######## shift_stream_ctrl ########
shift_stream_ctrl, drive-strength map:
Bar = 20 um.
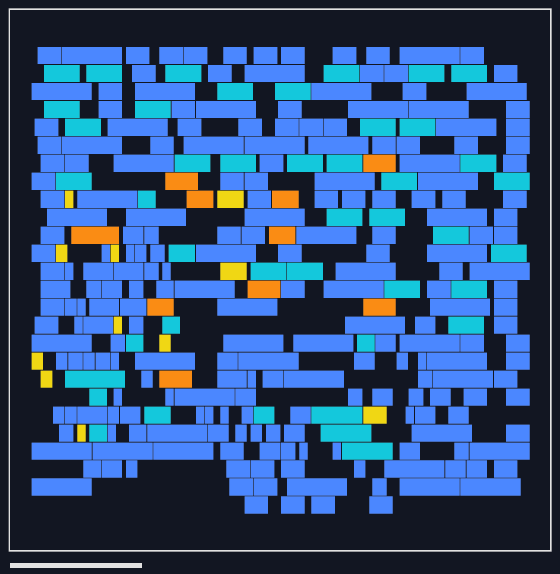
shift_stream_ctrl, clock wiring as the flow saved it:
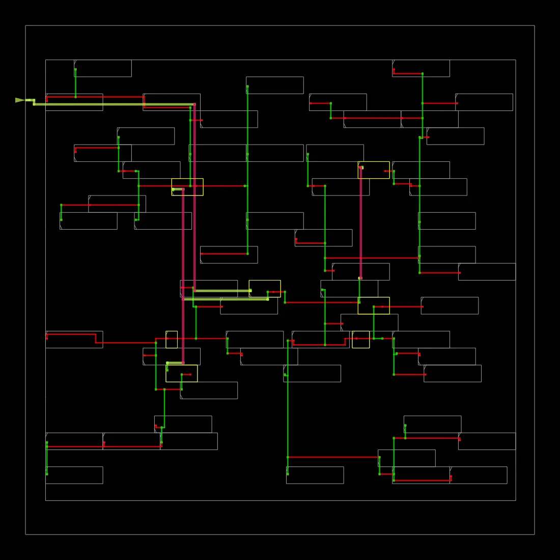
==> config.mk <==
export PLATFORM = sky130hd
export DESIGN_NAME = shift_stream_ctrl
export DESIGN_NICKNAME = d
export VERILOG_FILES = /design/src/rtl/shift_ctrl_pkg.sv /design/src/rtl/shift_stream_ctrl.sv
export SDC_FILE = /design/constraint.sdc
export NUM_CORES = 1
export LEC_CHECK = 0
export CAP_MARGIN = 20
export CORE_MARGIN = 3
export CORE_UTILIZATION = 45
export CTS_BUF_LIST = sky130_fd_sc_hd__clkbuf_2 sky130_fd_sc_hd__clkbuf_4 sky130_fd_sc_hd__clkbuf_8
export CTS_CLUSTER_DIAMETER = 40
export DETAILED_ROUTE_END_ITERATION = 10
export GPL_TIMING_DRIVEN = 0
export PLACE_DENSITY = 0.77
export SETUP_SLACK_MARGIN = 0.1
export SYNTH_ARGS = -nofsm -noshare
export SYNTH_HDL_FRONTEND = slang
export SYNTH_SLANG_ARGS = --single-unit
==> constraint.sdc <==
create_clock -name clk -period 2.3 [get_ports clk]
set_input_delay 0.345 -clock clk [delete_from_list [all_inputs] [get_ports clk]]
set_output_delay 0.345 -clock clk [all_outputs]
set_load 0.01 [all_outputs]
==> src/rtl/shift_ctrl_pkg.sv <==
// Shared definitions for the shift-register stream sequencer:
// shift-register select codes and controller state encoding.
package shift_ctrl_pkg;

    localparam logic [1:0] SEL_HOLD = 2'b00;
    localparam logic [1:0] SEL_SHR  = 2'b01;
    localparam logic [1:0] SEL_SHL  = 2'b10;
    localparam logic [1:0] SEL_LOAD = 2'b11;

    typedef enum logic [1:0] {
        IDLE,
        LOAD,
        SHIFT
    } state_t;

endpackage

==> src/rtl/shift_stream_ctrl.sv <==
// Sequences an external universal shift register: loads each accepted word once,
// then shifts it right NBITS times so pout[0] presents the word LSB-first.
module shift_stream_ctrl
    import shift_ctrl_pkg::*;
#(
    parameter int DWIDTH = 32,
    parameter int NBITS  = DWIDTH,
    parameter int CNTW   = 16
) (
    input  logic              clk,
    input  logic              rst,
    input  logic [DWIDTH-1:0] word_i,
    input  logic              word_valid_i,
    output logic              word_ready_o,
    input  logic              pause_i,
    input  logic              abort_i,
    output logic [1:0]        sel_o,
    output logic [DWIDTH-1:0] pin_o,
    output logic              bit_valid_o,
    output logic              busy_o,
    output logic              done_o,
    output logic [CNTW-1:0]   words_o
);

    localparam int CW = (DWIDTH > 1) ? $clog2(DWIDTH) : 1;
    localparam logic [CW-1:0] LAST_IDX = CW'(NBITS - 1);

    if (NBITS < 1 || NBITS > DWIDTH) begin : g_bad_nbits
        $error("shift_stream_ctrl: NBITS must be in 1..DWIDTH");
    end

    state_t        state;
    state_t        next_state;
    logic [CW-1:0] bit_cnt;
    logic          shift_en;
    logic          last_bit;
    logic          abort_clr;
    logic          accept;

    // NOTE: every output of this block gets a default before the case, so no
    // path leaves a signal unassigned and no latch is inferred.
    always_comb begin
        next_state   = state;
        sel_o        = SEL_HOLD;
        word_ready_o = 1'b0;
        bit_valid_o  = 1'b0;
        shift_en     = 1'b0;
        last_bit     = 1'b0;
        case (state)
            IDLE: begin
                word_ready_o = 1'b1;
                if (word_valid_i) next_state = LOAD;
            end
            LOAD: begin
                if (abort_i) begin
                    next_state = IDLE;
                end else begin
                    sel_o      = SEL_LOAD;
                    next_state = SHIFT;
                end
            end
            SHIFT: begin
                // Abort outranks pause, which outranks normal progress.
                if (abort_i) begin
                    next_state = IDLE;
                end else if (!pause_i) begin
                    sel_o       = SEL_SHR;
                    bit_valid_o = 1'b1;
                    shift_en    = 1'b1;
                    if (bit_cnt == LAST_IDX) begin
                        last_bit     = 1'b1;
                        word_ready_o = 1'b1;
                        next_state   = word_valid_i ? LOAD : IDLE;
                    end
                end
            end
            default: next_state = IDLE;
        endcase
    end

    assign abort_clr = abort_i && (state != IDLE);
    assign accept    = word_valid_i && word_ready_o;
    assign busy_o    = (state != IDLE);

    // NOTE: state is updated with non-blocking assignments so every register
    // samples the pre-edge values regardless of statement order.
    always_ff @(posedge clk or posedge rst) begin
        if (rst) begin
            state   <= IDLE;
            bit_cnt <= '0;
            pin_o   <= '0;
            done_o  <= 1'b0;
            words_o <= '0;
        end else begin
            state  <= next_state;
            done_o <= last_bit;
            if (last_bit) words_o <= words_o + 1'b1;
            if (accept) pin_o <= word_i;
            if (abort_clr || last_bit) begin
                bit_cnt <= '0;
            end else if (shift_en) begin
                bit_cnt <= bit_cnt + 1'b1;
            end
        end
    end

endmodule

==> run summary <==
CTS root buf - clkbuf_8
flop share of the area - 37.7%
ratio of cells with drive above 1 in the final layout - 22.3%
asr flop ratio synth - 100%
MUX share of area - 18.3%
R2R Path End - words_o[14]
run status - complete, no violations
startpoint types - register
met2 WL - 2650 um
Final ANT Viol Nets - 0
grt ovf - 0
M1 GR Usage - 21.3%
Top area cell types - dfrtp_1 54%, mux2_4 17%, ha_1 3.4%
CTS max path bufs - 2
minimum clock period after layout - 2160 ps
Yosys top cell by area - dfrtp_1
Max-area cell share - 54.4%
mi-comb count - 117
CP max FO - 9
endpoints failing setup - 0
Post-CTS Setup Inserts - 4
Worst Skew - 6.93 ps
AO/OA Area Share - 2.72%
number of global-route vias before repair - 1,733
Seq pwr share - 38.4%
most numerous logic cell after layout - clkdlybuf4s50_1
R2R Setup Slk - 260 ps
worst IR drop on VDD - 0.646 mV
pins over their slew limit - 0
Initial DRT Pass Iterations - 4
flop count - 56
origin of the worst setup path - state[0]
syn nets - 229
combinational power share - 48.1%
Fillers - 398
crit-path max cell delay - 410 ps
hold buffers post-CTS - 0
Via density - 4.92
Hold Vio Cnt, Final - 0
P per Cell Area - 1030 mW/mm2
placed inst area - 0.00359 mm2
Crit path required time - 1960 ps
met3 routed WL - 276 um
clk cell area share - 2.19%
Placer Congestion - 0.793
Clk pwr share - 13.5%
Total Wirelength - 5430 um
critical path class - reg -> out
M3 GR Usage - 3.62%
worst slack at placement - -170 ps
About 'drive-strength map' of shift_stream_ctrl:
legend:
  x6 and larger:
    colour: orange
    cells: 10
    share: 3.5%
  x3 and x4:
    colour: cyan
    cells: 43
    share: 15%
  x2:
    colour: yellow
    cells: 11
    share: 3.8%
  x1 and smaller:
    colour: blue
    cells: 223
    share: 78%

About 'clock wiring as the flow saved it' of shift_stream_ctrl:
CTS Buf Count: 5
Clk Latency, worst-skew pair: 300 ps

==> sequential cells by signal, indices dropped and copies added (netlist names) <==
signal / cells
pin_o: 32
bit_cnt: 5
state: 2
done_o: 1
words_o: 16
==> power groups by stage <==
stage / Combinational [mW] / Clock, mW / Sequential, mW
2_1_floorplan: 0.845 / 0 / 1.62
3_3_place_gp: 1.82 / 0 / 1.48
3_5_place_dp: 1.83 / 0 / 1.50
4_1_cts: 1.87 / 0.533 / 1.47
5_1_grt: 1.97 / 0.576 / 1.51
6_report: 1.84 / 0.516 / 1.47

######## hilo_unit ########
hilo_unit, I/O pins on the die edge:
Pins as bars across the die edge, other pins in grey.
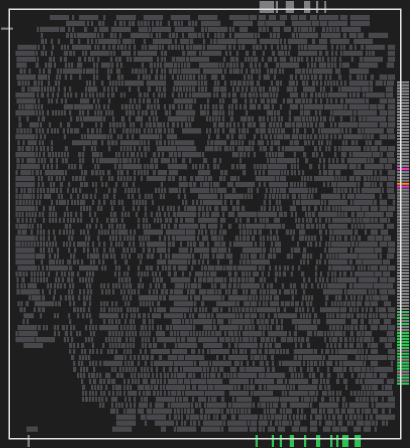
hilo_unit, the metal 4 layer:
Bar = 50 um.
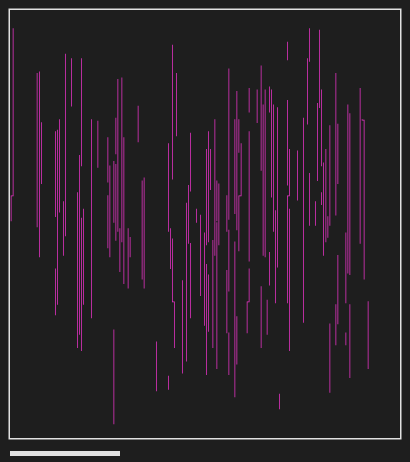
<file path="config.mk">
export PLATFORM = sky130hd
export DESIGN_NAME = hilo_unit
export DESIGN_NICKNAME = d
export VERILOG_FILES = /design/src/rtl/hilo_pkg.sv /design/src/rtl/hilo_mult_core.sv /design/src/rtl/hilo_unit.sv
export SDC_FILE = /design/constraint.sdc
export NUM_CORES = 1
export LEC_CHECK = 0
export ABC_AREA = 1
export CORE_ASPECT_RATIO = 1.1
export CORE_MARGIN = 2
export CORE_UTILIZATION = 60
export CTS_CLUSTER_DIAMETER = 40
export CTS_CLUSTER_SIZE = 40
export DETAILED_ROUTE_END_ITERATION = 7
export PLACE_DENSITY = 0.91
export SLEW_MARGIN = 20
export SYNTH_ARGS = -nofsm -noshare
export SYNTH_HDL_FRONTEND = slang
export SYNTH_HIERARCHICAL = 1
export SYNTH_SLANG_ARGS = --single-unit
export TNS_END_PERCENT = 30
</file>
<file path="constraint.sdc">
create_clock -name clk -period 3.25 [get_ports clk]
set_input_delay 0.65 -clock clk [delete_from_list [all_inputs] [get_ports clk]]
set_output_delay 0.65 -clock clk [all_outputs]
set_load 0.02 [all_outputs]
</file>
<file path="src/rtl/hilo_pkg.sv">
// HI/LO multiply unit shared definitions.
//   - DEFAULT_WIDTH : default operand width of HI, LO and the multiplier operands
//   - OP_*          : op field encodings
//   - state_t       : control FSM states
package hilo_pkg;

   localparam int unsigned DEFAULT_WIDTH = 32;

   localparam logic [1:0] OP_MULTU = 2'b00;
   localparam logic [1:0] OP_MULT  = 2'b01;
   localparam logic [1:0] OP_MTHI  = 2'b10;
   localparam logic [1:0] OP_MTLO  = 2'b11;

   typedef enum logic [1:0] {
      StIdle = 2'b00,
      StRun  = 2'b01,
      StFin  = 2'b10
   } state_t;

endpackage

</file>
<file path="src/rtl/hilo_mult_core.sv">
// Iterative radix-2 shift-add multiplier datapath.
// Ports:
//   clk, rst_n : clock, asynchronous active-low reset
//   load       : capture operand magnitudes and sign, clear accumulator and counter
//   is_signed  : treat a/b as two's complement at load
//   a, b       : operands
//   step       : perform one shift-add step
//   last       : the step taken this cycle is the final one
//   product    : sign-corrected 2*WIDTH result (valid once all steps are done)
module hilo_mult_core #(
   parameter int unsigned WIDTH = 32
) (
   input  logic                 clk,
   input  logic                 rst_n,
   input  logic                 load,
   input  logic                 is_signed,
   input  logic [WIDTH-1:0]     a,
   input  logic [WIDTH-1:0]     b,
   input  logic                 step,
   output logic                 last,
   output logic [2*WIDTH-1:0]   product
);

   localparam int unsigned CW = $clog2(WIDTH) + 1;

   logic [2*WIDTH-1:0] mcand_q;
   logic [2*WIDTH-1:0] acc_q;
   logic [WIDTH-1:0]   mplier_q;
   logic [CW-1:0]      cnt_q;
   logic               neg_q;

   logic               a_neg;
   logic               b_neg;
   logic [WIDTH-1:0]   a_mag;
   logic [WIDTH-1:0]   b_mag;

   // Negation of the most negative value wraps back to itself, which is exactly
   // the correct unsigned magnitude.
   always_comb begin
      a_neg = is_signed & a[WIDTH-1];
      b_neg = is_signed & b[WIDTH-1];
      a_mag = a_neg ? (-a) : a;
      b_mag = b_neg ? (-b) : b;
   end

   always_ff @(posedge clk or negedge rst_n) begin
      if (!rst_n) begin
         mcand_q  <= '0;
         acc_q    <= '0;
         mplier_q <= '0;
         cnt_q    <= '0;
         neg_q    <= 1'b0;
      end else if (load) begin
         mcand_q  <= {{WIDTH{1'b0}}, a_mag};
         mplier_q <= b_mag;
         acc_q    <= '0;
         cnt_q    <= '0;
         neg_q    <= a_neg ^ b_neg;
      end else if (step) begin
         if (mplier_q[0]) begin
            acc_q <= acc_q + mcand_q;
         end
         mcand_q  <= mcand_q << 1;
         mplier_q <= mplier_q >> 1;
         cnt_q    <= cnt_q + CW'(1);
      end
   end

   assign last    = (cnt_q == CW'(WIDTH - 1));
   assign product = neg_q ? (-acc_q) : acc_q;

endmodule

</file>
<file path="src/rtl/hilo_unit.sv">
// HI/LO register pair with an iterative multiplier (MULTU/MULT) and direct moves (MTHI/MTLO).
// Ports:
//   clk, rst_n     : clock, asynchronous active-low reset
//   start, op      : request strobe and operation (00 MULTU, 01 MULT, 10 MTHI, 11 MTLO)
//   rs_val, rt_val : multiplicand / move source, multiplier
//   rd_req         : downstream read of HI/LO this cycle
//   busy           : multiply in progress (RUN or FIN)
//   done           : one-cycle pulse after HI/LO take a multiply result
//   stall          : rd_req while busy
//   hi, lo         : registered HI and LO
module hilo_unit #(
   parameter int unsigned WIDTH = hilo_pkg::DEFAULT_WIDTH
) (
   input  logic               clk,
   input  logic               rst_n,
   input  logic               start,
   input  logic [1:0]         op,
   input  logic [WIDTH-1:0]   rs_val,
   input  logic [WIDTH-1:0]   rt_val,
   input  logic               rd_req,
   output logic               busy,
   output logic               done,
   output logic               stall,
   output logic [WIDTH-1:0]   hi,
   output logic [WIDTH-1:0]   lo
);

   import hilo_pkg::*;

   state_t             state_q, state_d;
   logic [WIDTH-1:0]   hi_q, hi_d;
   logic [WIDTH-1:0]   lo_q, lo_d;
   logic               done_q, done_d;

   logic               core_load;
   logic               core_step;
   logic               core_last;
   logic [2*WIDTH-1:0] core_product;

   hilo_mult_core #(
      .WIDTH (WIDTH)
   ) u_core (
      .clk       (clk),
      .rst_n     (rst_n),
      .load      (core_load),
      .is_signed (op == OP_MULT),
      .a         (rs_val),
      .b         (rt_val),
      .step      (core_step),
      .last      (core_last),
      .product   (core_product)
   );

   // Requests are only decoded in idle; anything arriving while busy is dropped.
   always_comb begin
      state_d   = state_q;
      hi_d      = hi_q;
      lo_d      = lo_q;
      done_d    = 1'b0;
      core_load = 1'b0;
      core_step = 1'b0;
      unique case (state_q)
         StIdle: begin
            if (start) begin
               unique case (op)
                  OP_MULTU, OP_MULT: begin
                     core_load = 1'b1;
                     state_d   = StRun;
                  end
                  OP_MTHI: hi_d = rs_val;
                  OP_MTLO: lo_d = rs_val;
                  default: ;
               endcase
            end
         end
         StRun: begin
            core_step = 1'b1;
            if (core_last) begin
               state_d = StFin;
            end
         end
         StFin: begin
            hi_d    = core_product[2*WIDTH-1:WIDTH];
            lo_d    = core_product[WIDTH-1:0];
            done_d  = 1'b1;
            state_d = StIdle;
         end
         default: state_d = StIdle;
      endcase
   end

   always_ff @(posedge clk or negedge rst_n) begin
      if (!rst_n) begin
         state_q <= StIdle;
         hi_q    <= '0;
         lo_q    <= '0;
         done_q  <= 1'b0;
      end else begin
         state_q <= state_d;
         hi_q    <= hi_d;
         lo_q    <= lo_d;
         done_q  <= done_d;
      end
   end

   assign busy  = (state_q != StIdle);
   assign done  = done_q;
   assign stall = rd_req & busy;
   assign hi    = hi_q;
   assign lo    = lo_q;

endmodule
</file>
==> run summary <==
worst slack at placement - 195 ps
failing checks - design-rule violations
Largest regs - u_core/acc_q: 64 flops, u_core/mcand_q: 64 flops
CTS root buf - clkbuf_16
met3 routed WL - 8210 um
Seq cells post-synth - 234
Total GRT Usage - 42.1%
Top cells excl fill/tap - 1,288 x nand2_1, 495 x inv_1, 321 x nand3_1
Fillers - 2,991
Clock transition at path regs - 70 ps
Core Util at FP - 60.4%
Non-Filler Instances - 3,882
Total Wirelength - 72,200 um
combinational gate power - 13.5 mW
die area - 0.0347 mm2
Post-CTS Setup Inserts - 0
Clk Latency, worst-skew pair - 560 ps
met2 WL - 31,500 um
startpoint types - register
syn nets - 3,452
n_diodes - 0
Die Height - 195 um
Log Warnings - 26
slew margin rel. - 34.7%
Worst path most repeated cell - nand2_1
critical path arrival - 3170 ps
CP cell instances - ha_1, nand2_1, inv_1, nand2_1, nor2_1, nand2_1, nor4_1, nand2_1, nand2_1, nand2_1, nand3_1, nand2_1
DR iter-0 viols - 2,660
placed inst area - 0.0217 mm2
fin crit share - 84.1%
Crit path max-delay family - simple AND/OR/NAND/NOR gates
FF/Latch Area - 0.00586 mm2
Vias - 22,300
final core occ - 69.4%
P per Cell Area - 1010 mW/mm2
number of cells in Yosys stat - 3,314
first-pass GRT wire length - 114,000 um
most common cell in the netlist - nand2_1
M2 GR Usage - 65.4%
hold_ws - 53.8 ps
Max power group - combinational logic
cell area after layout - 0.0229 mm2
run status - finished, violations left
Seq pwr share - 24.5%
CTS Buf Count - 38
Sink Count - 234
RR Startpoint - u_core/mcand_q[31]
comb area leader - simple AND/OR/NAND/NOR gates
DRC errors left - 4
CTS H-tree depth - 2
Die X - 178 um
grt ovf - 0
logic area - 0.0117 mm2
HPWL reported at the end of detailed placement - 55,300 um
Power Sequential - 5.68 mW
Synth top cells by count - 1,288 x nand2_1, 498 x inv_1, 321 x nand3_1, 270 x nor2_1, 234 x dfrtp_1
unrepaired setup endpoints after global routing - no
Seq share, synth - 29.4%
TritonCTS clock tree - done
pins over their slew limit - 0
xor+xnor area frac - 4.04%
Sw Ratio - 52.4%
origin of the worst setup path - u_core/mcand_q[31]
Clk pwr share - 17.4%
largest net degree at the start of global routing - 79
M3 GR Usage - 8.10%
YS warnings - 6
combinational power share - 58.1%
simple share - 41.9%
yosys adder share - 4.31%
Notes on 'I/O pins on the die edge' of hilo_unit above:
legend:
  `start`:
    colour: orange
    pins: 1
    direction: input
    edge: right
  `op`:
    colour: magenta
    pins: 2
    direction: input
    edge: right
  `rt_val`:
    colour: green
    pins: 32
    direction: input
    edge: 16 bottom, 16 right
all pins by edge: 102 right, 17 top, 17 bottom, 1 left

Notes on 'the metal 4 layer' of hilo_unit above:
longest straight run: 93.2 um
wire length on this layer: 4,740 um
nets with wire on the layer: 107
share of all routed wire: 6.6%

## final timing paths
check / end / slack (ps) / cells past startpoint
max in group asynchronous: u_core/mcand_q[61] / 2420 / 2
hold / removal: u_core/mcand_q[35] / 50 / 1
min in group clk: u_core/mplier_q[27] / 490 / 2
setup / recovery: u_core/acc_q[62] / 520 / 12
hold reg to reg: u_core/mplier_q[27] / 490 / 2
setup reg to reg: u_core/acc_q[62] / 520 / 12
## layout make-up
cell class,count,share of cell area (%)
multi-input combinational,2476,51.1
sequential,234,25.5
inverter,503,8.23
timing repair buffer,170,7.34
clock buffer,48,4.58
tap,432,2.36
clock inverter,19,0.879

######## lights_rr_ctrl ########
lights_rr_ctrl, I/O pins on the die edge:
Pins as bars across the die edge, other pins in grey.
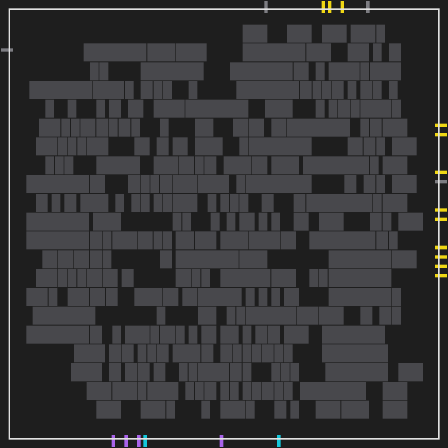
lights_rr_ctrl, drive-strength map:
Bar = 20 um.
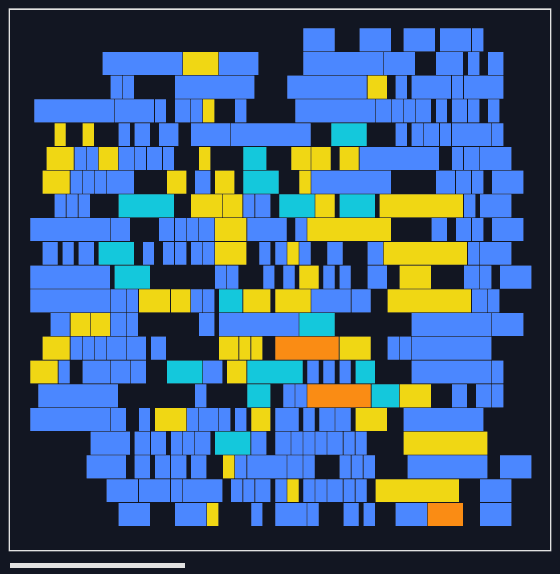
lights_rr_ctrl, clock network drawn from the DEF:
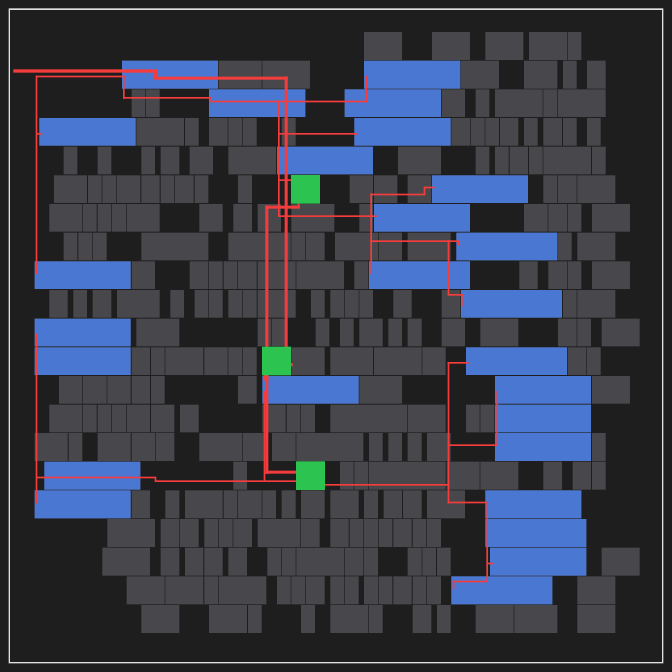
<file path="config.mk">
export PLATFORM = sky130hd
export DESIGN_NAME = lights_rr_ctrl
export DESIGN_NICKNAME = d
export VERILOG_FILES = /design/src/rtl/lights_pkg.sv /design/src/rtl/rr_pick.sv /design/src/rtl/lights_rr_ctrl.sv
export SDC_FILE = /design/constraint.sdc
export NUM_CORES = 1
export LEC_CHECK = 0
export ABC_AREA = 1
export CORE_MARGIN = 2
export CORE_UTILIZATION = 61
export CTS_BUF_LIST = sky130_fd_sc_hd__clkbuf_4
export DETAILED_ROUTE_END_ITERATION = 10
export GPL_ROUTABILITY_DRIVEN = 0
export PLACE_DENSITY = 0.85
export RECOVER_POWER = 25
export SYNTH_ARGS = -nofsm -noshare
export SYNTH_HDL_FRONTEND = slang
export SYNTH_SLANG_ARGS = --single-unit
</file>
<file path="constraint.sdc">
create_clock -name clk -period 3.26 [get_ports clk]
set_input_delay 0.652 -clock clk [delete_from_list [all_inputs] [get_ports clk]]
set_output_delay 0.652 -clock clk [all_outputs]
set_load 0.005 [all_outputs]
</file>
<file path="src/rtl/lights_pkg.sv">
// Shared light encodings, controller state type and field sanity helper
// for the multi-channel traffic light controllers.
package lights_pkg;

  localparam logic [2:0] ST_STOP = 3'b001;
  localparam logic [2:0] ST_GO   = 3'b010;
  localparam logic [2:0] ST_SLOW = 3'b100;

  typedef enum logic [1:0] {IDLE, GO, SLOW, CLEAR} ctrl_state_t;

  function automatic logic onehot3_ok(input logic [2:0] f);
    return (f == ST_STOP) || (f == ST_GO) || (f == ST_SLOW);
  endfunction

endpackage

</file>
<file path="src/rtl/rr_pick.sv">
// Combinational round-robin arbiter: picks the first requester strictly
// after `last`, wrapping, so `last` itself has the lowest priority.
module rr_pick #(
  parameter int unsigned NUM_CH = 4
) (
  input  logic [NUM_CH-1:0]         req,
  input  logic [$clog2(NUM_CH)-1:0] last,
  output logic                      valid,
  output logic [$clog2(NUM_CH)-1:0] idx
);

  localparam int unsigned IDX_W = $clog2(NUM_CH);

  always_comb begin
    int unsigned cand;
    valid = 1'b0;
    idx   = last;
    cand  = 0;
    for (int unsigned off = 1; off <= NUM_CH; off++) begin
      cand = (32'(last) + off) % NUM_CH;
      if (!valid && req[cand]) begin
        valid = 1'b1;
        idx   = IDX_W'(cand);
      end
    end
  end

endmodule

</file>
<file path="src/rtl/lights_rr_ctrl.sv">
// Round-robin multi-channel STOP/GO/SLOW light controller with min/max GO
// dwell, SLOW duration, all-stop clearance and a sticky sanity error flag.
module lights_rr_ctrl
  import lights_pkg::*;
#(
  parameter int unsigned NUM_CH    = 4,
  parameter int unsigned CNT_W     = 8,
  parameter int unsigned MIN_GO    = 4,
  parameter int unsigned MAX_GO    = 16,
  parameter int unsigned SLOW_CYC  = 2,
  parameter int unsigned CLEAR_CYC = 1
) (
  input  logic                      clk,
  input  logic                      rst_n,
  input  logic [NUM_CH-1:0]         req,
  output logic [3*NUM_CH-1:0]       state,
  output logic [$clog2(NUM_CH)-1:0] active_ch,
  output logic                      busy,
  output logic                      error
);

  localparam int unsigned IDX_W = $clog2(NUM_CH);
  localparam logic [CNT_W-1:0] CNT_SAT = '1;
  localparam logic [CNT_W-1:0] MIN_C   = CNT_W'(MIN_GO);
  localparam logic [CNT_W-1:0] MAX_C   = CNT_W'(MAX_GO);
  localparam logic [CNT_W-1:0] SLOW_C  = CNT_W'(SLOW_CYC);
  localparam logic [CNT_W-1:0] CLEAR_C = CNT_W'(CLEAR_CYC);

  (* covered_fsm = "lights_ctrl", is = "ctrl_q", os = "ctrl_d" *)
  ctrl_state_t ctrl_q, ctrl_d;

  logic [CNT_W-1:0]    cnt_q, cnt_d;
  logic [IDX_W-1:0]    act_d;
  logic [3*NUM_CH-1:0] state_d;
  logic                busy_d;
  logic                pick_valid;
  logic [IDX_W-1:0]    pick_idx;
  logic                own_req, other_req, bad;

  rr_pick #(.NUM_CH(NUM_CH)) u_pick (
    .req   (req),
    .last  (active_ch),
    .valid (pick_valid),
    .idx   (pick_idx)
  );

  always_comb begin
    own_req   = 1'b0;
    other_req = 1'b0;
    for (int unsigned i = 0; i < NUM_CH; i++) begin
      if (IDX_W'(i) == active_ch) own_req = req[i];
      else if (req[i])            other_req = 1'b1;
    end
  end

  always_ff @(posedge clk or negedge rst_n) begin
    if (!rst_n) begin
      ctrl_q <= IDLE;
      cnt_q  <= '0;
    end else begin
      ctrl_q <= ctrl_d;
      cnt_q  <= cnt_d;
    end
  end

  // Arbitration happens on leaving IDLE or at the end of clearance (or SLOW
  // when clearance is disabled); the served channel ranks last via active_ch.
  always_comb begin
    ctrl_d = ctrl_q;
    cnt_d  = cnt_q;
    act_d  = active_ch;
    unique case (ctrl_q)
      IDLE: begin
        if (pick_valid) begin
          ctrl_d = GO;
          cnt_d  = CNT_W'(1);
          act_d  = pick_idx;
        end
      end
      GO: begin
        if (cnt_q >= MIN_C && (!own_req || (cnt_q >= MAX_C && other_req))) begin
          ctrl_d = SLOW;
          cnt_d  = CNT_W'(1);
        end else if (cnt_q != CNT_SAT) begin
          cnt_d = cnt_q + CNT_W'(1);
        end
      end
      SLOW, CLEAR: begin
        if (cnt_q < ((ctrl_q == SLOW) ? SLOW_C : CLEAR_C)) begin
          cnt_d = cnt_q + CNT_W'(1);
        end else if (ctrl_q == SLOW && CLEAR_CYC != 0) begin
          ctrl_d = CLEAR;
          cnt_d  = CNT_W'(1);
        end else if (pick_valid) begin
          ctrl_d = GO;
          cnt_d  = CNT_W'(1);
          act_d  = pick_idx;
        end else begin
          ctrl_d = IDLE;
          cnt_d  = '0;
        end
      end
      default: begin
        ctrl_d = IDLE;
        cnt_d  = '0;
      end
    endcase
  end

  always_comb begin
    state_d = {NUM_CH{ST_STOP}};
    busy_d  = (ctrl_d == GO) || (ctrl_d == SLOW);
    for (int unsigned i = 0; i < NUM_CH; i++) begin
      if (IDX_W'(i) == act_d) begin
        if (ctrl_d == GO)   state_d[3*i +: 3] = ST_GO;
        if (ctrl_d == SLOW) state_d[3*i +: 3] = ST_SLOW;
      end
    end
  end

  always_comb begin
    int unsigned n_live;
    n_live = 0;
    bad    = 1'b0;
    for (int unsigned i = 0; i < NUM_CH; i++) begin
      if (!onehot3_ok(state[3*i +: 3])) bad = 1'b1;
      if (state[3*i +: 3] != ST_STOP)   n_live++;
    end
    if (n_live > 1) bad = 1'b1;
  end

  always_ff @(posedge clk or negedge rst_n) begin
    if (!rst_n) begin
      state     <= {NUM_CH{ST_STOP}};
      active_ch <= IDX_W'(NUM_CH - 1);
      busy      <= 1'b0;
      error     <= 1'b0;
    end else begin
      state     <= state_d;
      active_ch <= act_d;
      busy      <= busy_d;
      error     <= error | bad;
    end
  end

endmodule

</file>
==> run summary <==
yosys adder share - 7.34%
Met1 Routed Length - 1690 um
max reg flops - 12
Min-Delay Endpoint - error
run status - complete, no violations
setup_tns - 0 ps
comb area leader - simple AND/OR/NAND/NOR gates
Top area cell types - dfrtp_1 24%, nand2_1 11%, dfstp_2 7.7%
Log Warnings - 33
slew margin rel. - 8.19%
Synth Flop Type - dfrtp_1
Worst Skew - 2.93 ps
R2R Setup Slk - 820 ps
placed instance count - 327
origin of the worst setup path - active_ch[0]
Initial DRT Pass Iterations - 4
Sink Count - 26
maxcap violations - 0
Boundary Pins - 22
DR iter-0 viols - 66
Syn-to-layout area delta - 13.3%
Non-Filler Instances - 330
startpoint types - register
Notes on 'I/O pins on the die edge' of lights_rr_ctrl above:
legend:
  `state`:
    colour: yellow
    pins: 12
    direction: output
    edge: 9 right, 3 top
  `req`:
    colour: purple
    pins: 4
    direction: input
    edge: bottom
  `active_ch`:
    colour: cyan
    pins: 2
    direction: output
    edge: bottom

Notes on 'drive-strength map' of lights_rr_ctrl above:
legend:
  x3 and x4:
    colour: cyan
    cells: 16
    share: 5.6%
  x2:
    colour: yellow
    cells: 49
    share: 17%
  x1 and smaller:
    colour: blue
    cells: 216
    share: 76%
  x6 and larger:
    colour: orange
    cells: 3
    share: 1.1%

Notes on 'clock network drawn from the DEF' of lights_rr_ctrl above:
legend:
  flip-flops:
    colour: blue
    count: 26
  clock wires:
    colour: red
    length: 316 um
  clock-net drivers:
    colour: green
    count: 3
flops lie: all over the die
routed clock nets: 4

## report_power, final
group	internal, mW	total (mW)	leakage [nW]	switching [mW]
clock network	0.0434	0.133	0.0138	0.0893
registers	0.431	0.542	0.323	0.112
logic	0.538	1.40	0.820	0.861
total	1.01	2.07	1.16	1.06
## cell type report
cell class	count	area (um2)	share of cell area (%)
inverter	40	165	7.13
clock buffer	3	22.5	0.972
multi-input combinational	193	1200	51.8
tap	46	57.6	2.49
sequential	26	658	28.4
timing repair buffer	22	214	9.24

######## data_mem_responder ########
data_mem_responder, I/O pins on the die edge:
Pins as bars across the die edge, other pins in grey.
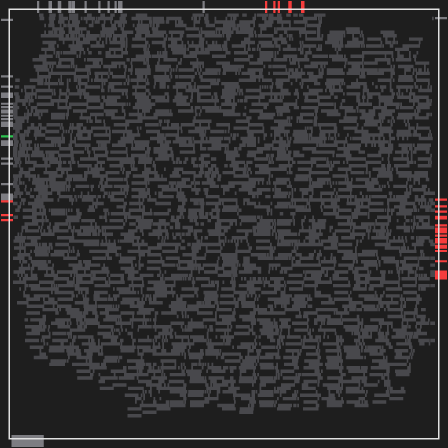
data_mem_responder, clock network drawn from the DEF:
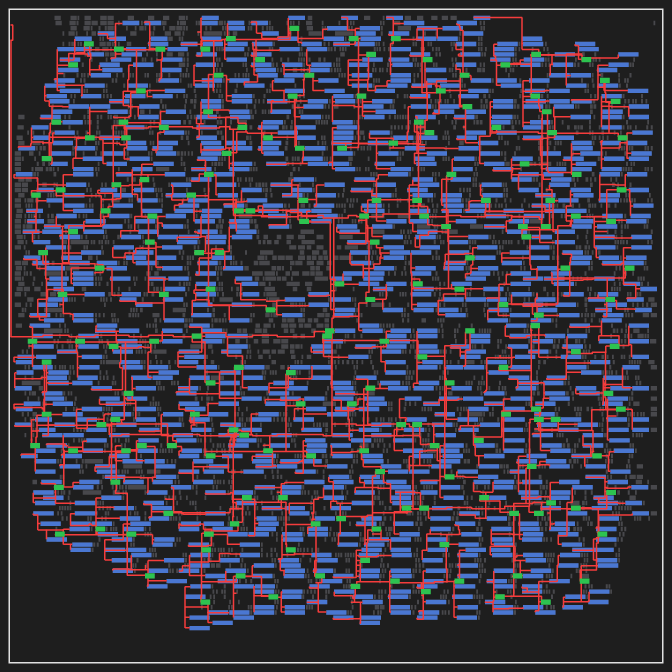
## config.mk

```make
export PLATFORM = sky130hd
export DESIGN_NAME = data_mem_responder
export DESIGN_NICKNAME = d
export VERILOG_FILES = /design/src/rtl/data_mem_responder.sv
export SDC_FILE = /design/constraint.sdc
export NUM_CORES = 1
export LEC_CHECK = 0
export ABC_AREA = 1
export ABC_CLOCK_PERIOD_IN_PS = 3300
export CAP_MARGIN = 20
export CORE_MARGIN = 2
export CORE_UTILIZATION = 40
export CTS_BUF_LIST = sky130_fd_sc_hd__clkbuf_8
export CTS_CLUSTER_DIAMETER = 200
export DETAILED_ROUTE_END_ITERATION = 10
export PLACE_DENSITY_LB_ADDON = 0.08
export SETUP_SLACK_MARGIN = 0.05
export SYNTH_ARGS = -nofsm -noshare
export SYNTH_HDL_FRONTEND = slang
export SYNTH_SLANG_ARGS = --single-unit
```

## constraint.sdc

```tcl
create_clock -name clk_i -period 3.3 [get_ports clk_i]
set_clock_uncertainty 0.05 [all_clocks]
set_input_delay 0.33 -clock clk_i [delete_from_list [all_inputs] [get_ports clk_i]]
set_output_delay 0.33 -clock clk_i [all_outputs]
set_load 0.005 [all_outputs]
```

## src/rtl/data_mem_responder.sv

```systemverilog
// Multi-cycle data-memory responder: req/ack handshake, fixed LATENCY, pipeline stall.
// Optional build macro MISALIGN_CHECK_EN flags and suppresses misaligned accesses via err_o.
//
// state | meaning
// IDLE  | waiting for req_i; latches request fields on accept
// BUSY  | counting down latency; access performed when cnt reaches 0
// RESP  | one-cycle ack_o (and err_o) pulse, then back to IDLE
module data_mem_responder #(
  parameter int DEPTH_LOG2 = 5,
  parameter int LATENCY    = 3
) (
  input  logic        clk_i,
  input  logic        rst_i,
  input  logic        req_i,
  input  logic        we_i,
  input  logic [31:0] addr_i,
  input  logic [31:0] wdata_i,
  output logic        stall_o,
  output logic        ack_o,
  output logic [31:0] rdata_o,
  output logic        err_o
);

  typedef enum logic [1:0] {IDLE, BUSY, RESP} state_t;

  state_t                r_state;
  state_t                w_state_nxt;
  logic [3:0]            r_cnt;
  logic [3:0]            w_cnt_nxt;
  logic                  r_we;
  logic [DEPTH_LOG2-1:0] r_idx;
  logic [31:0]           r_wdata;
  logic                  r_mis;
  logic                  r_ack;
  logic                  r_err;
  logic [31:0]           r_rdata;
  logic [31:0]           r_mem [2**DEPTH_LOG2];
  logic                  w_accept;
  logic                  w_done;
  logic                  w_misalign;
  logic                  w_unused_addr;

`ifdef MISALIGN_CHECK_EN
  assign w_misalign = (addr_i[1:0] != 2'b00);
`else
  assign w_misalign = 1'b0;
`endif

  // Upper address bits wrap by design; byte-lane bits only matter with the check enabled.
  assign w_unused_addr = ^{addr_i[31:DEPTH_LOG2+2], addr_i[1:0]};

  always_comb begin
    w_state_nxt = r_state;
    w_cnt_nxt   = r_cnt;
    w_accept    = 1'b0;
    w_done      = 1'b0;
    case (r_state)
      IDLE: begin
        if (req_i) begin
          w_accept    = 1'b1;
          w_cnt_nxt   = 4'(LATENCY - 1);
          w_state_nxt = BUSY;
        end
      end
      BUSY: begin
        if (r_cnt != 4'd0) begin
          w_cnt_nxt = r_cnt - 4'd1;
        end else begin
          w_done      = 1'b1;
          w_state_nxt = RESP;
        end
      end
      RESP:    w_state_nxt = IDLE;
      default: w_state_nxt = IDLE;
    endcase
  end

  always_ff @(posedge clk_i or negedge rst_i) begin
    if (!rst_i) begin
      r_state <= IDLE;
      r_cnt   <= 4'd0;
      r_we    <= 1'b0;
      r_idx   <= '0;
      r_wdata <= 32'd0;
      r_mis   <= 1'b0;
      r_ack   <= 1'b0;
      r_err   <= 1'b0;
      r_rdata <= 32'd0;
    end else begin
      r_state <= w_state_nxt;
      r_cnt   <= w_cnt_nxt;
      r_ack   <= w_done;
      r_err   <= w_done & r_mis;
      if (w_accept) begin
        r_we    <= we_i;
        r_idx   <= addr_i[DEPTH_LOG2+1:2];
        r_wdata <= wdata_i;
        r_mis   <= w_misalign;
      end
      if (w_done && !r_we && !r_mis) begin
        r_rdata <= r_mem[r_idx];
      end
    end
  end

  // Array is deliberately not reset; a reset mid-access leaves the FSM in IDLE so no write fires.
  always_ff @(posedge clk_i) begin
    if (w_done && r_we && !r_mis) begin
      r_mem[r_idx] <= r_wdata;
    end
  end

  assign stall_o = ((r_state == IDLE) && req_i) || (r_state == BUSY);
  assign ack_o   = r_ack;
  assign err_o   = r_err;
  assign rdata_o = r_rdata;

endmodule

```

==> run summary <==
setup_tns - 0 ps
Yosys cell types - 20
Max power group - registers
Seq cells post-synth - 1,101
Synth top cells by count - 2,530 x nand2_1, 1,024 x edfxtp_1, 187 x nand3_1, 110 x inv_1, 104 x nor2_1
FF/Latch Area - 0.0327 mm2
DR iter-0 viols - 2,474
die area - 0.116 mm2
Core Util at FP - 40.3%
CTS root buf - clkbuf_8
run status - complete, no violations
yosys stat area - 0.0452 mm2
TritonCTS clock tree - done
Non-Filler Instances - 6,196
# rows - 123
busiest grt layer - met2
Hold Vio Cnt, Final - 0
port bufs - 74
cell area after layout - 0.0526 mm2
Sw Ratio - 37.9%
synthesized area per cell - 10.5 um2
Biggest register - r_mem
Boundary Pins - 103
mi-comb count - 2,867
Final ANT Viol Nets - 0
Crit path required time - 3770 ps
Syn-to-layout area delta - 16.4%
Clk pwr share - 25.1%
Fillers - 10,400
Final #Nets - 4,600
Synth Flop Type - edfxtp_1
Clock transition at path regs - 60 ps
endpoints failing setup - 0
CP endpoint kind - register
CTS max path bufs - 3
clk pwr - 11.0 mW
Total GRT Usage - 22.4%
placed instance count - 5,800
Via density - 4.80
Sink Count - 1,101
Total Wirelength - 129,000 um
Leak - 21.9 nW
maxcap violations - 0
tap cells - 1,500
Top class by area - sequential cells
yosys adder share - 0.0554%
EDFF count, synth - 1,024
Signal buffers - 259
CP bufs+invs - 3
M2 GR Usage - 35.5%
worst slack at placement - 469 ps
Clk Latency, worst-skew pair - 860 ps
Psw - 16.6 mW
Yosys top cell by area - edfxtp_1
clock buf count - 199
Worst Tran Pin Value - 1070 ps
Crit path max-delay family - simple AND/OR/NAND/NOR gates
Placer Congestion - 0.748
post-CTS sizing - 0
asr flop ratio synth - 6.99%
most numerous logic cell after layout - nand2_1
M3 GR Usage - 4.03%
Signal buf overhead - 5.33%
fin crit share - 85.9%
Seq pwr share - 41.8%
Vias - 29,800
ratio of cells with drive above 1 in the final layout - 8.89%
flop share of the area - 62.2%
cells after synthesis - 4,294
Notes on 'I/O pins on the die edge' of data_mem_responder above:
legend:
  `rdata_o`:
    colour: red
    pins: 32
    direction: output
    edge: 22 right, 7 top, 3 left
  `stall_o`:
    colour: green
    pins: 1
    direction: output
    edge: left
all pins by edge: 29 left, 27 bottom, 24 top, 23 right

Notes on 'clock network drawn from the DEF' of data_mem_responder above:
legend:
  clock wires:
    colour: red
    length: 14,500 um
  clock-net drivers:
    colour: green
    count: 185
  flip-flops:
    colour: blue
    count: 1,101
flops lie: all over the die
routed clock nets: 186

-- final timing paths --
kind | slack, ps | start | endpoint | depth (start not counted)
worst max-delay path | 470 | r_cnt[0] | r_mem[14][14] | 8
worst min-delay path | 70 | wdata_i[7] | r_wdata[7] | 3
worst max register to register | 470 | r_cnt[0] | r_mem[14][14] | 8
worst min register to register | 430 | r_wdata[9] | r_wdata[9] | 2
max in group asynchronous | 2320 | rst_i | r_idx[1] | 4
min in group asynchronous | 490 | rst_i | rdata_o[26] | 4
-- timing repair --
item,in CTS,in global routing
buffers inserted,0,0
endpoints found under the hold margin,108,0
hold buffers,34,0

######## riscv_ahb3lite_arb2 ########
--- config.mk ---
export PLATFORM = sky130hd
export DESIGN_NAME = riscv_ahb3lite_arb2
export DESIGN_NICKNAME = d
export VERILOG_FILES = /design/src/rtl/riscv_ahb3lite_arb2_pkg.sv /design/src/rtl/riscv_ahb3lite_arb2_holdreg.sv /design/src/rtl/riscv_ahb3lite_arb2.sv
export SDC_FILE = /design/constraint.sdc
export NUM_CORES = 1
export LEC_CHECK = 0
export ABC_AREA = 0
export CORE_AREA = 2 2 132 134
export CTS_BUF_LIST = sky130_fd_sc_hd__clkbuf_8 sky130_fd_sc_hd__clkbuf_16
export CTS_CLUSTER_SIZE = 20
export DETAILED_ROUTE_END_ITERATION = 8
export DIE_AREA = 0 0 134 136
export PLACE_DENSITY = 0.71
export SLEW_MARGIN = 40
export SYNTH_ARGS = -nofsm -noshare
export SYNTH_HDL_FRONTEND = slang
export SYNTH_SLANG_ARGS = --single-unit
--- constraint.sdc ---
create_clock -name HCLK -period 20.2 [get_ports HCLK]
set_input_delay 4.04 -clock HCLK [delete_from_list [all_inputs] [get_ports HCLK]]
set_output_delay 4.04 -clock HCLK [all_outputs]
set_load 0.02 [all_outputs]
--- src/rtl/riscv_ahb3lite_arb2_pkg.sv ---
// Shared AHB3-Lite encodings and helpers for the two-master arbiter.
package riscv_ahb3lite_arb2_pkg;

  localparam logic [1:0] HTRANS_IDLE   = 2'b00;
  localparam logic [1:0] HTRANS_BUSY   = 2'b01;
  localparam logic [1:0] HTRANS_NONSEQ = 2'b10;
  localparam logic [1:0] HTRANS_SEQ    = 2'b11;

  localparam logic HRESP_OKAY  = 1'b0;
  localparam logic HRESP_ERROR = 1'b1;

  // sel + write + mastlock + trans(2) + size(3) + burst(3) + prot(4); address appended
  localparam int AP_CTRL_W = 15;

  typedef enum logic {
    MST_DCACHE = 1'b0,
    MST_ICACHE = 1'b1
  } master_e;

  function automatic logic is_xfer(input logic [1:0] trans);
    return (trans == HTRANS_NONSEQ) || (trans == HTRANS_SEQ);
  endfunction

endpackage

--- src/rtl/riscv_ahb3lite_arb2_holdreg.sv ---
// One-entry address-phase hold register for a master that lost the bus.
module riscv_ahb3lite_holdreg
  import riscv_ahb3lite_arb2_pkg::*;
#(
  parameter int DATA_W = 47
) (
  input  logic              i_clk,
  input  logic              i_rst,
  input  logic              i_capture,
  input  logic              i_clear,
  input  logic [DATA_W-1:0] i_data,
  output logic              o_valid,
  output logic [DATA_W-1:0] o_data
);

  logic              r_valid;
  logic [DATA_W-1:0] r_data;

  always_ff @(posedge i_clk) begin
    if (i_rst)          r_valid <= 1'b0;
    else if (i_clear)   r_valid <= 1'b0;
    else if (i_capture) r_valid <= 1'b1;
  end

  always_ff @(posedge i_clk) begin
    if (i_capture) r_data <= i_data;
  end

  assign o_valid = r_valid;
  assign o_data  = r_data;

endmodule

--- src/rtl/riscv_ahb3lite_arb2.sv ---
// Two-master AHB3-Lite arbiter: m0 = dcache (priority), m1 = icache with starvation guard.
module riscv_ahb3lite_arb2
  import riscv_ahb3lite_arb2_pkg::*;
#(
  parameter int XLEN           = 32,
  parameter int PHYS_ADDR_SIZE = XLEN,
  parameter int STARVE_LIMIT   = 4
) (
  input  logic                      HCLK,
  input  logic                      HRESET,
  input  logic                      m0_HSEL,
  input  logic [PHYS_ADDR_SIZE-1:0] m0_HADDR,
  input  logic [XLEN-1:0]           m0_HWDATA,
  output logic [XLEN-1:0]           m0_HRDATA,
  input  logic                      m0_HWRITE,
  input  logic [2:0]                m0_HSIZE,
  input  logic [2:0]                m0_HBURST,
  input  logic [3:0]                m0_HPROT,
  input  logic [1:0]                m0_HTRANS,
  input  logic                      m0_HMASTLOCK,
  output logic                      m0_HREADY,
  output logic                      m0_HRESP,
  input  logic                      m1_HSEL,
  input  logic [PHYS_ADDR_SIZE-1:0] m1_HADDR,
  input  logic [XLEN-1:0]           m1_HWDATA,
  output logic [XLEN-1:0]           m1_HRDATA,
  input  logic                      m1_HWRITE,
  input  logic [2:0]                m1_HSIZE,
  input  logic [2:0]                m1_HBURST,
  input  logic [3:0]                m1_HPROT,
  input  logic [1:0]                m1_HTRANS,
  input  logic                      m1_HMASTLOCK,
  output logic                      m1_HREADY,
  output logic                      m1_HRESP,
  output logic                      HSEL,
  output logic [PHYS_ADDR_SIZE-1:0] HADDR,
  output logic [XLEN-1:0]           HWDATA,
  input  logic [XLEN-1:0]           HRDATA,
  output logic                      HWRITE,
  output logic [2:0]                HSIZE,
  output logic [2:0]                HBURST,
  output logic [3:0]                HPROT,
  output logic [1:0]                HTRANS,
  output logic                      HMASTLOCK,
  input  logic                      HREADY,
  input  logic                      HRESP
);

  localparam int AP_W  = AP_CTRL_W + PHYS_ADDR_SIZE;
  localparam int CNT_W = (STARVE_LIMIT < 1) ? 1 : $clog2(STARVE_LIMIT + 1);

  logic [AP_W-1:0]  w_live_ap [2];
  logic [AP_W-1:0]  w_hold_ap [2];
  logic [AP_W-1:0]  w_src_ap  [2];
  logic [AP_W-1:0]  w_bus_ap;
  logic [1:0]       w_live_vld, w_hold_vld, w_req, w_capture, w_clear;
  logic [1:0]       w_own_d, w_mst_hready, w_mst_hresp;
  logic             w_arb_ok, w_issue, w_b_sel, w_b_lock;
  logic [1:0]       w_b_trans, w_own_trans;
  master_e          w_grant;

  master_e          r_owner;
  master_e          r_downer;
  logic             r_dvld;
  logic [CNT_W-1:0] r_starve;

  assign w_live_ap[0] = {m0_HSEL, m0_HWRITE, m0_HMASTLOCK, m0_HTRANS, m0_HSIZE,
                         m0_HBURST, m0_HPROT, m0_HADDR};
  assign w_live_ap[1] = {m1_HSEL, m1_HWRITE, m1_HMASTLOCK, m1_HTRANS, m1_HSIZE,
                         m1_HBURST, m1_HPROT, m1_HADDR};

  // Live requests only count while the master itself sees HREADY high.
  assign w_live_vld[0] = !HRESET && m0_HSEL && is_xfer(m0_HTRANS) && w_mst_hready[0];
  assign w_live_vld[1] = !HRESET && m1_HSEL && is_xfer(m1_HTRANS) && w_mst_hready[1];

  for (genvar g = 0; g < 2; g++) begin : g_mst
    localparam master_e L_MST = (g == 0) ? MST_DCACHE : MST_ICACHE;
    logic w_issue_mst;

    riscv_ahb3lite_holdreg #(.DATA_W(AP_W)) u_hold (
      .i_clk     (HCLK),
      .i_rst     (HRESET),
      .i_capture (w_capture[g]),
      .i_clear   (w_clear[g]),
      .i_data    (w_live_ap[g]),
      .o_valid   (w_hold_vld[g]),
      .o_data    (w_hold_ap[g])
    );

    assign w_req[g]        = w_hold_vld[g] || w_live_vld[g];
    assign w_src_ap[g]     = w_hold_vld[g] ? w_hold_ap[g] : w_live_ap[g];
    assign w_issue_mst     = w_issue && HREADY && (w_grant == L_MST);
    assign w_clear[g]      = w_hold_vld[g] && w_issue_mst;
    assign w_capture[g]    = w_live_vld[g] && !w_hold_vld[g] && !w_issue_mst;
    assign w_own_d[g]      = r_dvld && (r_downer == L_MST);
    assign w_mst_hready[g] = HRESET ? 1'b1 : (w_own_d[g] ? HREADY : !w_hold_vld[g]);
    assign w_mst_hresp[g]  = (!HRESET && w_own_d[g] && (HRESP == HRESP_ERROR))
                             ? HRESP_ERROR : HRESP_OKAY;
  end

  // Ownership may only move at a bus-ready boundary outside a burst or locked sequence.
  assign w_own_trans = (r_owner == MST_ICACHE) ? m1_HTRANS : m0_HTRANS;
  assign w_arb_ok    = HREADY && (w_own_trans != HTRANS_SEQ) &&
                       !((r_owner == MST_ICACHE) ? m1_HMASTLOCK : m0_HMASTLOCK);

  always_comb begin
    w_grant = r_owner;
    if (w_arb_ok) begin
      if (w_req[1] && (!w_req[0] || (r_starve >= CNT_W'(STARVE_LIMIT)))) w_grant = MST_ICACHE;
      else if (w_req[0])                                                 w_grant = MST_DCACHE;
    end
  end

  assign w_issue  = !HRESET && ((w_grant == MST_ICACHE) ? w_req[1] : w_req[0]);
  assign w_bus_ap = (w_grant == MST_ICACHE) ? w_src_ap[1] : w_src_ap[0];

  assign {w_b_sel, HWRITE, w_b_lock, w_b_trans, HSIZE, HBURST, HPROT, HADDR} = w_bus_ap;
  assign HSEL      = w_issue && w_b_sel;
  assign HTRANS    = w_issue ? w_b_trans : HTRANS_IDLE;
  assign HMASTLOCK = w_issue && w_b_lock;

  assign HWDATA    = (r_downer == MST_ICACHE) ? m1_HWDATA : m0_HWDATA;
  assign m0_HRDATA = HRDATA;
  assign m1_HRDATA = HRDATA;
  assign m0_HREADY = w_mst_hready[0];
  assign m1_HREADY = w_mst_hready[1];
  assign m0_HRESP  = w_mst_hresp[0];
  assign m1_HRESP  = w_mst_hresp[1];

  always_ff @(posedge HCLK) begin
    if (HRESET) begin
      r_owner  <= MST_ICACHE;
      r_downer <= MST_DCACHE;
      r_dvld   <= 1'b0;
      r_starve <= '0;
    end else if (HREADY) begin
      r_dvld <= w_issue;
      if (w_issue) begin
        r_downer <= w_grant;
        r_owner  <= w_grant;
      end
      if (w_arb_ok && w_issue) begin
        if ((w_grant == MST_ICACHE) || !w_req[1])       r_starve <= '0;
        else if (r_starve < CNT_W'(STARVE_LIMIT))       r_starve <= r_starve + 1'b1;
      end
    end
  end

endmodule

riscv_ahb3lite_arb2, the metal 4 layer:
Bar = 50 um.
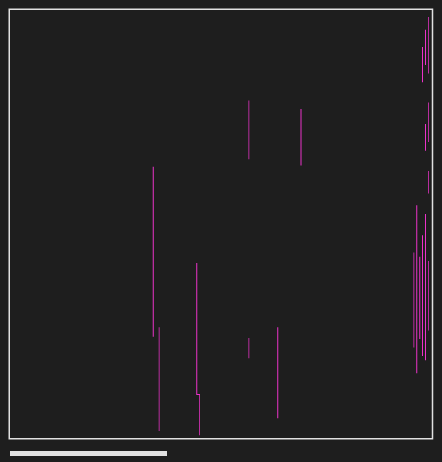
nets with wire on the layer: 18
share of all routed wire: 3.0%
longest straight run: 53.7 um

riscv_ahb3lite_arb2, I/O pins on the die edge:
Pins as bars across the die edge, other pins in grey.
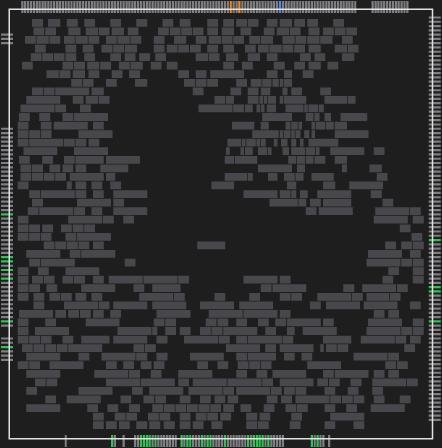
legend:
  `m1_HTRANS`:
    colour: orange
    pins: 2
    direction: input
    edge: top
  `m0_HADDR`:
    colour: green
    pins: 32
    direction: input
    edge: 21 bottom, 7 left, 4 right
  `HRESP`:
    colour: blue
    pins: 1
    direction: input
    edge: top
all pins by edge: 129 top, 95 right, 61 bottom, 56 left

## final timing paths
| check | to | startpoint |
|---|---|---|
| min reg2reg | r_starve[0] | r_starve[0] |
| min | r_starve[0] | r_starve[0] |
| max | HBURST[0] | HREADY |
| max reg2reg | g_mst[1].u_hold.o_data[2] | r_downer |
## power by group
group	total, mW	switching [mW]	internal [mW]	leakage (nW)
clock	0.171	0.0759	0.0954	0.147
sequential	0.241	0.00384	0.238	0.928
combinational	0.124	0.0546	0.0692	1.88
==> run summary <==
Routed wire per std cell - 19.9 um
Via density - 4.89
logic area - 0.00218 mm2
Crit path required time - 16,160 ps
die area - 0.0182 mm2
unrepaired setup endpoints after global routing - no
Worst path most repeated cell - clkdlybuf4s50_1
P per Cell Area - 64.9 mW/mm2
yosys adder share - 0.217%
hold_ws - 489 ps
Yosys top cell by area - edfxtp_1
Max-area cell share - 49.0%
CP bufs+invs - 3
CTS Buf Count - 9
Clock transition at path regs - 60 ps
setup_tns - 0 ps
DR iter-0 viols - 189
hold path depth - 2
worst slack at placement - 8130 ps
run status - complete, no violations
syn nets - 621
Syn-to-layout area delta - 43.7%
number of cells in Yosys stat - 426
fin crit share - 59.6%
Seq cells post-synth - 102
multi-input combinational area share - 26.3%
placed inst area - 0.00799 mm2
cell area after layout - 0.00827 mm2
R2R Setup Slk - 16,480 ps
Log Warnings - 26
cells after synthesis - 426
Synth Flop Type - edfxtp_1
maxcap violations - 0
Total Wirelength - 16,500 um
post-CTS sizing - 0
simple share - 2.35%
largest net degree at the start of global routing - 48
Top cells excl fill/tap - 244 x clkdlybuf4s50_1, 133 x mux2i_1, 94 x edfxtp_1
met2 WL - 8020 um
n_diodes - 0
Synth top cells by count - 133 x mux2i_1, 94 x edfxtp_1, 68 x buf_4, 36 x mux2_2, 17 x clkbuf_1
Worst Tran Pin Value - 687 ps
yosys stat area - 0.00576 mm2
synthesized area per cell - 13.5 um2
Die Height - 136 um
critical path arrival - 8000 ps
flop count - 102
CTS root buf - clkbuf_16
final worst slack - 8160 ps
minimum clock period after layout - 12,040 ps
M2 GR Usage - 28.3%
clk cell area share - 3.46%
Die X - 134 um
port bufs - 244
Signal buffers - 250
slew margin rel. - 54.2%
TritonCTS clock tree - done
HPWL reported at the end of detailed placement - 12,400 um
Final #Nets - 794
Vias - 4,050
Fmax - 83.0 MHz
CTS H-tree depth - 3
DR top layer - met4

######## hazard_ctrl ########
===== src/rtl/hazard_ctrl.sv =====
// hazard_ctrl: pipeline hazard unit handling load-use stalls, multi-cycle MDU stalls and branch flushes.
module hazard_ctrl #(
    parameter int MULT_LAT = 4,
    parameter int DIV_LAT  = 8
) (
    input  logic        clk,
    input  logic        rst_n,
    input  logic [31:0] id_instr,
    input  logic [31:0] ex_instr,
    input  logic        branch_taken,
    output logic        pc_write,
    output logic        ifid_write,
    output logic        ifid_flush,
    output logic        idex_write,
    output logic        idex_flush,
    output logic        exmem_bubble,
    output logic [15:0] stall_cnt,
    output logic [15:0] flush_cnt
);
    typedef enum logic [1:0] {RUN, BUSY, DONE} state_t;

    localparam logic [3:0] MULT_CNT = 4'(MULT_LAT - 2);
    localparam logic [3:0] DIV_CNT  = 4'(DIV_LAT - 2);

    state_t      state_q, state_d;
    logic [3:0]  cnt_q, cnt_d;
    logic [15:0] stall_cnt_q, stall_cnt_d, flush_cnt_q, flush_cnt_d;

    logic [5:0] id_op, ex_op, ex_funct;
    logic [4:0] id_rs, id_rt, ex_rt;
    logic       ex_load, id_uses_rt, load_use, is_mult, is_div, mdu_op;
    logic       unused_ok;

    assign id_op      = id_instr[31:26];
    assign id_rs      = id_instr[25:21];
    assign id_rt      = id_instr[20:16];
    assign ex_op      = ex_instr[31:26];
    assign ex_rt      = ex_instr[20:16];
    assign ex_funct   = ex_instr[5:0];
    assign unused_ok  = &{1'b0, id_instr[15:0], ex_instr[25:21], ex_instr[15:6]};

    assign ex_load    = (ex_op == 6'h23) && (ex_rt != 5'd0);
    assign id_uses_rt = (id_op == 6'h00) || (id_op == 6'h04) || (id_op == 6'h05) || (id_op == 6'h2B);
    assign load_use   = ex_load && ((ex_rt == id_rs) || (id_uses_rt && (ex_rt == id_rt)));
    assign is_mult    = (ex_op == 6'h00) && ((ex_funct == 6'h18) || (ex_funct == 6'h19));
    assign is_div     = (ex_op == 6'h00) && ((ex_funct == 6'h1A) || (ex_funct == 6'h1B));
    assign mdu_op     = is_mult || is_div;

    always_comb begin
        pc_write     = 1'b1;
        ifid_write   = 1'b1;
        idex_write   = 1'b1;
        ifid_flush   = 1'b0;
        idex_flush   = 1'b0;
        exmem_bubble = 1'b0;
        state_d      = state_q;
        cnt_d        = cnt_q;
        if (rst_n) begin
            case (state_q)
                BUSY: begin
                    pc_write     = 1'b0;
                    ifid_write   = 1'b0;
                    idex_write   = 1'b0;
                    exmem_bubble = 1'b1;
                    state_d      = (cnt_q == 4'd0) ? DONE : BUSY;
                    cnt_d        = (cnt_q == 4'd0) ? cnt_q : cnt_q - 4'd1;
                end
                default: begin
                    // DONE never re-detects the MDU op still sitting in EX
                    state_d = RUN;
                    if (branch_taken) begin
                        ifid_flush = 1'b1;
                        idex_flush = 1'b1;
                    end else if (state_q == RUN && mdu_op) begin
                        pc_write     = 1'b0;
                        ifid_write   = 1'b0;
                        idex_write   = 1'b0;
                        exmem_bubble = 1'b1;
                        cnt_d        = is_mult ? MULT_CNT : DIV_CNT;
                        state_d      = BUSY;
                    end else if (load_use) begin
                        pc_write   = 1'b0;
                        ifid_write = 1'b0;
                        idex_flush = 1'b1;
                    end
                end
            endcase
        end
        stall_cnt_d = (!pc_write && stall_cnt_q != 16'hFFFF) ? stall_cnt_q + 16'd1 : stall_cnt_q;
        flush_cnt_d = (ifid_flush && flush_cnt_q != 16'hFFFF) ? flush_cnt_q + 16'd1 : flush_cnt_q;
    end

    always_ff @(posedge clk) begin
        if (!rst_n) begin
            state_q     <= RUN;
            cnt_q       <= 4'd0;
            stall_cnt_q <= 16'd0;
            flush_cnt_q <= 16'd0;
        end else begin
            state_q     <= state_d;
            cnt_q       <= cnt_d;
            stall_cnt_q <= stall_cnt_d;
            flush_cnt_q <= flush_cnt_d;
        end
    end

    assign stall_cnt = stall_cnt_q;
    assign flush_cnt = flush_cnt_q;
endmodule


===== config.mk =====
export PLATFORM = sky130hd
export DESIGN_NAME = hazard_ctrl
export DESIGN_NICKNAME = d
export VERILOG_FILES = /design/src/rtl/hazard_ctrl.sv
export SDC_FILE = /design/constraint.sdc
export NUM_CORES = 1
export LEC_CHECK = 0
export CAP_MARGIN = 20
export CORE_MARGIN = 2
export CORE_UTILIZATION = 34
export CTS_BUF_LIST = sky130_fd_sc_hd__clkbuf_8
export CTS_CLUSTER_DIAMETER = 60
export DETAILED_ROUTE_END_ITERATION = 10
export PLACE_DENSITY_LB_ADDON = 0.3
export SLEW_MARGIN = 10
export SYNTH_ARGS = -nofsm -noshare
export SYNTH_HDL_FRONTEND = slang
export SYNTH_SLANG_ARGS = --single-unit

===== constraint.sdc =====
create_clock -name clk -period 2.3 [get_ports clk]
set_input_delay 0.46 -clock clk [delete_from_list [all_inputs] [get_ports clk]]
set_output_delay 0.46 -clock clk [all_outputs]
set_load 0.05 [all_outputs]

hazard_ctrl, I/O pins on the die edge:
Pins as bars across the die edge, other pins in grey.
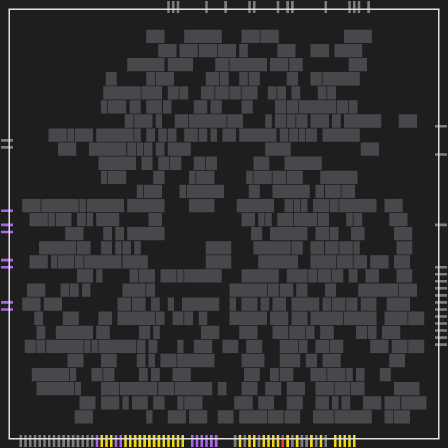
legend:
  `idex_flush`:
    colour: red
    pins: 1
    direction: output
    edge: bottom
  `id_instr`:
    colour: yellow
    pins: 32
    direction: input
    edge: bottom
  `flush_cnt`:
    colour: purple
    pins: 16
    direction: output
    edge: 9 bottom, 7 left
all pins by edge: 66 bottom, 15 right, 15 top, 9 left

==> run summary <==
Die Height - 82.6 um
final core occ - 55.1%
minimum clock period after layout - 2270 ps
CTS root buf - clkbuf_8
Worst path most repeated cell - a31o_4
Top area cell types - dfxtp_1 36%, nand3_1 6.0%, xor2_1 5.8%
Crit path required time - 1840 ps
Synth top cells by count - 38 x dfxtp_1, 25 x nand3_1, 19 x nand2_1, 15 x nor2_1
Hold Path Class - reg -> reg
run status - complete, no violations
comb area leader - simple AND/OR/NAND/NOR gates
antenna violations before repair - 0
n_diodes - 0
yosys adder share - 1.79%
origin of the worst setup path - ex_instr[4]
Final #Nets - 421
DR iter-0 viols - 58
startpoint types - input port
hazard_ctrl, clock wiring as the flow saved it:
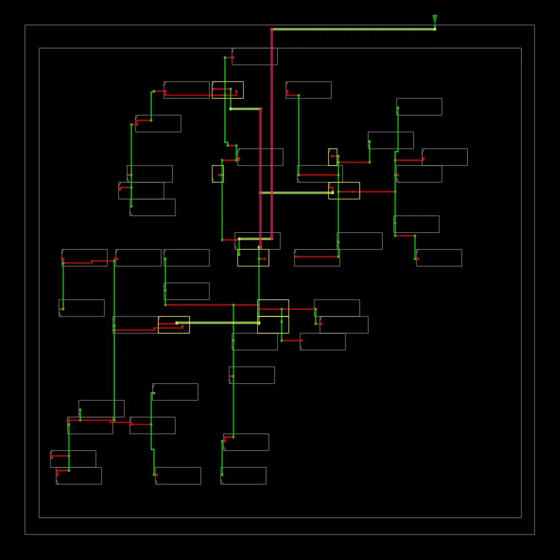
clock buf count: 6
CTS Buf Count: 5
clk pwr: 0.465 mW
Sink Count: 38
Worst Skew: 6.94 ps

==> timing repair <==
action,4_1_cts,5_1_grt
gates resized,58,16
setup endpoints to repair,8,6
pin swaps,19,13
setup buffers,2,2
hold buffers,0,0
==> per-layer routing <==
layer  wire [um]  GRT usage, %
met1        2630          22.0
met2        2760          26.9
met3         235          3.26
met4          79          5.41
met5           0             0
==> report_power, final <==
group / internal, mW / total, mW / switching [mW]
combinational: 0.0873 / 0.170 / 0.0829
sequential: 0.661 / 0.665 / 0.00390
clock: 0.237 / 0.465 / 0.228
total: 0.986 / 1.30 / 0.314

######## regfile_write_queue_flat ########
File: src/rtl/regfile_write_queue_pkg.sv
// regfile_write_queue_pkg: shared widths, pointer width and entry type for the write queue
package regfile_write_queue_pkg;
  localparam int WQ_DEPTH = 4;
  localparam int WQ_ADDR_W = 2;
  localparam int WQ_DATA_W = 4;
  localparam int WQ_PTR_W = $clog2(WQ_DEPTH);
  typedef struct packed {
    logic [WQ_ADDR_W-1:0] addr;
    logic [WQ_DATA_W-1:0] data;
  } wq_entry_t;
endpackage

File: src/rtl/regfile_write_queue_if.sv
// regfile_write_queue_if: valid/ready write-request channel from execution units into the queue
interface regfile_write_queue_if
  import regfile_write_queue_pkg::*;
#(
  parameter int ADDR_W = WQ_ADDR_W,
  parameter int DATA_W = WQ_DATA_W
);
  logic              valid;
  logic              ready;
  logic [ADDR_W-1:0] addr;
  logic [DATA_W-1:0] data;
  modport master (output valid, addr, data, input ready);
  modport slave (input valid, addr, data, output ready);
endinterface

File: src/rtl/wq_match.sv
// wq_match: DEPTH-way pending-address compare; with REGFILE_WRITE_QUEUE_FWD_EN also picks the youngest matching data
module wq_match
  import regfile_write_queue_pkg::*;
#(
  parameter int DEPTH = WQ_DEPTH,
  parameter int ADDR_W = WQ_ADDR_W,
`ifdef REGFILE_WRITE_QUEUE_FWD_EN
  parameter int DATA_W = WQ_DATA_W,
`endif
  localparam int PTR_W = $clog2(DEPTH)
) (
  input  logic [ADDR_W-1:0] ent_addr [DEPTH],
`ifdef REGFILE_WRITE_QUEUE_FWD_EN
  input  logic [DATA_W-1:0] ent_data [DEPTH],
  output logic [DATA_W-1:0] data,
`endif
  input  logic [DEPTH-1:0]  occ,
  input  logic [PTR_W-1:0]  head,
  input  logic [ADDR_W-1:0] lk_addr,
  output logic              hit
);
  logic [PTR_W-1:0] idx;
  // Walk oldest to youngest so the last match seen is the youngest
  always_comb begin
    hit = 1'b0;
    idx = head;
`ifdef REGFILE_WRITE_QUEUE_FWD_EN
    data = '0;
`endif
    for (int k = 0; k < DEPTH; k++) begin
      idx = head + PTR_W'(k);
      if (occ[idx] && ent_addr[idx] == lk_addr) begin
        hit = 1'b1;
`ifdef REGFILE_WRITE_QUEUE_FWD_EN
        data = ent_data[idx];
`endif
      end
    end
  end
endmodule

File: src/rtl/regfile_write_queue.sv
// regfile_write_queue: FIFO of pending regfile writes draining one per cycle, with pending-address lookup.
// Define REGFILE_WRITE_QUEUE_FWD_EN to add lk_data forwarding of the youngest matching entry.
module regfile_write_queue
  import regfile_write_queue_pkg::*;
#(
  parameter int DEPTH = WQ_DEPTH,
  parameter int ADDR_W = WQ_ADDR_W,
  parameter int DATA_W = WQ_DATA_W,
  localparam int PTR_W = $clog2(DEPTH),
  localparam int CNT_W = $clog2(DEPTH + 1)
) (
  input  logic              CLK,
  input  logic              ASYNCRESETN,
  regfile_write_queue_if.slave in_if,
  input  logic              wr_stall,
  output logic              wr_en,
  output logic [ADDR_W-1:0] wr_addr,
  output logic [DATA_W-1:0] wr_data,
  input  logic [ADDR_W-1:0] lk_addr,
  output logic              lk_hit,
`ifdef REGFILE_WRITE_QUEUE_FWD_EN
  output logic [DATA_W-1:0] lk_data,
`endif
  output logic [CNT_W-1:0]  count
);
  logic [ADDR_W-1:0] addr_q [DEPTH];
  logic [ADDR_W-1:0] addr_d [DEPTH];
  logic [DATA_W-1:0] data_q [DEPTH];
  logic [DATA_W-1:0] data_d [DEPTH];
  logic [PTR_W-1:0]  head_q, head_d, tail_q, tail_d;
  logic [CNT_W-1:0]  count_q, count_d;
  logic [PTR_W-1:0]  age [DEPTH];
  logic [DEPTH-1:0]  occ;
  logic              push, pop;
  // ready depends only on registered count, never on wr_stall
  assign in_if.ready = count_q != CNT_W'(DEPTH);
  assign push = in_if.valid && in_if.ready;
  assign wr_en = count_q != '0 && !wr_stall;
  assign pop = wr_en;
  assign wr_addr = addr_q[head_q];
  assign wr_data = data_q[head_q];
  assign count = count_q;
  always_comb begin
    head_d = pop ? head_q + PTR_W'(1) : head_q;
    tail_d = push ? tail_q + PTR_W'(1) : tail_q;
    count_d = count_q + CNT_W'(push) - CNT_W'(pop);
    addr_d = addr_q;
    data_d = data_q;
    if (push) begin
      addr_d[tail_q] = in_if.addr;
      data_d[tail_q] = in_if.data;
    end
  end
  always_ff @(posedge CLK or negedge ASYNCRESETN) begin
    if (!ASYNCRESETN) begin
      head_q <= '0;
      tail_q <= '0;
      count_q <= '0;
      addr_q <= '{default: '0};
      data_q <= '{default: '0};
    end else begin
      head_q <= head_d;
      tail_q <= tail_d;
      count_q <= count_d;
      addr_q <= addr_d;
      data_q <= data_d;
    end
  end
  // A slot is live when its distance from head is below the occupancy count
  genvar i;
  for (i = 0; i < DEPTH; i++) begin : g_occ
    assign age[i] = PTR_W'(i) - head_q;
    assign occ[i] = count_q > CNT_W'(age[i]);
  end
  wq_match #(
    .DEPTH(DEPTH),
`ifdef REGFILE_WRITE_QUEUE_FWD_EN
    .DATA_W(DATA_W),
`endif
    .ADDR_W(ADDR_W)
  ) u_match (
    .ent_addr(addr_q),
`ifdef REGFILE_WRITE_QUEUE_FWD_EN
    .ent_data(data_q),
    .data(lk_data),
`endif
    .occ(occ),
    .head(head_q),
    .lk_addr(lk_addr),
    .hit(lk_hit)
  );
endmodule
File: src/flat_wrapper.sv
// flat-port wrapper written by rule: the top's interface ports become plain ports
module regfile_write_queue_flat import regfile_write_queue_pkg::*;
#(
  parameter int DEPTH = WQ_DEPTH,
  parameter int ADDR_W = WQ_ADDR_W,
  parameter int DATA_W = WQ_DATA_W,
  localparam int PTR_W = $clog2(DEPTH),
  localparam int CNT_W = $clog2(DEPTH + 1)
)
  (CLK, ASYNCRESETN, wr_stall, wr_en, wr_addr, wr_data, lk_addr, lk_hit, count, in_if_valid, in_if_addr, in_if_data, in_if_ready);
  regfile_write_queue_if #(.ADDR_W(ADDR_W), .DATA_W(DATA_W)) in_if_i ();
  input  logic CLK;
  input  logic ASYNCRESETN;
  input  logic wr_stall;
  output logic wr_en;
  output logic [ADDR_W-1:0] wr_addr;
  output logic [DATA_W-1:0] wr_data;
  input  logic [ADDR_W-1:0] lk_addr;
  output logic lk_hit;
  output logic [CNT_W-1:0] count;
  input wire logic [$bits(in_if_i.valid)-1:0] in_if_valid;
  input wire logic [$bits(in_if_i.addr)-1:0] in_if_addr;
  input wire logic [$bits(in_if_i.data)-1:0] in_if_data;
  output wire logic [$bits(in_if_i.ready)-1:0] in_if_ready;
  assign in_if_i.valid = in_if_valid;
  assign in_if_i.addr = in_if_addr;
  assign in_if_i.data = in_if_data;
  assign in_if_ready = in_if_i.ready;
  regfile_write_queue #(.DEPTH(DEPTH), .ADDR_W(ADDR_W), .DATA_W(DATA_W)) u_core (.CLK(CLK), .ASYNCRESETN(ASYNCRESETN), .in_if(in_if_i), .wr_stall(wr_stall), .wr_en(wr_en), .wr_addr(wr_addr), .wr_data(wr_data), .lk_addr(lk_addr), .lk_hit(lk_hit), .count(count));
endmodule
File: config.mk
export PLATFORM = sky130hd
export DESIGN_NAME = regfile_write_queue_flat
export DESIGN_NICKNAME = d
export VERILOG_FILES = /design/src/rtl/regfile_write_queue_pkg.sv /design/src/rtl/regfile_write_queue_if.sv /design/src/rtl/wq_match.sv /design/src/rtl/regfile_write_queue.sv /design/src/flat_wrapper.sv
export SDC_FILE = /design/constraint.sdc
export NUM_CORES = 1
export LEC_CHECK = 0
export CORE_MARGIN = 2
export CORE_UTILIZATION = 30
export CTS_CLUSTER_SIZE = 20
export DETAILED_ROUTE_END_ITERATION = 10
export PLACE_DENSITY = 0.45
export SETUP_SLACK_MARGIN = 0.2
export SYNTH_ARGS = -nofsm -noshare
export SYNTH_HDL_FRONTEND = slang
export SYNTH_SLANG_ARGS = --single-unit
File: constraint.sdc
create_clock -name CLK -period 6.8 [get_ports CLK]
set_input_delay 0.68 -clock CLK [delete_from_list [all_inputs] [get_ports CLK]]
set_output_delay 0.68 -clock CLK [all_outputs]
set_load 0.005 [all_outputs]
regfile_write_queue_flat, I/O pins on the die edge:
Pins as bars across the die edge, other pins in grey.
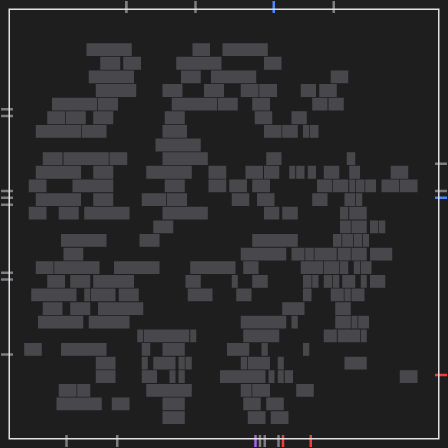
legend:
  `count`:
    colour: red
    pins: 3
    direction: output
    edge: 2 bottom, 1 right
  `in_if_valid`:
    colour: purple
    pins: 1
    direction: input
    edge: bottom
  `wr_addr`:
    colour: blue
    pins: 2
    direction: output
    edge: 1 right, 1 top
all pins by edge: 8 bottom, 8 left, 4 right, 4 top

==> run summary <==
run status - complete, no violations
most common cell in the netlist - dfrtp_1
Seq share, synth - 39.0%
CTS root buf - clkbuf_8
Syn Std Cell Area - 0.00199 mm2
core area - 0.00639 mm2
antenna violations before repair - 0
comb area leader - multiplexers
CTS Buf Count - 5
grt ovf - 0
Seq pwr share - 30.2%
Psw - 0.536 mW
M1 GR Usage - 15.6%
worst IR drop on VDD - 0.207 mV
Total GRT Usage - 12.6%
Top cells excl fill/tap - 31 x dfrtp_1, 24 x mux2_2, 23 x clkdlybuf4s50_1
Vias - 1,406
Seq cells post-synth - 31
CP cell instances - inv_1, ha_1, nor2b_1, a2bb2oi_1, a221o_1, nand4_1, o21ai_1, or3_1, clkdlybuf4s50_1
final core occ - 36.7%
busiest grt layer - met2
Sw Ratio - 40.1%
Pwr Total - 1.34 mW
Clock transition at path regs - 60 ps
Leak - 1.00 nW
Routed wire per std cell - 15.3 um
Worst Skew - 4.69 ps
hold_ws - 500 ps
unrepaired setup endpoints after global routing - no
Synth top cells by count - 31 x dfrtp_1, 24 x mux2_2, 14 x xnor2_1, 13 x mux2i_1, 12 x ha_1
CP endpoint kind - primary output
Top area cell types - dfrtp_1 39%, mux2_2 14%, ha_1 7.5%
Total Wirelength - 4200 um
cells after synthesis - 177
simple share - 6.29%
number of cells in Yosys stat - 177
most numerous logic cell after layout - dfrtp_1
## path summary, 6_finish.rpt
check / end / slack [ps]
worst min register to register: u_core.data_q[15] / 500
min in group asynchronous: u_core.tail_q[1] / 790
max in group asynchronous: u_core.addr_q[2] / 5710
worst max-delay path: lk_hit / 2350
worst max register to register: u_core.count[2] / 4580
worst min-delay path: u_core.data_q[15] / 500
## power groups by stage
stage	clock network, mW	logic [mW]	registers [mW]
finish	0.128	0.805	0.405
global route	0.142	0.904	0.425
CTS	0.133	0.814	0.407
detailed placement	0	0.808	0.411
global placement	0	0.793	0.402
floorplan	0	0.627	0.332

######## pc_update_ctrl_flat ########
pc_update_ctrl_flat, I/O pins on the die edge:
Pins as bars across the die edge, other pins in grey.
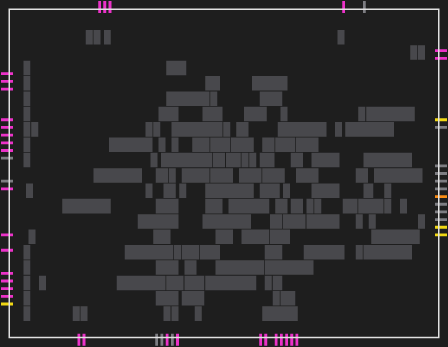
### config.mk
export PLATFORM = sky130hd
export DESIGN_NAME = pc_update_ctrl_flat
export DESIGN_NICKNAME = d
export VERILOG_FILES = /design/src/rtl/pc_update_ctrl_if.sv /design/src/rtl/pc_update_ctrl.sv /design/src/flat_wrapper.sv
export SDC_FILE = /design/constraint.sdc
export NUM_CORES = 1
export LEC_CHECK = 0
export ABC_AREA = 1
export CAP_MARGIN = 5
export CORE_ASPECT_RATIO = 0.75
export CORE_MARGIN = 2
export CORE_UTILIZATION = 25
export DETAILED_ROUTE_END_ITERATION = 10
export DONT_BUFFER_PORTS = 1
export PLACE_DENSITY = 0.45
export SETUP_SLACK_MARGIN = 0.5
export SYNTH_ARGS = -nofsm -noshare
export SYNTH_HDL_FRONTEND = slang
export SYNTH_SLANG_ARGS = --single-unit
### constraint.sdc
create_clock -name clk -period 1.1 [get_ports clk]
set_input_delay 0.33 -clock clk [delete_from_list [all_inputs] [get_ports clk]]
set_output_delay 0.33 -clock clk [all_outputs]
set_load 0.02 [all_outputs]
### src/rtl/pc_update_ctrl_if.sv
// PC update control bus between the main control unit
// and the PC update sequencer.
interface pc_update_ctrl_if;
  logic        inc_req;
  logic        xfer_req;
  logic [1:0]  op_kind;
  logic        branch_taken;
  logic        exc_opcode;
  logic        exc_ovf;
  logic        exc_div0;
  logic [3:0]  PCSource;
  logic        PCWrite;
  logic        EPCWrite;
  logic        exc_mem_read;
  logic [31:0] exc_addr;
  logic        busy;
  logic        done;

  modport master (
    output inc_req, xfer_req, op_kind, branch_taken,
    output exc_opcode, exc_ovf, exc_div0,
    input  PCSource, PCWrite, EPCWrite,
    input  exc_mem_read, exc_addr, busy, done
  );

  modport slave (
    input  inc_req, xfer_req, op_kind, branch_taken,
    input  exc_opcode, exc_ovf, exc_div0,
    output PCSource, PCWrite, EPCWrite,
    output exc_mem_read, exc_addr, busy, done
  );
endinterface

### src/rtl/pc_update_ctrl.sv
// Multicycle PC update sequencer: increment, transfers, exception entry.
// Optional PCU_CAUSE_REG_EN adds a registered exception cause output.
module pc_update_ctrl #(
  parameter int unsigned MEM_WAIT = 1,
  parameter logic [31:0] VEC_BASE = 32'd253
) (
  input  logic             clk,
  input  logic             reset,
  pc_update_ctrl_if.slave  bus
`ifdef PCU_CAUSE_REG_EN
  ,
  output logic [1:0]       cause
`endif
);

  typedef enum logic [2:0] {
    IDLE,
    UPD,
    EXC_EPC,
    EXC_WAIT,
    EXC_LOAD
  } state_t;

  localparam bit       WAIT_EN   = (MEM_WAIT != 0);
  localparam logic [2:0] WAIT_LAST = 3'(MEM_WAIT - 1);

  state_t      state_q, state_d;
  logic [2:0]  cnt_q, cnt_d;
  logic [3:0]  src_q, src_d;
  logic        pcw_q, pcw_d;
  logic        epcw_q, epcw_d;
  logic        mr_q, mr_d;
  logic [31:0] addr_q, addr_d;
  logic        busy_q, busy_d;
  logic        done_q, done_d;
  logic        exc_any;
  logic [1:0]  exc_off;
  logic [3:0]  kind_src;
`ifdef PCU_CAUSE_REG_EN
  logic [1:0]  cause_q, cause_d;
`endif

  // Exception cause priority and op_kind to source mapping
  always_comb begin
    exc_any = bus.exc_opcode | bus.exc_ovf | bus.exc_div0;
    exc_off = 2'd2;
    if (bus.exc_opcode)
      exc_off = 2'd0;
    else if (bus.exc_ovf)
      exc_off = 2'd1;
    kind_src = 4'd0;
    unique case (bus.op_kind)
      2'd0: kind_src = 4'd1;
      2'd1: kind_src = 4'd2;
      2'd2: kind_src = 4'd0;
      2'd3: kind_src = 4'd3;
      default: kind_src = 4'd0;
    endcase
  end

  // Next state and next registered outputs
  always_comb begin
    state_d = state_q;
    cnt_d   = cnt_q;
    src_d   = 4'd0;
    pcw_d   = 1'b0;
    epcw_d  = 1'b0;
    mr_d    = 1'b0;
    addr_d  = 32'd0;
    done_d  = 1'b0;
`ifdef PCU_CAUSE_REG_EN
    cause_d = cause_q;
`endif
    unique case (state_q)
      IDLE: begin
        if (exc_any) begin
          state_d = EXC_EPC;
          epcw_d  = 1'b1;
          mr_d    = 1'b1;
          addr_d  = VEC_BASE + {30'd0, exc_off};
`ifdef PCU_CAUSE_REG_EN
          cause_d = exc_off + 2'd1;
`endif
        end else if (bus.xfer_req) begin
          state_d = UPD;
          src_d   = kind_src;
          pcw_d   = !((bus.op_kind == 2'd0) && !bus.branch_taken);
          done_d  = 1'b1;
`ifdef PCU_CAUSE_REG_EN
          if (bus.op_kind == 2'd3)
            cause_d = 2'd0;
`endif
        end else if (bus.inc_req) begin
          state_d = UPD;
          pcw_d   = 1'b1;
          done_d  = 1'b1;
        end
      end
      UPD: state_d = IDLE;
      EXC_EPC: begin
        addr_d = addr_q;
        if (WAIT_EN) begin
          state_d = EXC_WAIT;
          mr_d    = 1'b1;
          cnt_d   = WAIT_LAST;
        end else begin
          state_d = EXC_LOAD;
          src_d   = 4'd4;
          pcw_d   = 1'b1;
          done_d  = 1'b1;
        end
      end
      EXC_WAIT: begin
        addr_d = addr_q;
        if (cnt_q == 3'd0) begin
          state_d = EXC_LOAD;
          src_d   = 4'd4;
          pcw_d   = 1'b1;
          done_d  = 1'b1;
        end else begin
          mr_d  = 1'b1;
          cnt_d = cnt_q - 3'd1;
        end
      end
      EXC_LOAD: state_d = IDLE;
      default:  state_d = IDLE;
    endcase
    busy_d = (state_d != IDLE);
  end

  // State and output registers with synchronous reset
  always_ff @(posedge clk) begin
    if (reset) begin
      state_q <= IDLE;
      cnt_q   <= 3'd0;
      src_q   <= 4'd0;
      pcw_q   <= 1'b0;
      epcw_q  <= 1'b0;
      mr_q    <= 1'b0;
      addr_q  <= 32'd0;
      busy_q  <= 1'b0;
      done_q  <= 1'b0;
`ifdef PCU_CAUSE_REG_EN
      cause_q <= 2'd0;
`endif
    end else begin
      state_q <= state_d;
      cnt_q   <= cnt_d;
      src_q   <= src_d;
      pcw_q   <= pcw_d;
      epcw_q  <= epcw_d;
      mr_q    <= mr_d;
      addr_q  <= addr_d;
      busy_q  <= busy_d;
      done_q  <= done_d;
`ifdef PCU_CAUSE_REG_EN
      cause_q <= cause_d;
`endif
    end
  end

  assign bus.PCSource     = src_q;
  assign bus.PCWrite      = pcw_q;
  assign bus.EPCWrite     = epcw_q;
  assign bus.exc_mem_read = mr_q;
  assign bus.exc_addr     = addr_q;
  assign bus.busy         = busy_q;
  assign bus.done         = done_q;
`ifdef PCU_CAUSE_REG_EN
  assign cause = cause_q;
`endif

endmodule

### src/flat_wrapper.sv
// flat-port wrapper written by rule: the top's interface ports become plain ports
module pc_update_ctrl_flat 
#(
  parameter int unsigned MEM_WAIT = 1,
  parameter logic [31:0] VEC_BASE = 32'd253
)
  (clk, reset, bus_inc_req, bus_xfer_req, bus_op_kind, bus_branch_taken, bus_exc_opcode, bus_exc_ovf, bus_exc_div0, bus_PCSource, bus_PCWrite, bus_EPCWrite, bus_exc_mem_read, bus_exc_addr, bus_busy, bus_done);
  pc_update_ctrl_if bus_i ();
  input  logic clk;
  input  logic reset;
  input wire logic [$bits(bus_i.inc_req)-1:0] bus_inc_req;
  input wire logic [$bits(bus_i.xfer_req)-1:0] bus_xfer_req;
  input wire logic [$bits(bus_i.op_kind)-1:0] bus_op_kind;
  input wire logic [$bits(bus_i.branch_taken)-1:0] bus_branch_taken;
  input wire logic [$bits(bus_i.exc_opcode)-1:0] bus_exc_opcode;
  input wire logic [$bits(bus_i.exc_ovf)-1:0] bus_exc_ovf;
  input wire logic [$bits(bus_i.exc_div0)-1:0] bus_exc_div0;
  output wire logic [$bits(bus_i.PCSource)-1:0] bus_PCSource;
  output wire logic [$bits(bus_i.PCWrite)-1:0] bus_PCWrite;
  output wire logic [$bits(bus_i.EPCWrite)-1:0] bus_EPCWrite;
  output wire logic [$bits(bus_i.exc_mem_read)-1:0] bus_exc_mem_read;
  output wire logic [$bits(bus_i.exc_addr)-1:0] bus_exc_addr;
  output wire logic [$bits(bus_i.busy)-1:0] bus_busy;
  output wire logic [$bits(bus_i.done)-1:0] bus_done;
  assign bus_i.inc_req = bus_inc_req;
  assign bus_i.xfer_req = bus_xfer_req;
  assign bus_i.op_kind = bus_op_kind;
  assign bus_i.branch_taken = bus_branch_taken;
  assign bus_i.exc_opcode = bus_exc_opcode;
  assign bus_i.exc_ovf = bus_exc_ovf;
  assign bus_i.exc_div0 = bus_exc_div0;
  assign bus_PCSource = bus_i.PCSource;
  assign bus_PCWrite = bus_i.PCWrite;
  assign bus_EPCWrite = bus_i.EPCWrite;
  assign bus_exc_mem_read = bus_i.exc_mem_read;
  assign bus_exc_addr = bus_i.exc_addr;
  assign bus_busy = bus_i.busy;
  assign bus_done = bus_i.done;
  pc_update_ctrl #(.MEM_WAIT(MEM_WAIT), .VEC_BASE(VEC_BASE)) u_core (.clk(clk), .reset(reset), .bus(bus_i));
endmodule
==> run summary <==
Fmax - 861 MHz
critical path arrival - 830 ps
Crit path required time - 770 ps
YS warnings - 0
R2R Path End - u_core.cnt_q[0]
worst IR drop on VDD - 0.545 mV
CTS Buf Count - 3
die area - 0.00439 mm2
Non-Filler Instances - 185
worst slack at placement - 5.72 ps
EDFF count, synth - 0
cell area after layout - 0.00134 mm2
origin of the worst setup path - u_core.bus.exc_addr[7]
DRC errors left - 0
placed instance count - 176
Final #Nets - 148
Power Sequential - 0.982 mW
Post-CTS Setup Inserts - 3
first-pass GRT wire length - 3230 um
CTS max path bufs - 2
Die Height - 57.9 um
M1 GR Usage - 11.8%
final core occ - 36.3%
CTS root buf - clkbuf_8
n_diodes - 0
M3 GR Usage - 4.70%
run status - finished, violations left
Hold Vio Cnt, Final - 0
Clock transition at path regs - 70 ps
Yosys cell types - 15
fin crit share - 106%
minimum clock period after layout - 1160 ps
grt ovf - 0
hold_ws - 121 ps
CP max FO - 7
yosys stat area - 967 um2
Worst R2R Path Depth - 7
final worst slack - -60.8 ps
endpoints failing setup - 6
failing checks - negative setup slack
Psw - 0.956 mW
Syn Std Cell Area - 967 um2
Clk Latency, worst-skew pair - 250 ps
CTS H-tree depth - 1
asr flop ratio synth - 0%
number of global-route vias before repair - 691
Notes on 'I/O pins on the die edge' of pc_update_ctrl_flat above:
legend:
  `bus_exc_addr`:
    colour: magenta
    pins: 32
    direction: output
    edge: 15 left, 11 bottom, 4 top, 2 right
  `bus_inc_req`:
    colour: orange
    pins: 1
    direction: input
    edge: right
  `bus_PCSource`:
    colour: yellow
    pins: 4
    direction: output
    edge: 3 right, 1 left
all pins by edge: 18 left, 14 right, 14 bottom, 5 top

==> layout make-up <==
cell class / instances / area, um2 / share of cell area [%]
tap: 52 / 65.1 / 4.86
timing repair buffer: 6 / 65.1 / 4.86
multi-input combinational: 89 / 662 / 49.4
inverter: 16 / 72.6 / 5.42
clock buffer: 4 / 55.1 / 4.11
sequential: 18 / 419 / 31.3

######## res_drain ########
## src/rtl/res_drain.sv

```systemverilog
// Result-memory drain: reads a run of RAM C words, buffers them in a small FIFO
// and serialises each word LSB-first onto a valid/ready byte stream.
module res_drain #(
    parameter int ADDR_W     = 5,
    parameter int DATA_W     = 64,
    parameter int FIFO_DEPTH = 4
) (
    input  logic              clk,
    input  logic              rst,
    input  logic              start,
    input  logic [ADDR_W-1:0] base_addr,
    input  logic [ADDR_W:0]   num_words,
    output logic              busy,
    output logic              done,
    output logic              mem_c_rd,
    output logic [ADDR_W-1:0] mem_c_addr,
    input  logic [DATA_W-1:0] mem_c_data,
    output logic [7:0]        byte_data,
    output logic              byte_valid,
    input  logic              byte_ready,
    output logic              byte_last
);

    localparam int NB    = DATA_W / 8;
    localparam int IDX_W = (NB > 1) ? $clog2(NB) : 1;
    localparam int PTR_W = (FIFO_DEPTH > 1) ? $clog2(FIFO_DEPTH) : 1;
    localparam int CNT_W = PTR_W + 1;

    localparam logic [CNT_W-1:0]  DEPTH_C  = CNT_W'(FIFO_DEPTH);
    localparam logic [IDX_W-1:0]  LAST_IDX = IDX_W'(NB - 1);
    localparam logic [ADDR_W:0]   ONE_W    = (ADDR_W + 1)'(1);
    localparam logic [ADDR_W:0]   ZERO_W   = '0;

    localparam logic [1:0] S_IDLE   = 2'd0;
    localparam logic [1:0] S_READ   = 2'd1;
    localparam logic [1:0] S_DRAIN  = 2'd2;
    localparam logic [1:0] S_FINISH = 2'd3;

    logic [1:0]        state;
    logic [ADDR_W-1:0] rd_addr;
    logic [ADDR_W:0]   rd_left;
    logic [ADDR_W:0]   out_left;
    logic              vld_p1;

    logic [DATA_W-1:0] fifo_mem [FIFO_DEPTH];
    logic [PTR_W-1:0]  wr_ptr;
    logic [PTR_W-1:0]  rd_ptr;
    logic [CNT_W-1:0]  fifo_count;

    logic [DATA_W-1:0] hold_word_p2;
    logic              vld_p2;
    logic              hold_last;
    logic [IDX_W-1:0]  byte_idx;

    logic [CNT_W-1:0]  credit_used;
    logic              issue;
    logic              xfer;
    logic              last_byte;
    logic              hold_free;
    logic              fifo_empty;
    logic              fifo_rd;
    logic              fifo_wr;
    logic              bypass;
    logic              hold_load;

    always_comb begin
        credit_used = fifo_count + CNT_W'(vld_p1);
        issue       = (state == S_READ) && (credit_used < DEPTH_C);
        xfer        = vld_p2 && byte_ready;
        last_byte   = (byte_idx == LAST_IDX);
        hold_free   = !vld_p2 || (xfer && last_byte);
        fifo_empty  = (fifo_count == '0);
        fifo_rd     = hold_free && !fifo_empty;
        // Returning data skips the FIFO when nothing is queued ahead of it.
        bypass      = vld_p1 && fifo_empty && hold_free;
        fifo_wr     = vld_p1 && !bypass;
        hold_load   = fifo_rd || bypass;
    end

    assign busy       = (state != S_IDLE);
    assign done       = (state == S_FINISH);
    assign mem_c_rd   = issue;
    assign mem_c_addr = rd_addr;
    assign byte_valid = vld_p2;
    assign byte_data  = vld_p2 ? hold_word_p2[7:0] : 8'h00;
    assign byte_last  = vld_p2 && hold_last && last_byte;

    // Stage p0: FSM and read issue
    always_ff @(posedge clk) begin
        if (rst) begin
            state    <= S_IDLE;
            rd_addr  <= '0;
            rd_left  <= '0;
            out_left <= '0;
        end else begin
            case (state)
                S_IDLE: begin
                    if (start) begin
                        rd_addr  <= base_addr;
                        rd_left  <= num_words;
                        out_left <= num_words;
                        state    <= (num_words == ZERO_W) ? S_FINISH : S_READ;
                    end
                end
                S_READ: begin
                    if (issue) begin
                        rd_addr <= rd_addr + 1'b1;
                        rd_left <= rd_left - ONE_W;
                        if (rd_left == ONE_W) state <= S_DRAIN;
                    end
                end
                S_DRAIN: begin
                    if (fifo_empty && !vld_p1 && xfer && byte_last) state <= S_FINISH;
                end
                default: state <= S_IDLE;
            endcase
            if (hold_load) out_left <= out_left - ONE_W;
        end
    end

    // Stage p1: RAM C data returns and lands in the FIFO or the holding register
    always_ff @(posedge clk) begin
        if (rst) begin
            vld_p1     <= 1'b0;
            wr_ptr     <= '0;
            rd_ptr     <= '0;
            fifo_count <= '0;
        end else begin
            vld_p1 <= issue;
            if (fifo_wr) wr_ptr <= wr_ptr + 1'b1;
            if (fifo_rd) rd_ptr <= rd_ptr + 1'b1;
            case ({fifo_wr, fifo_rd})
                2'b10:   fifo_count <= fifo_count + 1'b1;
                2'b01:   fifo_count <= fifo_count - 1'b1;
                default: fifo_count <= fifo_count;
            endcase
        end
    end

    always_ff @(posedge clk) begin
        if (fifo_wr) fifo_mem[wr_ptr] <= mem_c_data;
    end

    // Stage p2: holding register shifts out one byte per accepted transfer
    always_ff @(posedge clk) begin
        if (rst) begin
            vld_p2    <= 1'b0;
            hold_last <= 1'b0;
            byte_idx  <= '0;
        end else begin
            if (hold_load) begin
                vld_p2    <= 1'b1;
                hold_last <= (out_left == ONE_W);
                byte_idx  <= '0;
            end else if (xfer) begin
                if (last_byte) vld_p2 <= 1'b0;
                byte_idx <= byte_idx + 1'b1;
            end
        end
    end

    always_ff @(posedge clk) begin
        if (hold_load)
            hold_word_p2 <= bypass ? mem_c_data : fifo_mem[rd_ptr];
        else if (xfer)
            hold_word_p2 <= hold_word_p2 >> 8;
    end

endmodule
```

## config.mk

```make
export PLATFORM = sky130hd
export DESIGN_NAME = res_drain
export DESIGN_NICKNAME = d
export VERILOG_FILES = /design/src/rtl/res_drain.sv
export SDC_FILE = /design/constraint.sdc
export NUM_CORES = 1
export LEC_CHECK = 0
export ABC_AREA = 1
export CAP_MARGIN = 5
export CORE_UTILIZATION = 50
export DETAILED_ROUTE_END_ITERATION = 16
export GPL_TIMING_DRIVEN = 0
export PLACE_DENSITY = 0.69
export SLEW_MARGIN = 20
export SYNTH_ARGS = -nofsm -noshare
export SYNTH_HDL_FRONTEND = slang
export SYNTH_SLANG_ARGS = --single-unit
```

## constraint.sdc

```tcl
create_clock -name clk -period 11.6 [get_ports clk]
set_input_delay 2.32 -clock clk [delete_from_list [all_inputs] [get_ports clk]]
set_output_delay 2.32 -clock clk [all_outputs]
set_load 0.005 [all_outputs]
```

res_drain, I/O pins on the die edge:
Pins as bars across the die edge, other pins in grey.
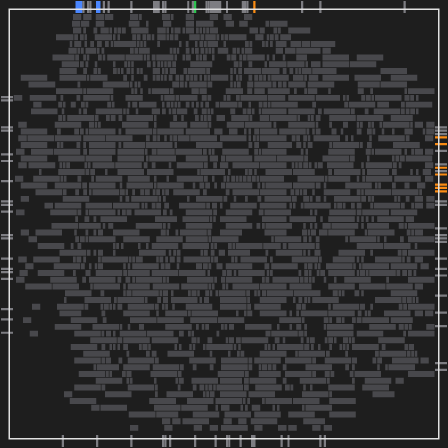
legend:
  `byte_data`:
    colour: orange
    pins: 8
    direction: output
    edge: 7 right, 1 top
  `base_addr`:
    colour: blue
    pins: 5
    direction: input
    edge: top
  `start`:
    colour: green
    pins: 1
    direction: input
    edge: top
all pins by edge: 34 top, 27 right, 19 left, 17 bottom

placed cells by master (no fill, tap or decap), types with 11 or more instances in the layout:
master and instances:
edfxtp_1 320, nor2_1 226, nand2_1 182, o21ai_0 169, clkdlybuf4s50_1 96, a31oi_1 61, clkbuf_1 60, o22ai_1 57
inv_1 50, clkbuf_16 39, dfxtp_1 34, a21oi_1 30, nand3_1 22, buf_2 19, ha_1 16, buf_16 11
report_power, final:
part | leakage, nW | total, mW | switching (mW) | internal (mW)
logic | 2.42 | 1.42 | 0.950 | 0.468
clock network | 0.538 | 1.10 | 0.472 | 0.627
registers | 3.20 | 1.81 | 0.0883 | 1.72
==> run summary <==
run status - complete, no violations
die area - 0.0299 mm2
post-CTS sizing - 0
R2R Path End - fifo_mem[3][37]
number of global-route vias before repair - 10,100
Fmax - 191 MHz
# rows - 62
crit-path max cell delay - 580 ps
M2 GR Usage - 38.8%
Biggest register - fifo_mem
R2R Setup Slk - 8060 ps
Worst path most repeated cell - buf_16
critical path arrival - 5450 ps
fin crit share - 45.1%
CTS Buf Count - 37
Signal buffers - 184
TritonCTS clock tree - done
Crit path required time - 11,830 ps
syn nets - 1,370
CP cell instances - clkdlybuf4s50_1, nand2_2, o21ai_2, nand3_2, clkbuf_1, nand2_2, nor2_4, buf_16, buf_16, buf_16
n_diodes - 1
M1 GR Usage - 33.1%
Placer Congestion - 0.786
Crit path max-delay family - buffers and inverters
Core Util at FP - 50.9%
Crit path depth - 10
met2 WL - 17,100 um
RR Startpoint - byte_idx[0]
Syn Std Cell Area - 0.0146 mm2
placed instance count - 1,767

######## imem_dmem_arbiter ########
imem_dmem_arbiter, clock network drawn from the DEF:
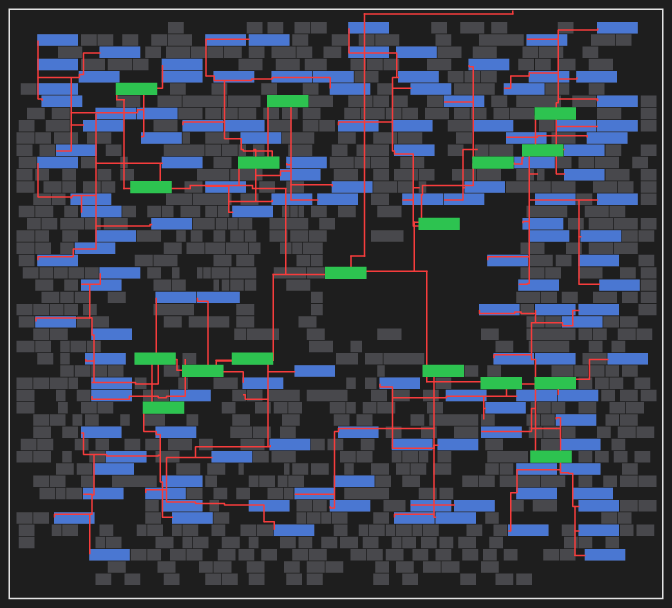
imem_dmem_arbiter, I/O pins on the die edge:
Pins as bars across the die edge, other pins in grey.
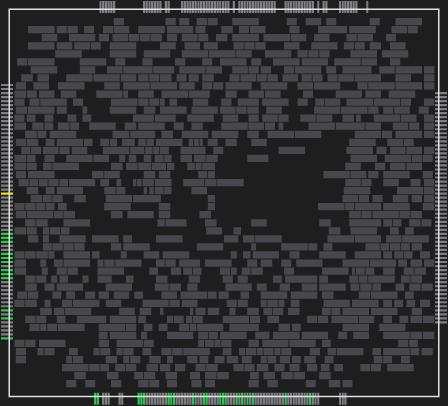
[src/rtl/arb_pkg.sv]
// Shared definitions for the instruction/data memory arbiter.
// Holds the FSM state encodings and the default address/data widths.
package arb_pkg;

    localparam int unsigned ADDR_W_DEF = 32;
    localparam int unsigned DATA_W_DEF = 32;

    typedef enum logic [2:0] {
        StIdle    = 3'd0,
        StIfAcc   = 3'd1,
        StMemAcc  = 3'd2,
        StIfResp  = 3'd3,
        StMemResp = 3'd4
    } arb_state_e;

endpackage

[src/rtl/arb_starve_ctr.sv]
// Fetch starvation counter for the memory arbiter.
// Counts MEM grants made while a fetch is waiting; clears on every IF grant and
// saturates at STARVE_LIMIT. force_if tells the arbiter to grant IF next time.
// Only instantiated when ARB_STARVE_GUARD_EN is defined.
// Ports:
//   clk, rst        clock, asynchronous active-low reset
//   mem_grant_pend  MEM granted this cycle while if_req was high
//   if_grant        IF granted this cycle
//   force_if        counter has reached STARVE_LIMIT
module arb_starve_ctr #(
    parameter int unsigned STARVE_LIMIT = 4
) (
    input  logic clk,
    input  logic rst,
    input  logic mem_grant_pend,
    input  logic if_grant,
    output logic force_if
);

    localparam int unsigned CNT_W = (STARVE_LIMIT < 1) ? 1 : $clog2(STARVE_LIMIT + 1);
    localparam logic [CNT_W-1:0] LIMIT = CNT_W'(STARVE_LIMIT);

    logic [CNT_W-1:0] cnt_q, cnt_d;

    always_comb begin
        cnt_d = cnt_q;
        if (if_grant) begin
            cnt_d = '0;
        end else if (mem_grant_pend && (cnt_q != LIMIT)) begin
            cnt_d = cnt_q + 1'b1;
        end
    end

    always_ff @(posedge clk or negedge rst) begin
        if (!rst) begin
            cnt_q <= '0;
        end else begin
            cnt_q <= cnt_d;
        end
    end

    assign force_if = (cnt_q == LIMIT);

endmodule

[src/rtl/imem_dmem_arbiter.sv]
// Arbiter sharing one single-port unified RAM between instruction fetch
// (read-only) and the memory stage (read/write).
// Each access runs IDLE -> *_ACC (ram_req until ram_ready) -> *_RESP (valid
// pulse) -> IDLE. MEM has priority in IDLE; defining ARB_STARVE_GUARD_EN adds
// a counter that forces an IF grant after STARVE_LIMIT MEM grants with a
// fetch pending.
// Ports:
//   clk, rst                       clock, asynchronous active-low reset
//   if_req/if_addr/if_flush        fetch request, address, redirect
//   if_rdata/if_valid/if_freeze    fetch data, completion pulse, stall
//   mem_req/we/addr/wdata          data request
//   mem_rdata/mem_valid/mem_freeze data read value, completion pulse, stall
//   ram_req/we/addr/wdata          RAM access strobe and command
//   ram_rdata/ram_ready            RAM read data and access-complete
module imem_dmem_arbiter
    import arb_pkg::*;
#(
    parameter int unsigned ADDR_W       = ADDR_W_DEF,
    parameter int unsigned DATA_W       = DATA_W_DEF,
    parameter int unsigned STARVE_LIMIT = 4
) (
    input  logic              clk,
    input  logic              rst,
    input  logic              if_req,
    input  logic [ADDR_W-1:0] if_addr,
    input  logic              if_flush,
    output logic [DATA_W-1:0] if_rdata,
    output logic              if_valid,
    output logic              if_freeze,
    input  logic              mem_req,
    input  logic              mem_we,
    input  logic [ADDR_W-1:0] mem_addr,
    input  logic [DATA_W-1:0] mem_wdata,
    output logic [DATA_W-1:0] mem_rdata,
    output logic              mem_valid,
    output logic              mem_freeze,
    output logic              ram_req,
    output logic              ram_we,
    output logic [ADDR_W-1:0] ram_addr,
    output logic [DATA_W-1:0] ram_wdata,
    input  logic [DATA_W-1:0] ram_rdata,
    input  logic              ram_ready
);

    arb_state_e state_q, state_d;

    logic              lat_we_q;
    logic [ADDR_W-1:0] lat_addr_q;
    logic [DATA_W-1:0] lat_wdata_q;
    logic [DATA_W-1:0] if_rdata_q;
    logic [DATA_W-1:0] mem_rdata_q;
    logic              discard_q, discard_d;

    logic idle;
    logic if_ok;
    logic mem_grant;
    logic if_grant;
    logic in_acc;

    assign idle  = (state_q == StIdle);
    assign if_ok = if_req & ~if_flush;

`ifdef ARB_STARVE_GUARD_EN
    logic force_if;

    arb_starve_ctr #(
        .STARVE_LIMIT(STARVE_LIMIT)
    ) u_starve_ctr (
        .clk           (clk),
        .rst           (rst),
        .mem_grant_pend(mem_grant & if_req),
        .if_grant      (if_grant),
        .force_if      (force_if)
    );

    assign mem_grant = idle & mem_req & ~(force_if & if_ok);
`else
    logic unused_starve_limit;
    assign unused_starve_limit = |STARVE_LIMIT;

    assign mem_grant = idle & mem_req;
`endif

    assign if_grant = idle & if_ok & ~mem_grant;
    assign in_acc   = (state_q == StIfAcc) || (state_q == StMemAcc);

    // State register.
    always_ff @(posedge clk or negedge rst) begin
        if (!rst) begin
            state_q <= StIdle;
        end else begin
            state_q <= state_d;
        end
    end

    // Next-state logic.
    always_comb begin
        state_d = state_q;
        unique case (state_q)
            StIdle: begin
                if (mem_grant) begin
                    state_d = StMemAcc;
                end else if (if_grant) begin
                    state_d = StIfAcc;
                end
            end
            StIfAcc:   if (ram_ready) state_d = StIfResp;
            StMemAcc:  if (ram_ready) state_d = StMemResp;
            StIfResp:  state_d = StIdle;
            StMemResp: state_d = StIdle;
            default:   state_d = StIdle;
        endcase
    end

    // Outputs. A flush arriving in IF_RESP itself suppresses the pulse directly.
    always_comb begin
        ram_req   = in_acc;
        ram_we    = (state_q == StMemAcc) & lat_we_q;
        ram_addr  = in_acc ? lat_addr_q : '0;
        ram_wdata = in_acc ? lat_wdata_q : '0;
        if_valid  = (state_q == StIfResp) & ~discard_q & ~if_flush;
        mem_valid = (state_q == StMemResp);
    end

    assign if_freeze  = if_req & ~if_valid;
    assign mem_freeze = mem_req & ~mem_valid;
    assign if_rdata   = if_rdata_q;
    assign mem_rdata  = mem_rdata_q;

    // Discard flag: set by a flush during the fetch, cleared on leaving IF_RESP.
    always_comb begin
        discard_d = discard_q;
        if (state_q == StIfResp) begin
            discard_d = 1'b0;
        end else if ((state_q == StIfAcc) && if_flush) begin
            discard_d = 1'b1;
        end
    end

    // Request latch and read-data capture. IF grants latch a zero write command
    // so ram_we/ram_wdata stay 0 during fetches.
    always_ff @(posedge clk or negedge rst) begin
        if (!rst) begin
            lat_we_q    <= 1'b0;
            lat_addr_q  <= '0;
            lat_wdata_q <= '0;
            if_rdata_q  <= '0;
            mem_rdata_q <= '0;
            discard_q   <= 1'b0;
        end else begin
            discard_q <= discard_d;
            if (mem_grant) begin
                lat_we_q    <= mem_we;
                lat_addr_q  <= mem_addr;
                lat_wdata_q <= mem_wdata;
            end else if (if_grant) begin
                lat_we_q    <= 1'b0;
                lat_addr_q  <= if_addr;
                lat_wdata_q <= '0;
            end
            if ((state_q == StIfAcc) && ram_ready && !discard_q && !if_flush) begin
                if_rdata_q <= ram_rdata;
            end
            if ((state_q == StMemAcc) && ram_ready && !lat_we_q) begin
                mem_rdata_q <= ram_rdata;
            end
        end
    end

endmodule

[config.mk]
export PLATFORM = sky130hd
export DESIGN_NAME = imem_dmem_arbiter
export DESIGN_NICKNAME = d
export VERILOG_FILES = /design/src/rtl/arb_pkg.sv /design/src/rtl/arb_starve_ctr.sv /design/src/rtl/imem_dmem_arbiter.sv
export SDC_FILE = /design/constraint.sdc
export NUM_CORES = 1
export LEC_CHECK = 0
export ABC_AREA = 0
export CAP_MARGIN = 20
export CORE_ASPECT_RATIO = 0.9
export CORE_UTILIZATION = 31
export DETAILED_ROUTE_END_ITERATION = 10
export GPL_TIMING_DRIVEN = 0
export HOLD_SLACK_MARGIN = 0.06
export SETUP_SLACK_MARGIN = 0.15
export SYNTH_ARGS = -nofsm -noshare
export SYNTH_HDL_FRONTEND = slang
export SYNTH_SLANG_ARGS = --single-unit
[constraint.sdc]
create_clock -name clk -period 1.9 [get_ports clk]
set_input_delay 0.19 -clock clk [delete_from_list [all_inputs] [get_ports clk]]
set_output_delay 0.19 -clock clk [all_outputs]
set_load 0.03 [all_outputs]
==> run summary <==
Clock transition at path regs - 60 ps
synthesized area per cell - 13.6 um2
crit-path max cell delay - 370 ps
Non-Filler Instances - 1,023
asr flop ratio synth - 100%
MUX share of area - 12.7%
endpoints failing setup - 130
Pwr Total - 19.8 mW
placed inst area - 0.00870 mm2
Non-clk invs - 0
Core Util at FP - 31.9%
logic area - 0.00258 mm2
Worst path most repeated cell - buf_6
Top area cell types - dfrtp_1 59%, mux2_2 11%, and2_1 7.2%
clock buf count - 19
cell area after layout - 0.0110 mm2
grt ovf - 0
Crit path max-delay family - buffers and inverters
Signal buffers - 369
Leak - 5.22 nW
CP max FO - 5
Fillers - 1,361
flop count - 133
Final ANT Viol Nets - 0
number of cells in Yosys stat - 418
run status - finished, violations left
fin crit share - 112%
hold buffers post-CTS - 1
DR iter-0 viols - 142
worst slack at placement - -743 ps
final worst slack - -220 ps
first-pass GRT wire length - 28,400 um
HPWL reported at the end of detailed placement - 12,100 um
core area - 0.0178 mm2
Seq pwr share - 24.3%
CP endpoint kind - primary output
unrepaired setup endpoints after global routing - yes
failing checks - negative setup slack
Hold Path Class - in -> async
minimum clock period after layout - 2120 ps
simple share - 13.7%
Crit path required time - 1710 ps
Yosys cell types - 25
final core occ - 61.7%
syn nets - 553
Max-area cell share - 58.6%
Log Warnings - 28
Synth top cells by count - 133 x dfrtp_1, 65 x and2_1, 57 x mux2_2, 33 x a22o_1, 33 x and3_1
slew margin rel. - 58.0%
Yosys top cell by area - dfrtp_1
critical path class - reg -> out
Clk pwr share - 16.2%
Psw - 7.21 mW
hold_ws - 365 ps
Total GRT Usage - 20.0%
setup_tns - -15,600 ps
clk cell area share - 5.22%
CP cell instances - buf_6, nand2b_4, a21oi_4, buf_12, clkbuf_16, clkbuf_8, and2_4, buf_6
Power Sequential - 4.79 mW
Worst R2R Path Depth - 10
Placer Congestion - 0.760
critical path arrival - 1930 ps
FF/Latch Area - 0.00333 mm2
Final #Nets - 906
most common cell in the netlist - dfrtp_1
placed instance count - 927
P per Cell Area - 1800 mW/mm2
Signal buf overhead - 38.2%
Die X - 145 um
largest net degree at the start of global routing - 69
Notes on 'clock network drawn from the DEF' of imem_dmem_arbiter above:
legend:
  clock-net drivers:
    colour: green
    count: 17
  clock wires:
    colour: red
    length: 1,820 um
  flip-flops:
    colour: blue
    count: 133
routed clock nets: 18
flops lie: all over the die

Notes on 'I/O pins on the die edge' of imem_dmem_arbiter above:
legend:
  `if_addr`:
    colour: green
    pins: 32
    direction: input
    edge: 20 bottom, 12 left
  `mem_valid`:
    colour: yellow
    pins: 1
    direction: output
    edge: left
all pins by edge: 77 bottom, 70 top, 64 left, 58 right

worst paths after layout:
kind | end | slack, ps
hold / removal | mem_rdata[15] | 360
min in group clk | lat_wdata_q[25] | 370
setup reg to reg | lat_addr_q[16] | -140
hold reg to reg | mem_rdata[4] | 500
max in group asynchronous | state_q[0] | 730
setup / recovery | ram_addr[22] | -220
routing by layer:
layer,part of all wire (%),GRT usage [%],vias to the layer above
met2,49,33.3,176
met4,1.3,6.81,0
met1,44,25.2,2410
met3,6.1,5.36,23
met5,0,0,-
li1,-,-,2244

######## mac_acc16_flat ########
mac_acc16_flat, I/O pins on the die edge:
Pins as bars across the die edge, other pins in grey.
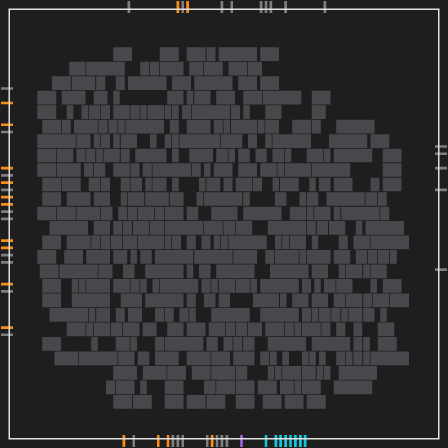
--- src/rtl/mac_acc16_if.sv ---
`default_nettype none
// ============================================================================
// Module   : mac_acc16_if
// Brief    : Product-stream and result handshake bundle for mac_acc16.
// Revision : 1.0 - initial release
// ============================================================================
interface mac_acc16_if #(
    parameter int ACC_W = 24
) ();
    logic             in_valid;
    logic             in_ready;
    logic [15:0]      mul;
    logic             res_valid;
    logic             res_ready;
    logic [ACC_W-1:0] res;

    // slave: the accumulator; master: whoever feeds products and takes results
    modport slave (
        input  in_valid,
        input  mul,
        input  res_ready,
        output in_ready,
        output res_valid,
        output res
    );

    modport master (
        output in_valid,
        output mul,
        output res_ready,
        input  in_ready,
        input  res_valid,
        input  res
    );
endinterface
`default_nettype wire

--- src/rtl/mac_acc16.sv ---
`default_nettype none
// ============================================================================
// Module   : mac_acc16
// Brief    : Sums a programmed number of 16-bit products into an ACC_W-bit
//            accumulator with sticky overflow. Define MAC_ACC16_SATURATE_EN to
//            saturate instead of wrapping on overflow.
// Revision : 1.0 - initial release
// ============================================================================
module mac_acc16 #(
    parameter int ACC_W = 24,
    parameter int CNT_W = 8
) (
    input  wire logic             clk,
    input  wire logic             rst,
    input  wire logic             start,
    input  wire logic [CNT_W-1:0] len,
    mac_acc16_if.slave            bus,
    output logic                  ovf,
    output logic                  busy
);
    typedef enum logic [1:0] {
        S_IDLE = 2'd0,
        S_ACC  = 2'd1,
        S_DONE = 2'd2
    } state_t;

    localparam logic [CNT_W-1:0] c_cnt_one = CNT_W'(1);

    state_t           r_state;
    logic [CNT_W-1:0] r_len;
    logic [CNT_W-1:0] r_cnt;
    logic [ACC_W-1:0] r_acc;
    logic             r_ovf;

    logic [ACC_W:0]   w_sum;
    logic [ACC_W-1:0] w_acc_next;
    logic             w_last;

    // One extra bit on the add exposes the carry that drives ovf
    assign w_sum  = {1'b0, r_acc} + {{(ACC_W+1-16){1'b0}}, bus.mul};
    assign w_last = (r_cnt == (r_len - c_cnt_one));

    always_comb begin
        w_acc_next = w_sum[ACC_W-1:0];
`ifdef MAC_ACC16_SATURATE_EN
        if (w_sum[ACC_W]) begin
            w_acc_next = '1;
        end
`endif
    end

    always_ff @(posedge clk) begin
        if (rst) begin
            r_state <= S_IDLE;
            r_len   <= '0;
            r_cnt   <= '0;
            r_acc   <= '0;
            r_ovf   <= 1'b0;
        end else begin
            case (r_state)
                S_IDLE: begin
                    if (start) begin
                        r_len   <= len;
                        r_cnt   <= '0;
                        r_acc   <= '0;
                        r_ovf   <= 1'b0;
                        r_state <= (len == '0) ? S_DONE : S_ACC;
                    end
                end
                S_ACC: begin
                    // in_ready is 1 throughout ACC, so in_valid alone is the handshake
                    if (bus.in_valid) begin
                        r_acc <= w_acc_next;
                        r_cnt <= r_cnt + c_cnt_one;
                        if (w_sum[ACC_W]) begin
                            r_ovf <= 1'b1;
                        end
                        if (w_last) begin
                            r_state <= S_DONE;
                        end
                    end
                end
                S_DONE: begin
                    if (bus.res_ready) begin
                        r_state <= S_IDLE;
                    end
                end
                default: r_state <= S_IDLE;
            endcase
        end
    end

    assign bus.in_ready  = (r_state == S_ACC);
    assign bus.res_valid = (r_state == S_DONE);
    assign bus.res       = r_acc;
    assign busy          = (r_state != S_IDLE);
    assign ovf           = r_ovf;

endmodule
`default_nettype wire

--- src/flat_wrapper.sv ---
// flat-port wrapper written by rule: the top's interface ports become plain ports
module mac_acc16_flat 
#(
    parameter int ACC_W = 24,
    parameter int CNT_W = 8
)
  (clk, rst, start, len, ovf, busy, bus_in_valid, bus_mul, bus_res_ready, bus_in_ready, bus_res_valid, bus_res);
  mac_acc16_if #(.ACC_W(ACC_W)) bus_i ();
  input  wire logic clk;
  input  wire logic rst;
  input  wire logic start;
  input  wire logic [CNT_W-1:0] len;
  output logic ovf;
  output logic busy;
  input wire logic [$bits(bus_i.in_valid)-1:0] bus_in_valid;
  input wire logic [$bits(bus_i.mul)-1:0] bus_mul;
  input wire logic [$bits(bus_i.res_ready)-1:0] bus_res_ready;
  output wire logic [$bits(bus_i.in_ready)-1:0] bus_in_ready;
  output wire logic [$bits(bus_i.res_valid)-1:0] bus_res_valid;
  output wire logic [$bits(bus_i.res)-1:0] bus_res;
  assign bus_i.in_valid = bus_in_valid;
  assign bus_i.mul = bus_mul;
  assign bus_i.res_ready = bus_res_ready;
  assign bus_in_ready = bus_i.in_ready;
  assign bus_res_valid = bus_i.res_valid;
  assign bus_res = bus_i.res;
  mac_acc16 #(.ACC_W(ACC_W), .CNT_W(CNT_W)) u_core (.clk(clk), .rst(rst), .start(start), .len(len), .bus(bus_i), .ovf(ovf), .busy(busy));
endmodule
--- config.mk ---
export PLATFORM = sky130hd
export DESIGN_NAME = mac_acc16_flat
export DESIGN_NICKNAME = d
export VERILOG_FILES = /design/src/rtl/mac_acc16_if.sv /design/src/rtl/mac_acc16.sv /design/src/flat_wrapper.sv
export SDC_FILE = /design/constraint.sdc
export NUM_CORES = 1
export LEC_CHECK = 0
export CAP_MARGIN = 25
export CORE_MARGIN = 5
export CORE_UTILIZATION = 56
export CTS_CLUSTER_SIZE = 16
export DETAILED_ROUTE_END_ITERATION = 10
export PLACE_DENSITY = 0.95
export SYNTH_ARGS = -nofsm -noshare
export SYNTH_HDL_FRONTEND = slang
export SYNTH_SLANG_ARGS = --single-unit
--- constraint.sdc ---
create_clock -name clk -period 7.2 [get_ports clk]
set_input_delay 1.44 -clock clk [delete_from_list [all_inputs] [get_ports clk]]
set_output_delay 1.44 -clock clk [all_outputs]
set_load 0.01 [all_outputs]
==> run summary <==
run status - complete, no violations
critical path endpoint - u_core.bus.res[21]
AO/OA Area Share - 22.4%
Crit path required time - 7430 ps
M3 GR Usage - 4.37%
endpoints failing setup - 0
Final ANT Viol Nets - 0
post-CTS sizing - 0
P per Cell Area - 162 mW/mm2
final core occ - 72.3%
Clk Latency, worst-skew pair - 300 ps
MUX share of area - 2.17%
number of cells in Yosys stat - 339
unrepaired setup endpoints after global routing - no
hold_sp - u_core.ovf
largest net degree at the start of global routing - 31
Seq cells post-synth - 43
ratio of cells with drive above 1 in the final layout - 5.38%
Via density - 6.06
fin crit share - 51.6%
M1 GR Usage - 27.9%
first-pass GRT wire length - 12,100 um
cells after synthesis - 339
Total GRT Usage - 22.9%
CP endpoint kind - register
hold_ws - 492 ps
Synth Flop Type - dfxtp_1
Clk pwr share - 25.2%
Initial DRT Pass Iterations - 4
hold buffers post-CTS - 0
Vias - 2,769
Clock transition at path regs - 90 ps
yosys adder share - 8.84%
core area - 0.00475 mm2
Seq pwr share - 46.6%
Final #Nets - 439
About 'I/O pins on the die edge' of mac_acc16_flat:
legend:
  `len`:
    colour: cyan
    pins: 8
    direction: input
    edge: bottom
  `bus_res_ready`:
    colour: purple
    pins: 1
    direction: input
    edge: bottom
  `bus_mul`:
    colour: orange
    pins: 16
    direction: input
    edge: 10 left, 4 bottom, 2 top
all pins by edge: 21 bottom, 20 left, 11 top, 5 right

[cells by family after synthesis]
logic type,Yosys count
xor gates and xnor gates,23
and+or+nand+nor,138
adders and majority gates,19
buffers and inverters,20
AOI/OAI and AO/OA,90
DFF,43
muxes,6
[state kept, by name, summed over array words and instances, names as in the netlist]
name	cells
u_core.r_len	8
u_core.ovf	1
u_core.bus.res	24
u_core.r_state	2
u_core.r_cnt	8
[cell type report]
class	count	area [um2]
multi-input cells	276	1820
fillers	372	1320
well taps	67	83.8
inverters	8	30.0
clock buffers	6	72.6
flip-flops and latches	43	861
repair buffers	57	568


==> screenshots <==
Clock wiring as the flow saved it.
(a)
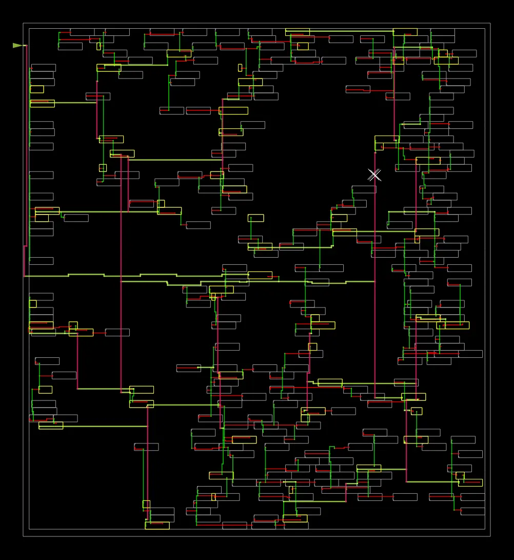
(b)
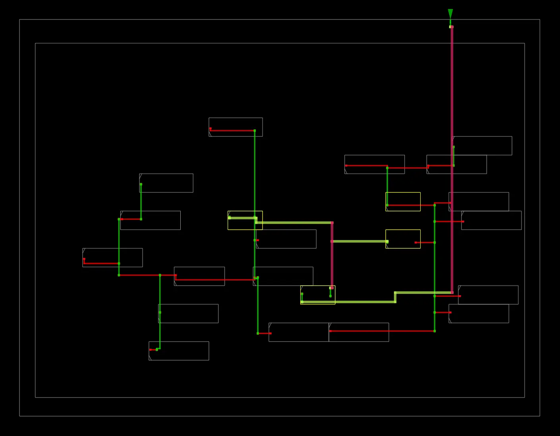
(c)
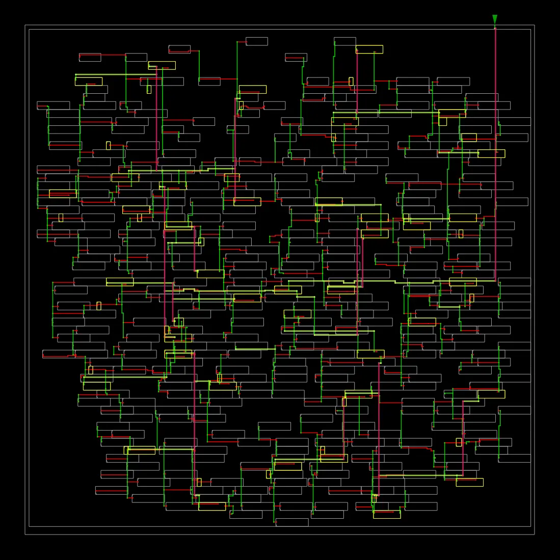
(d)
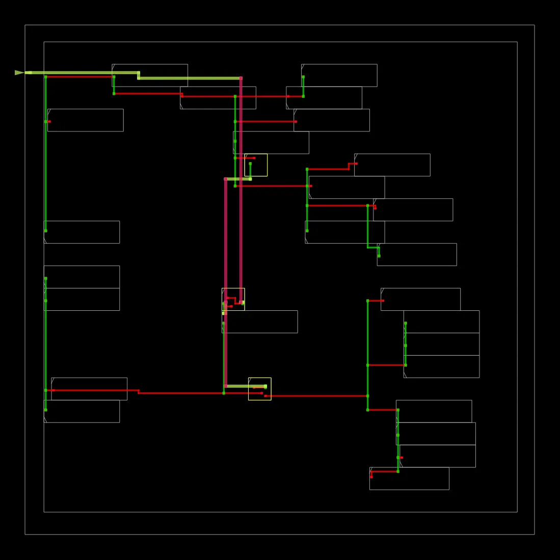
(e)
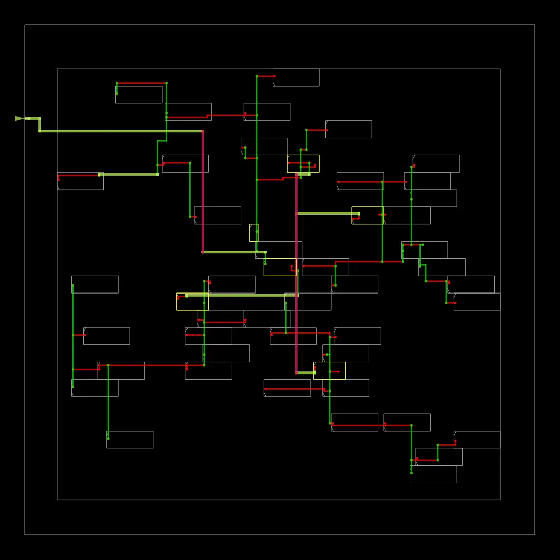
(f)
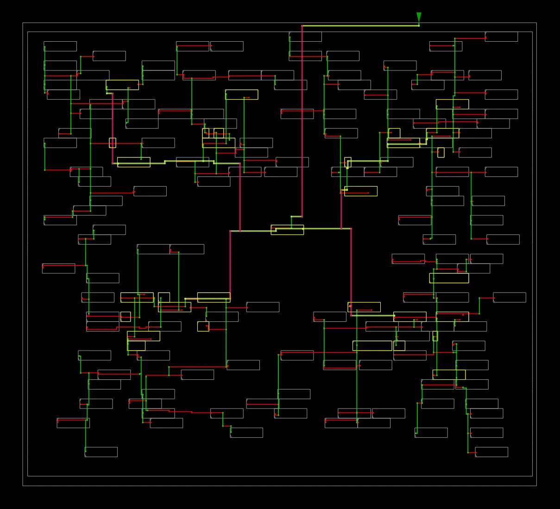
(e) is mac_acc16_flat.
(f) is imem_dmem_arbiter.
(b) is pc_update_ctrl_flat.
(d) is lights_rr_ctrl.
(c) is res_drain.
(a) is hilo_unit.
Of these, fewest sequential cells: (b)
Of these, most sequential cells: (c)


==> screenshots <==
Drive-strength map.
shot_01.png
Bar = 20 um.
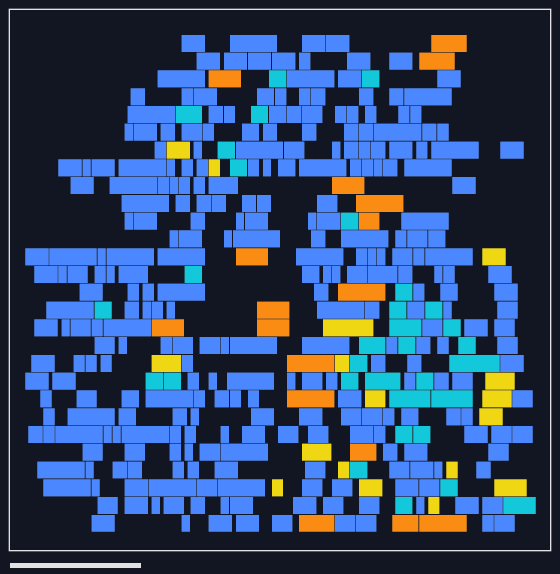
shot_02.png
Bar = 50 um.
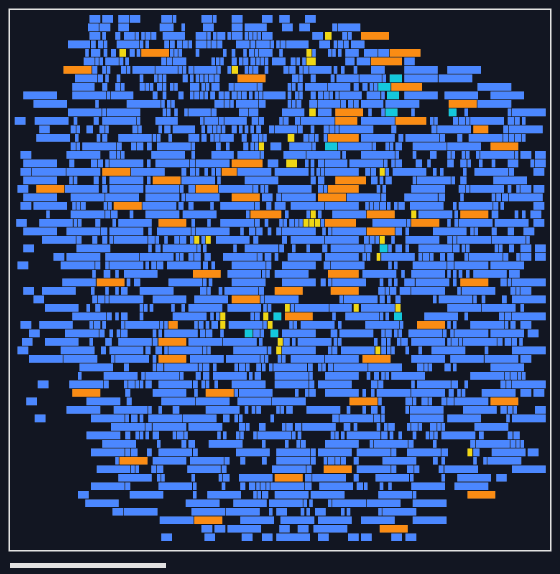
shot_03.png
Bar = 100 um.
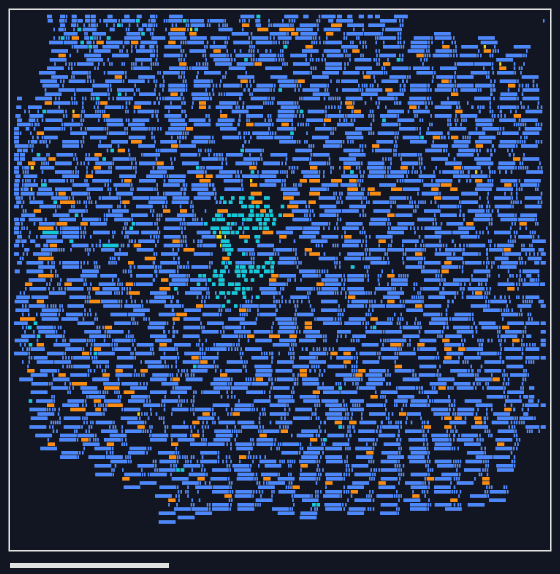
shot_04.png
Bar = 20 um.
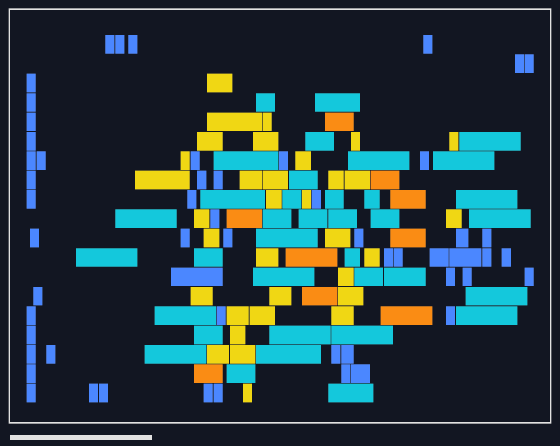
shot_05.png
Bar = 20 um.
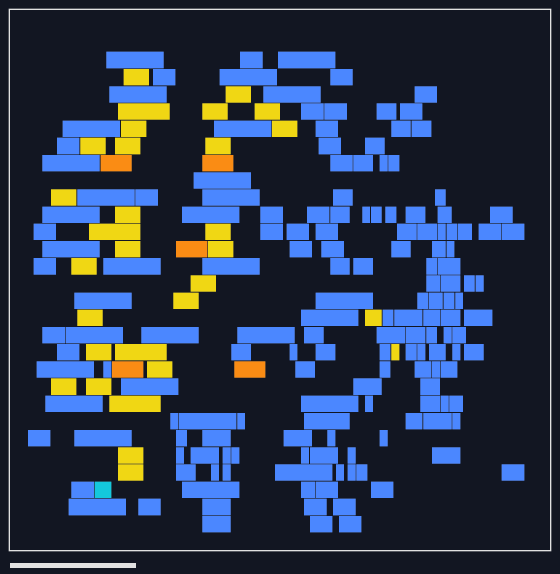
shot_06.png
Bar = 50 um.
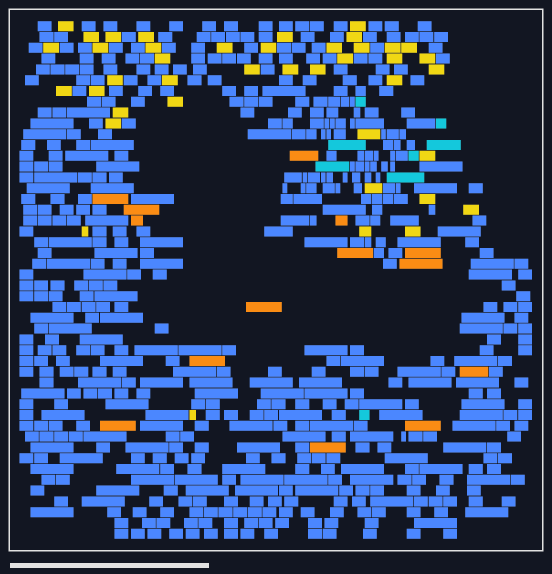
Of these, largest die: shot_03.png
Of these, most cells: shot_03.png
| picture | from |
|---|---|
| shot_02.png | res_drain |
| shot_04.png | pc_update_ctrl_flat |
| shot_06.png | riscv_ahb3lite_arb2 |
| shot_01.png | hazard_ctrl |
| shot_03.png | data_mem_responder |
| shot_05.png | regfile_write_queue_flat |

Key to shot_06.png:
legend:
  x6 and larger:
    colour: orange
    cells: 14
    share: 2.3%
  x2:
    colour: yellow
    cells: 41
    share: 6.8%
  x3 and x4:
    colour: cyan
    cells: 8
    share: 1.3%
  x1 and smaller:
    colour: blue
    cells: 540
    share: 90%

No activity file was given, so power comes from the tool's default toggle rates.
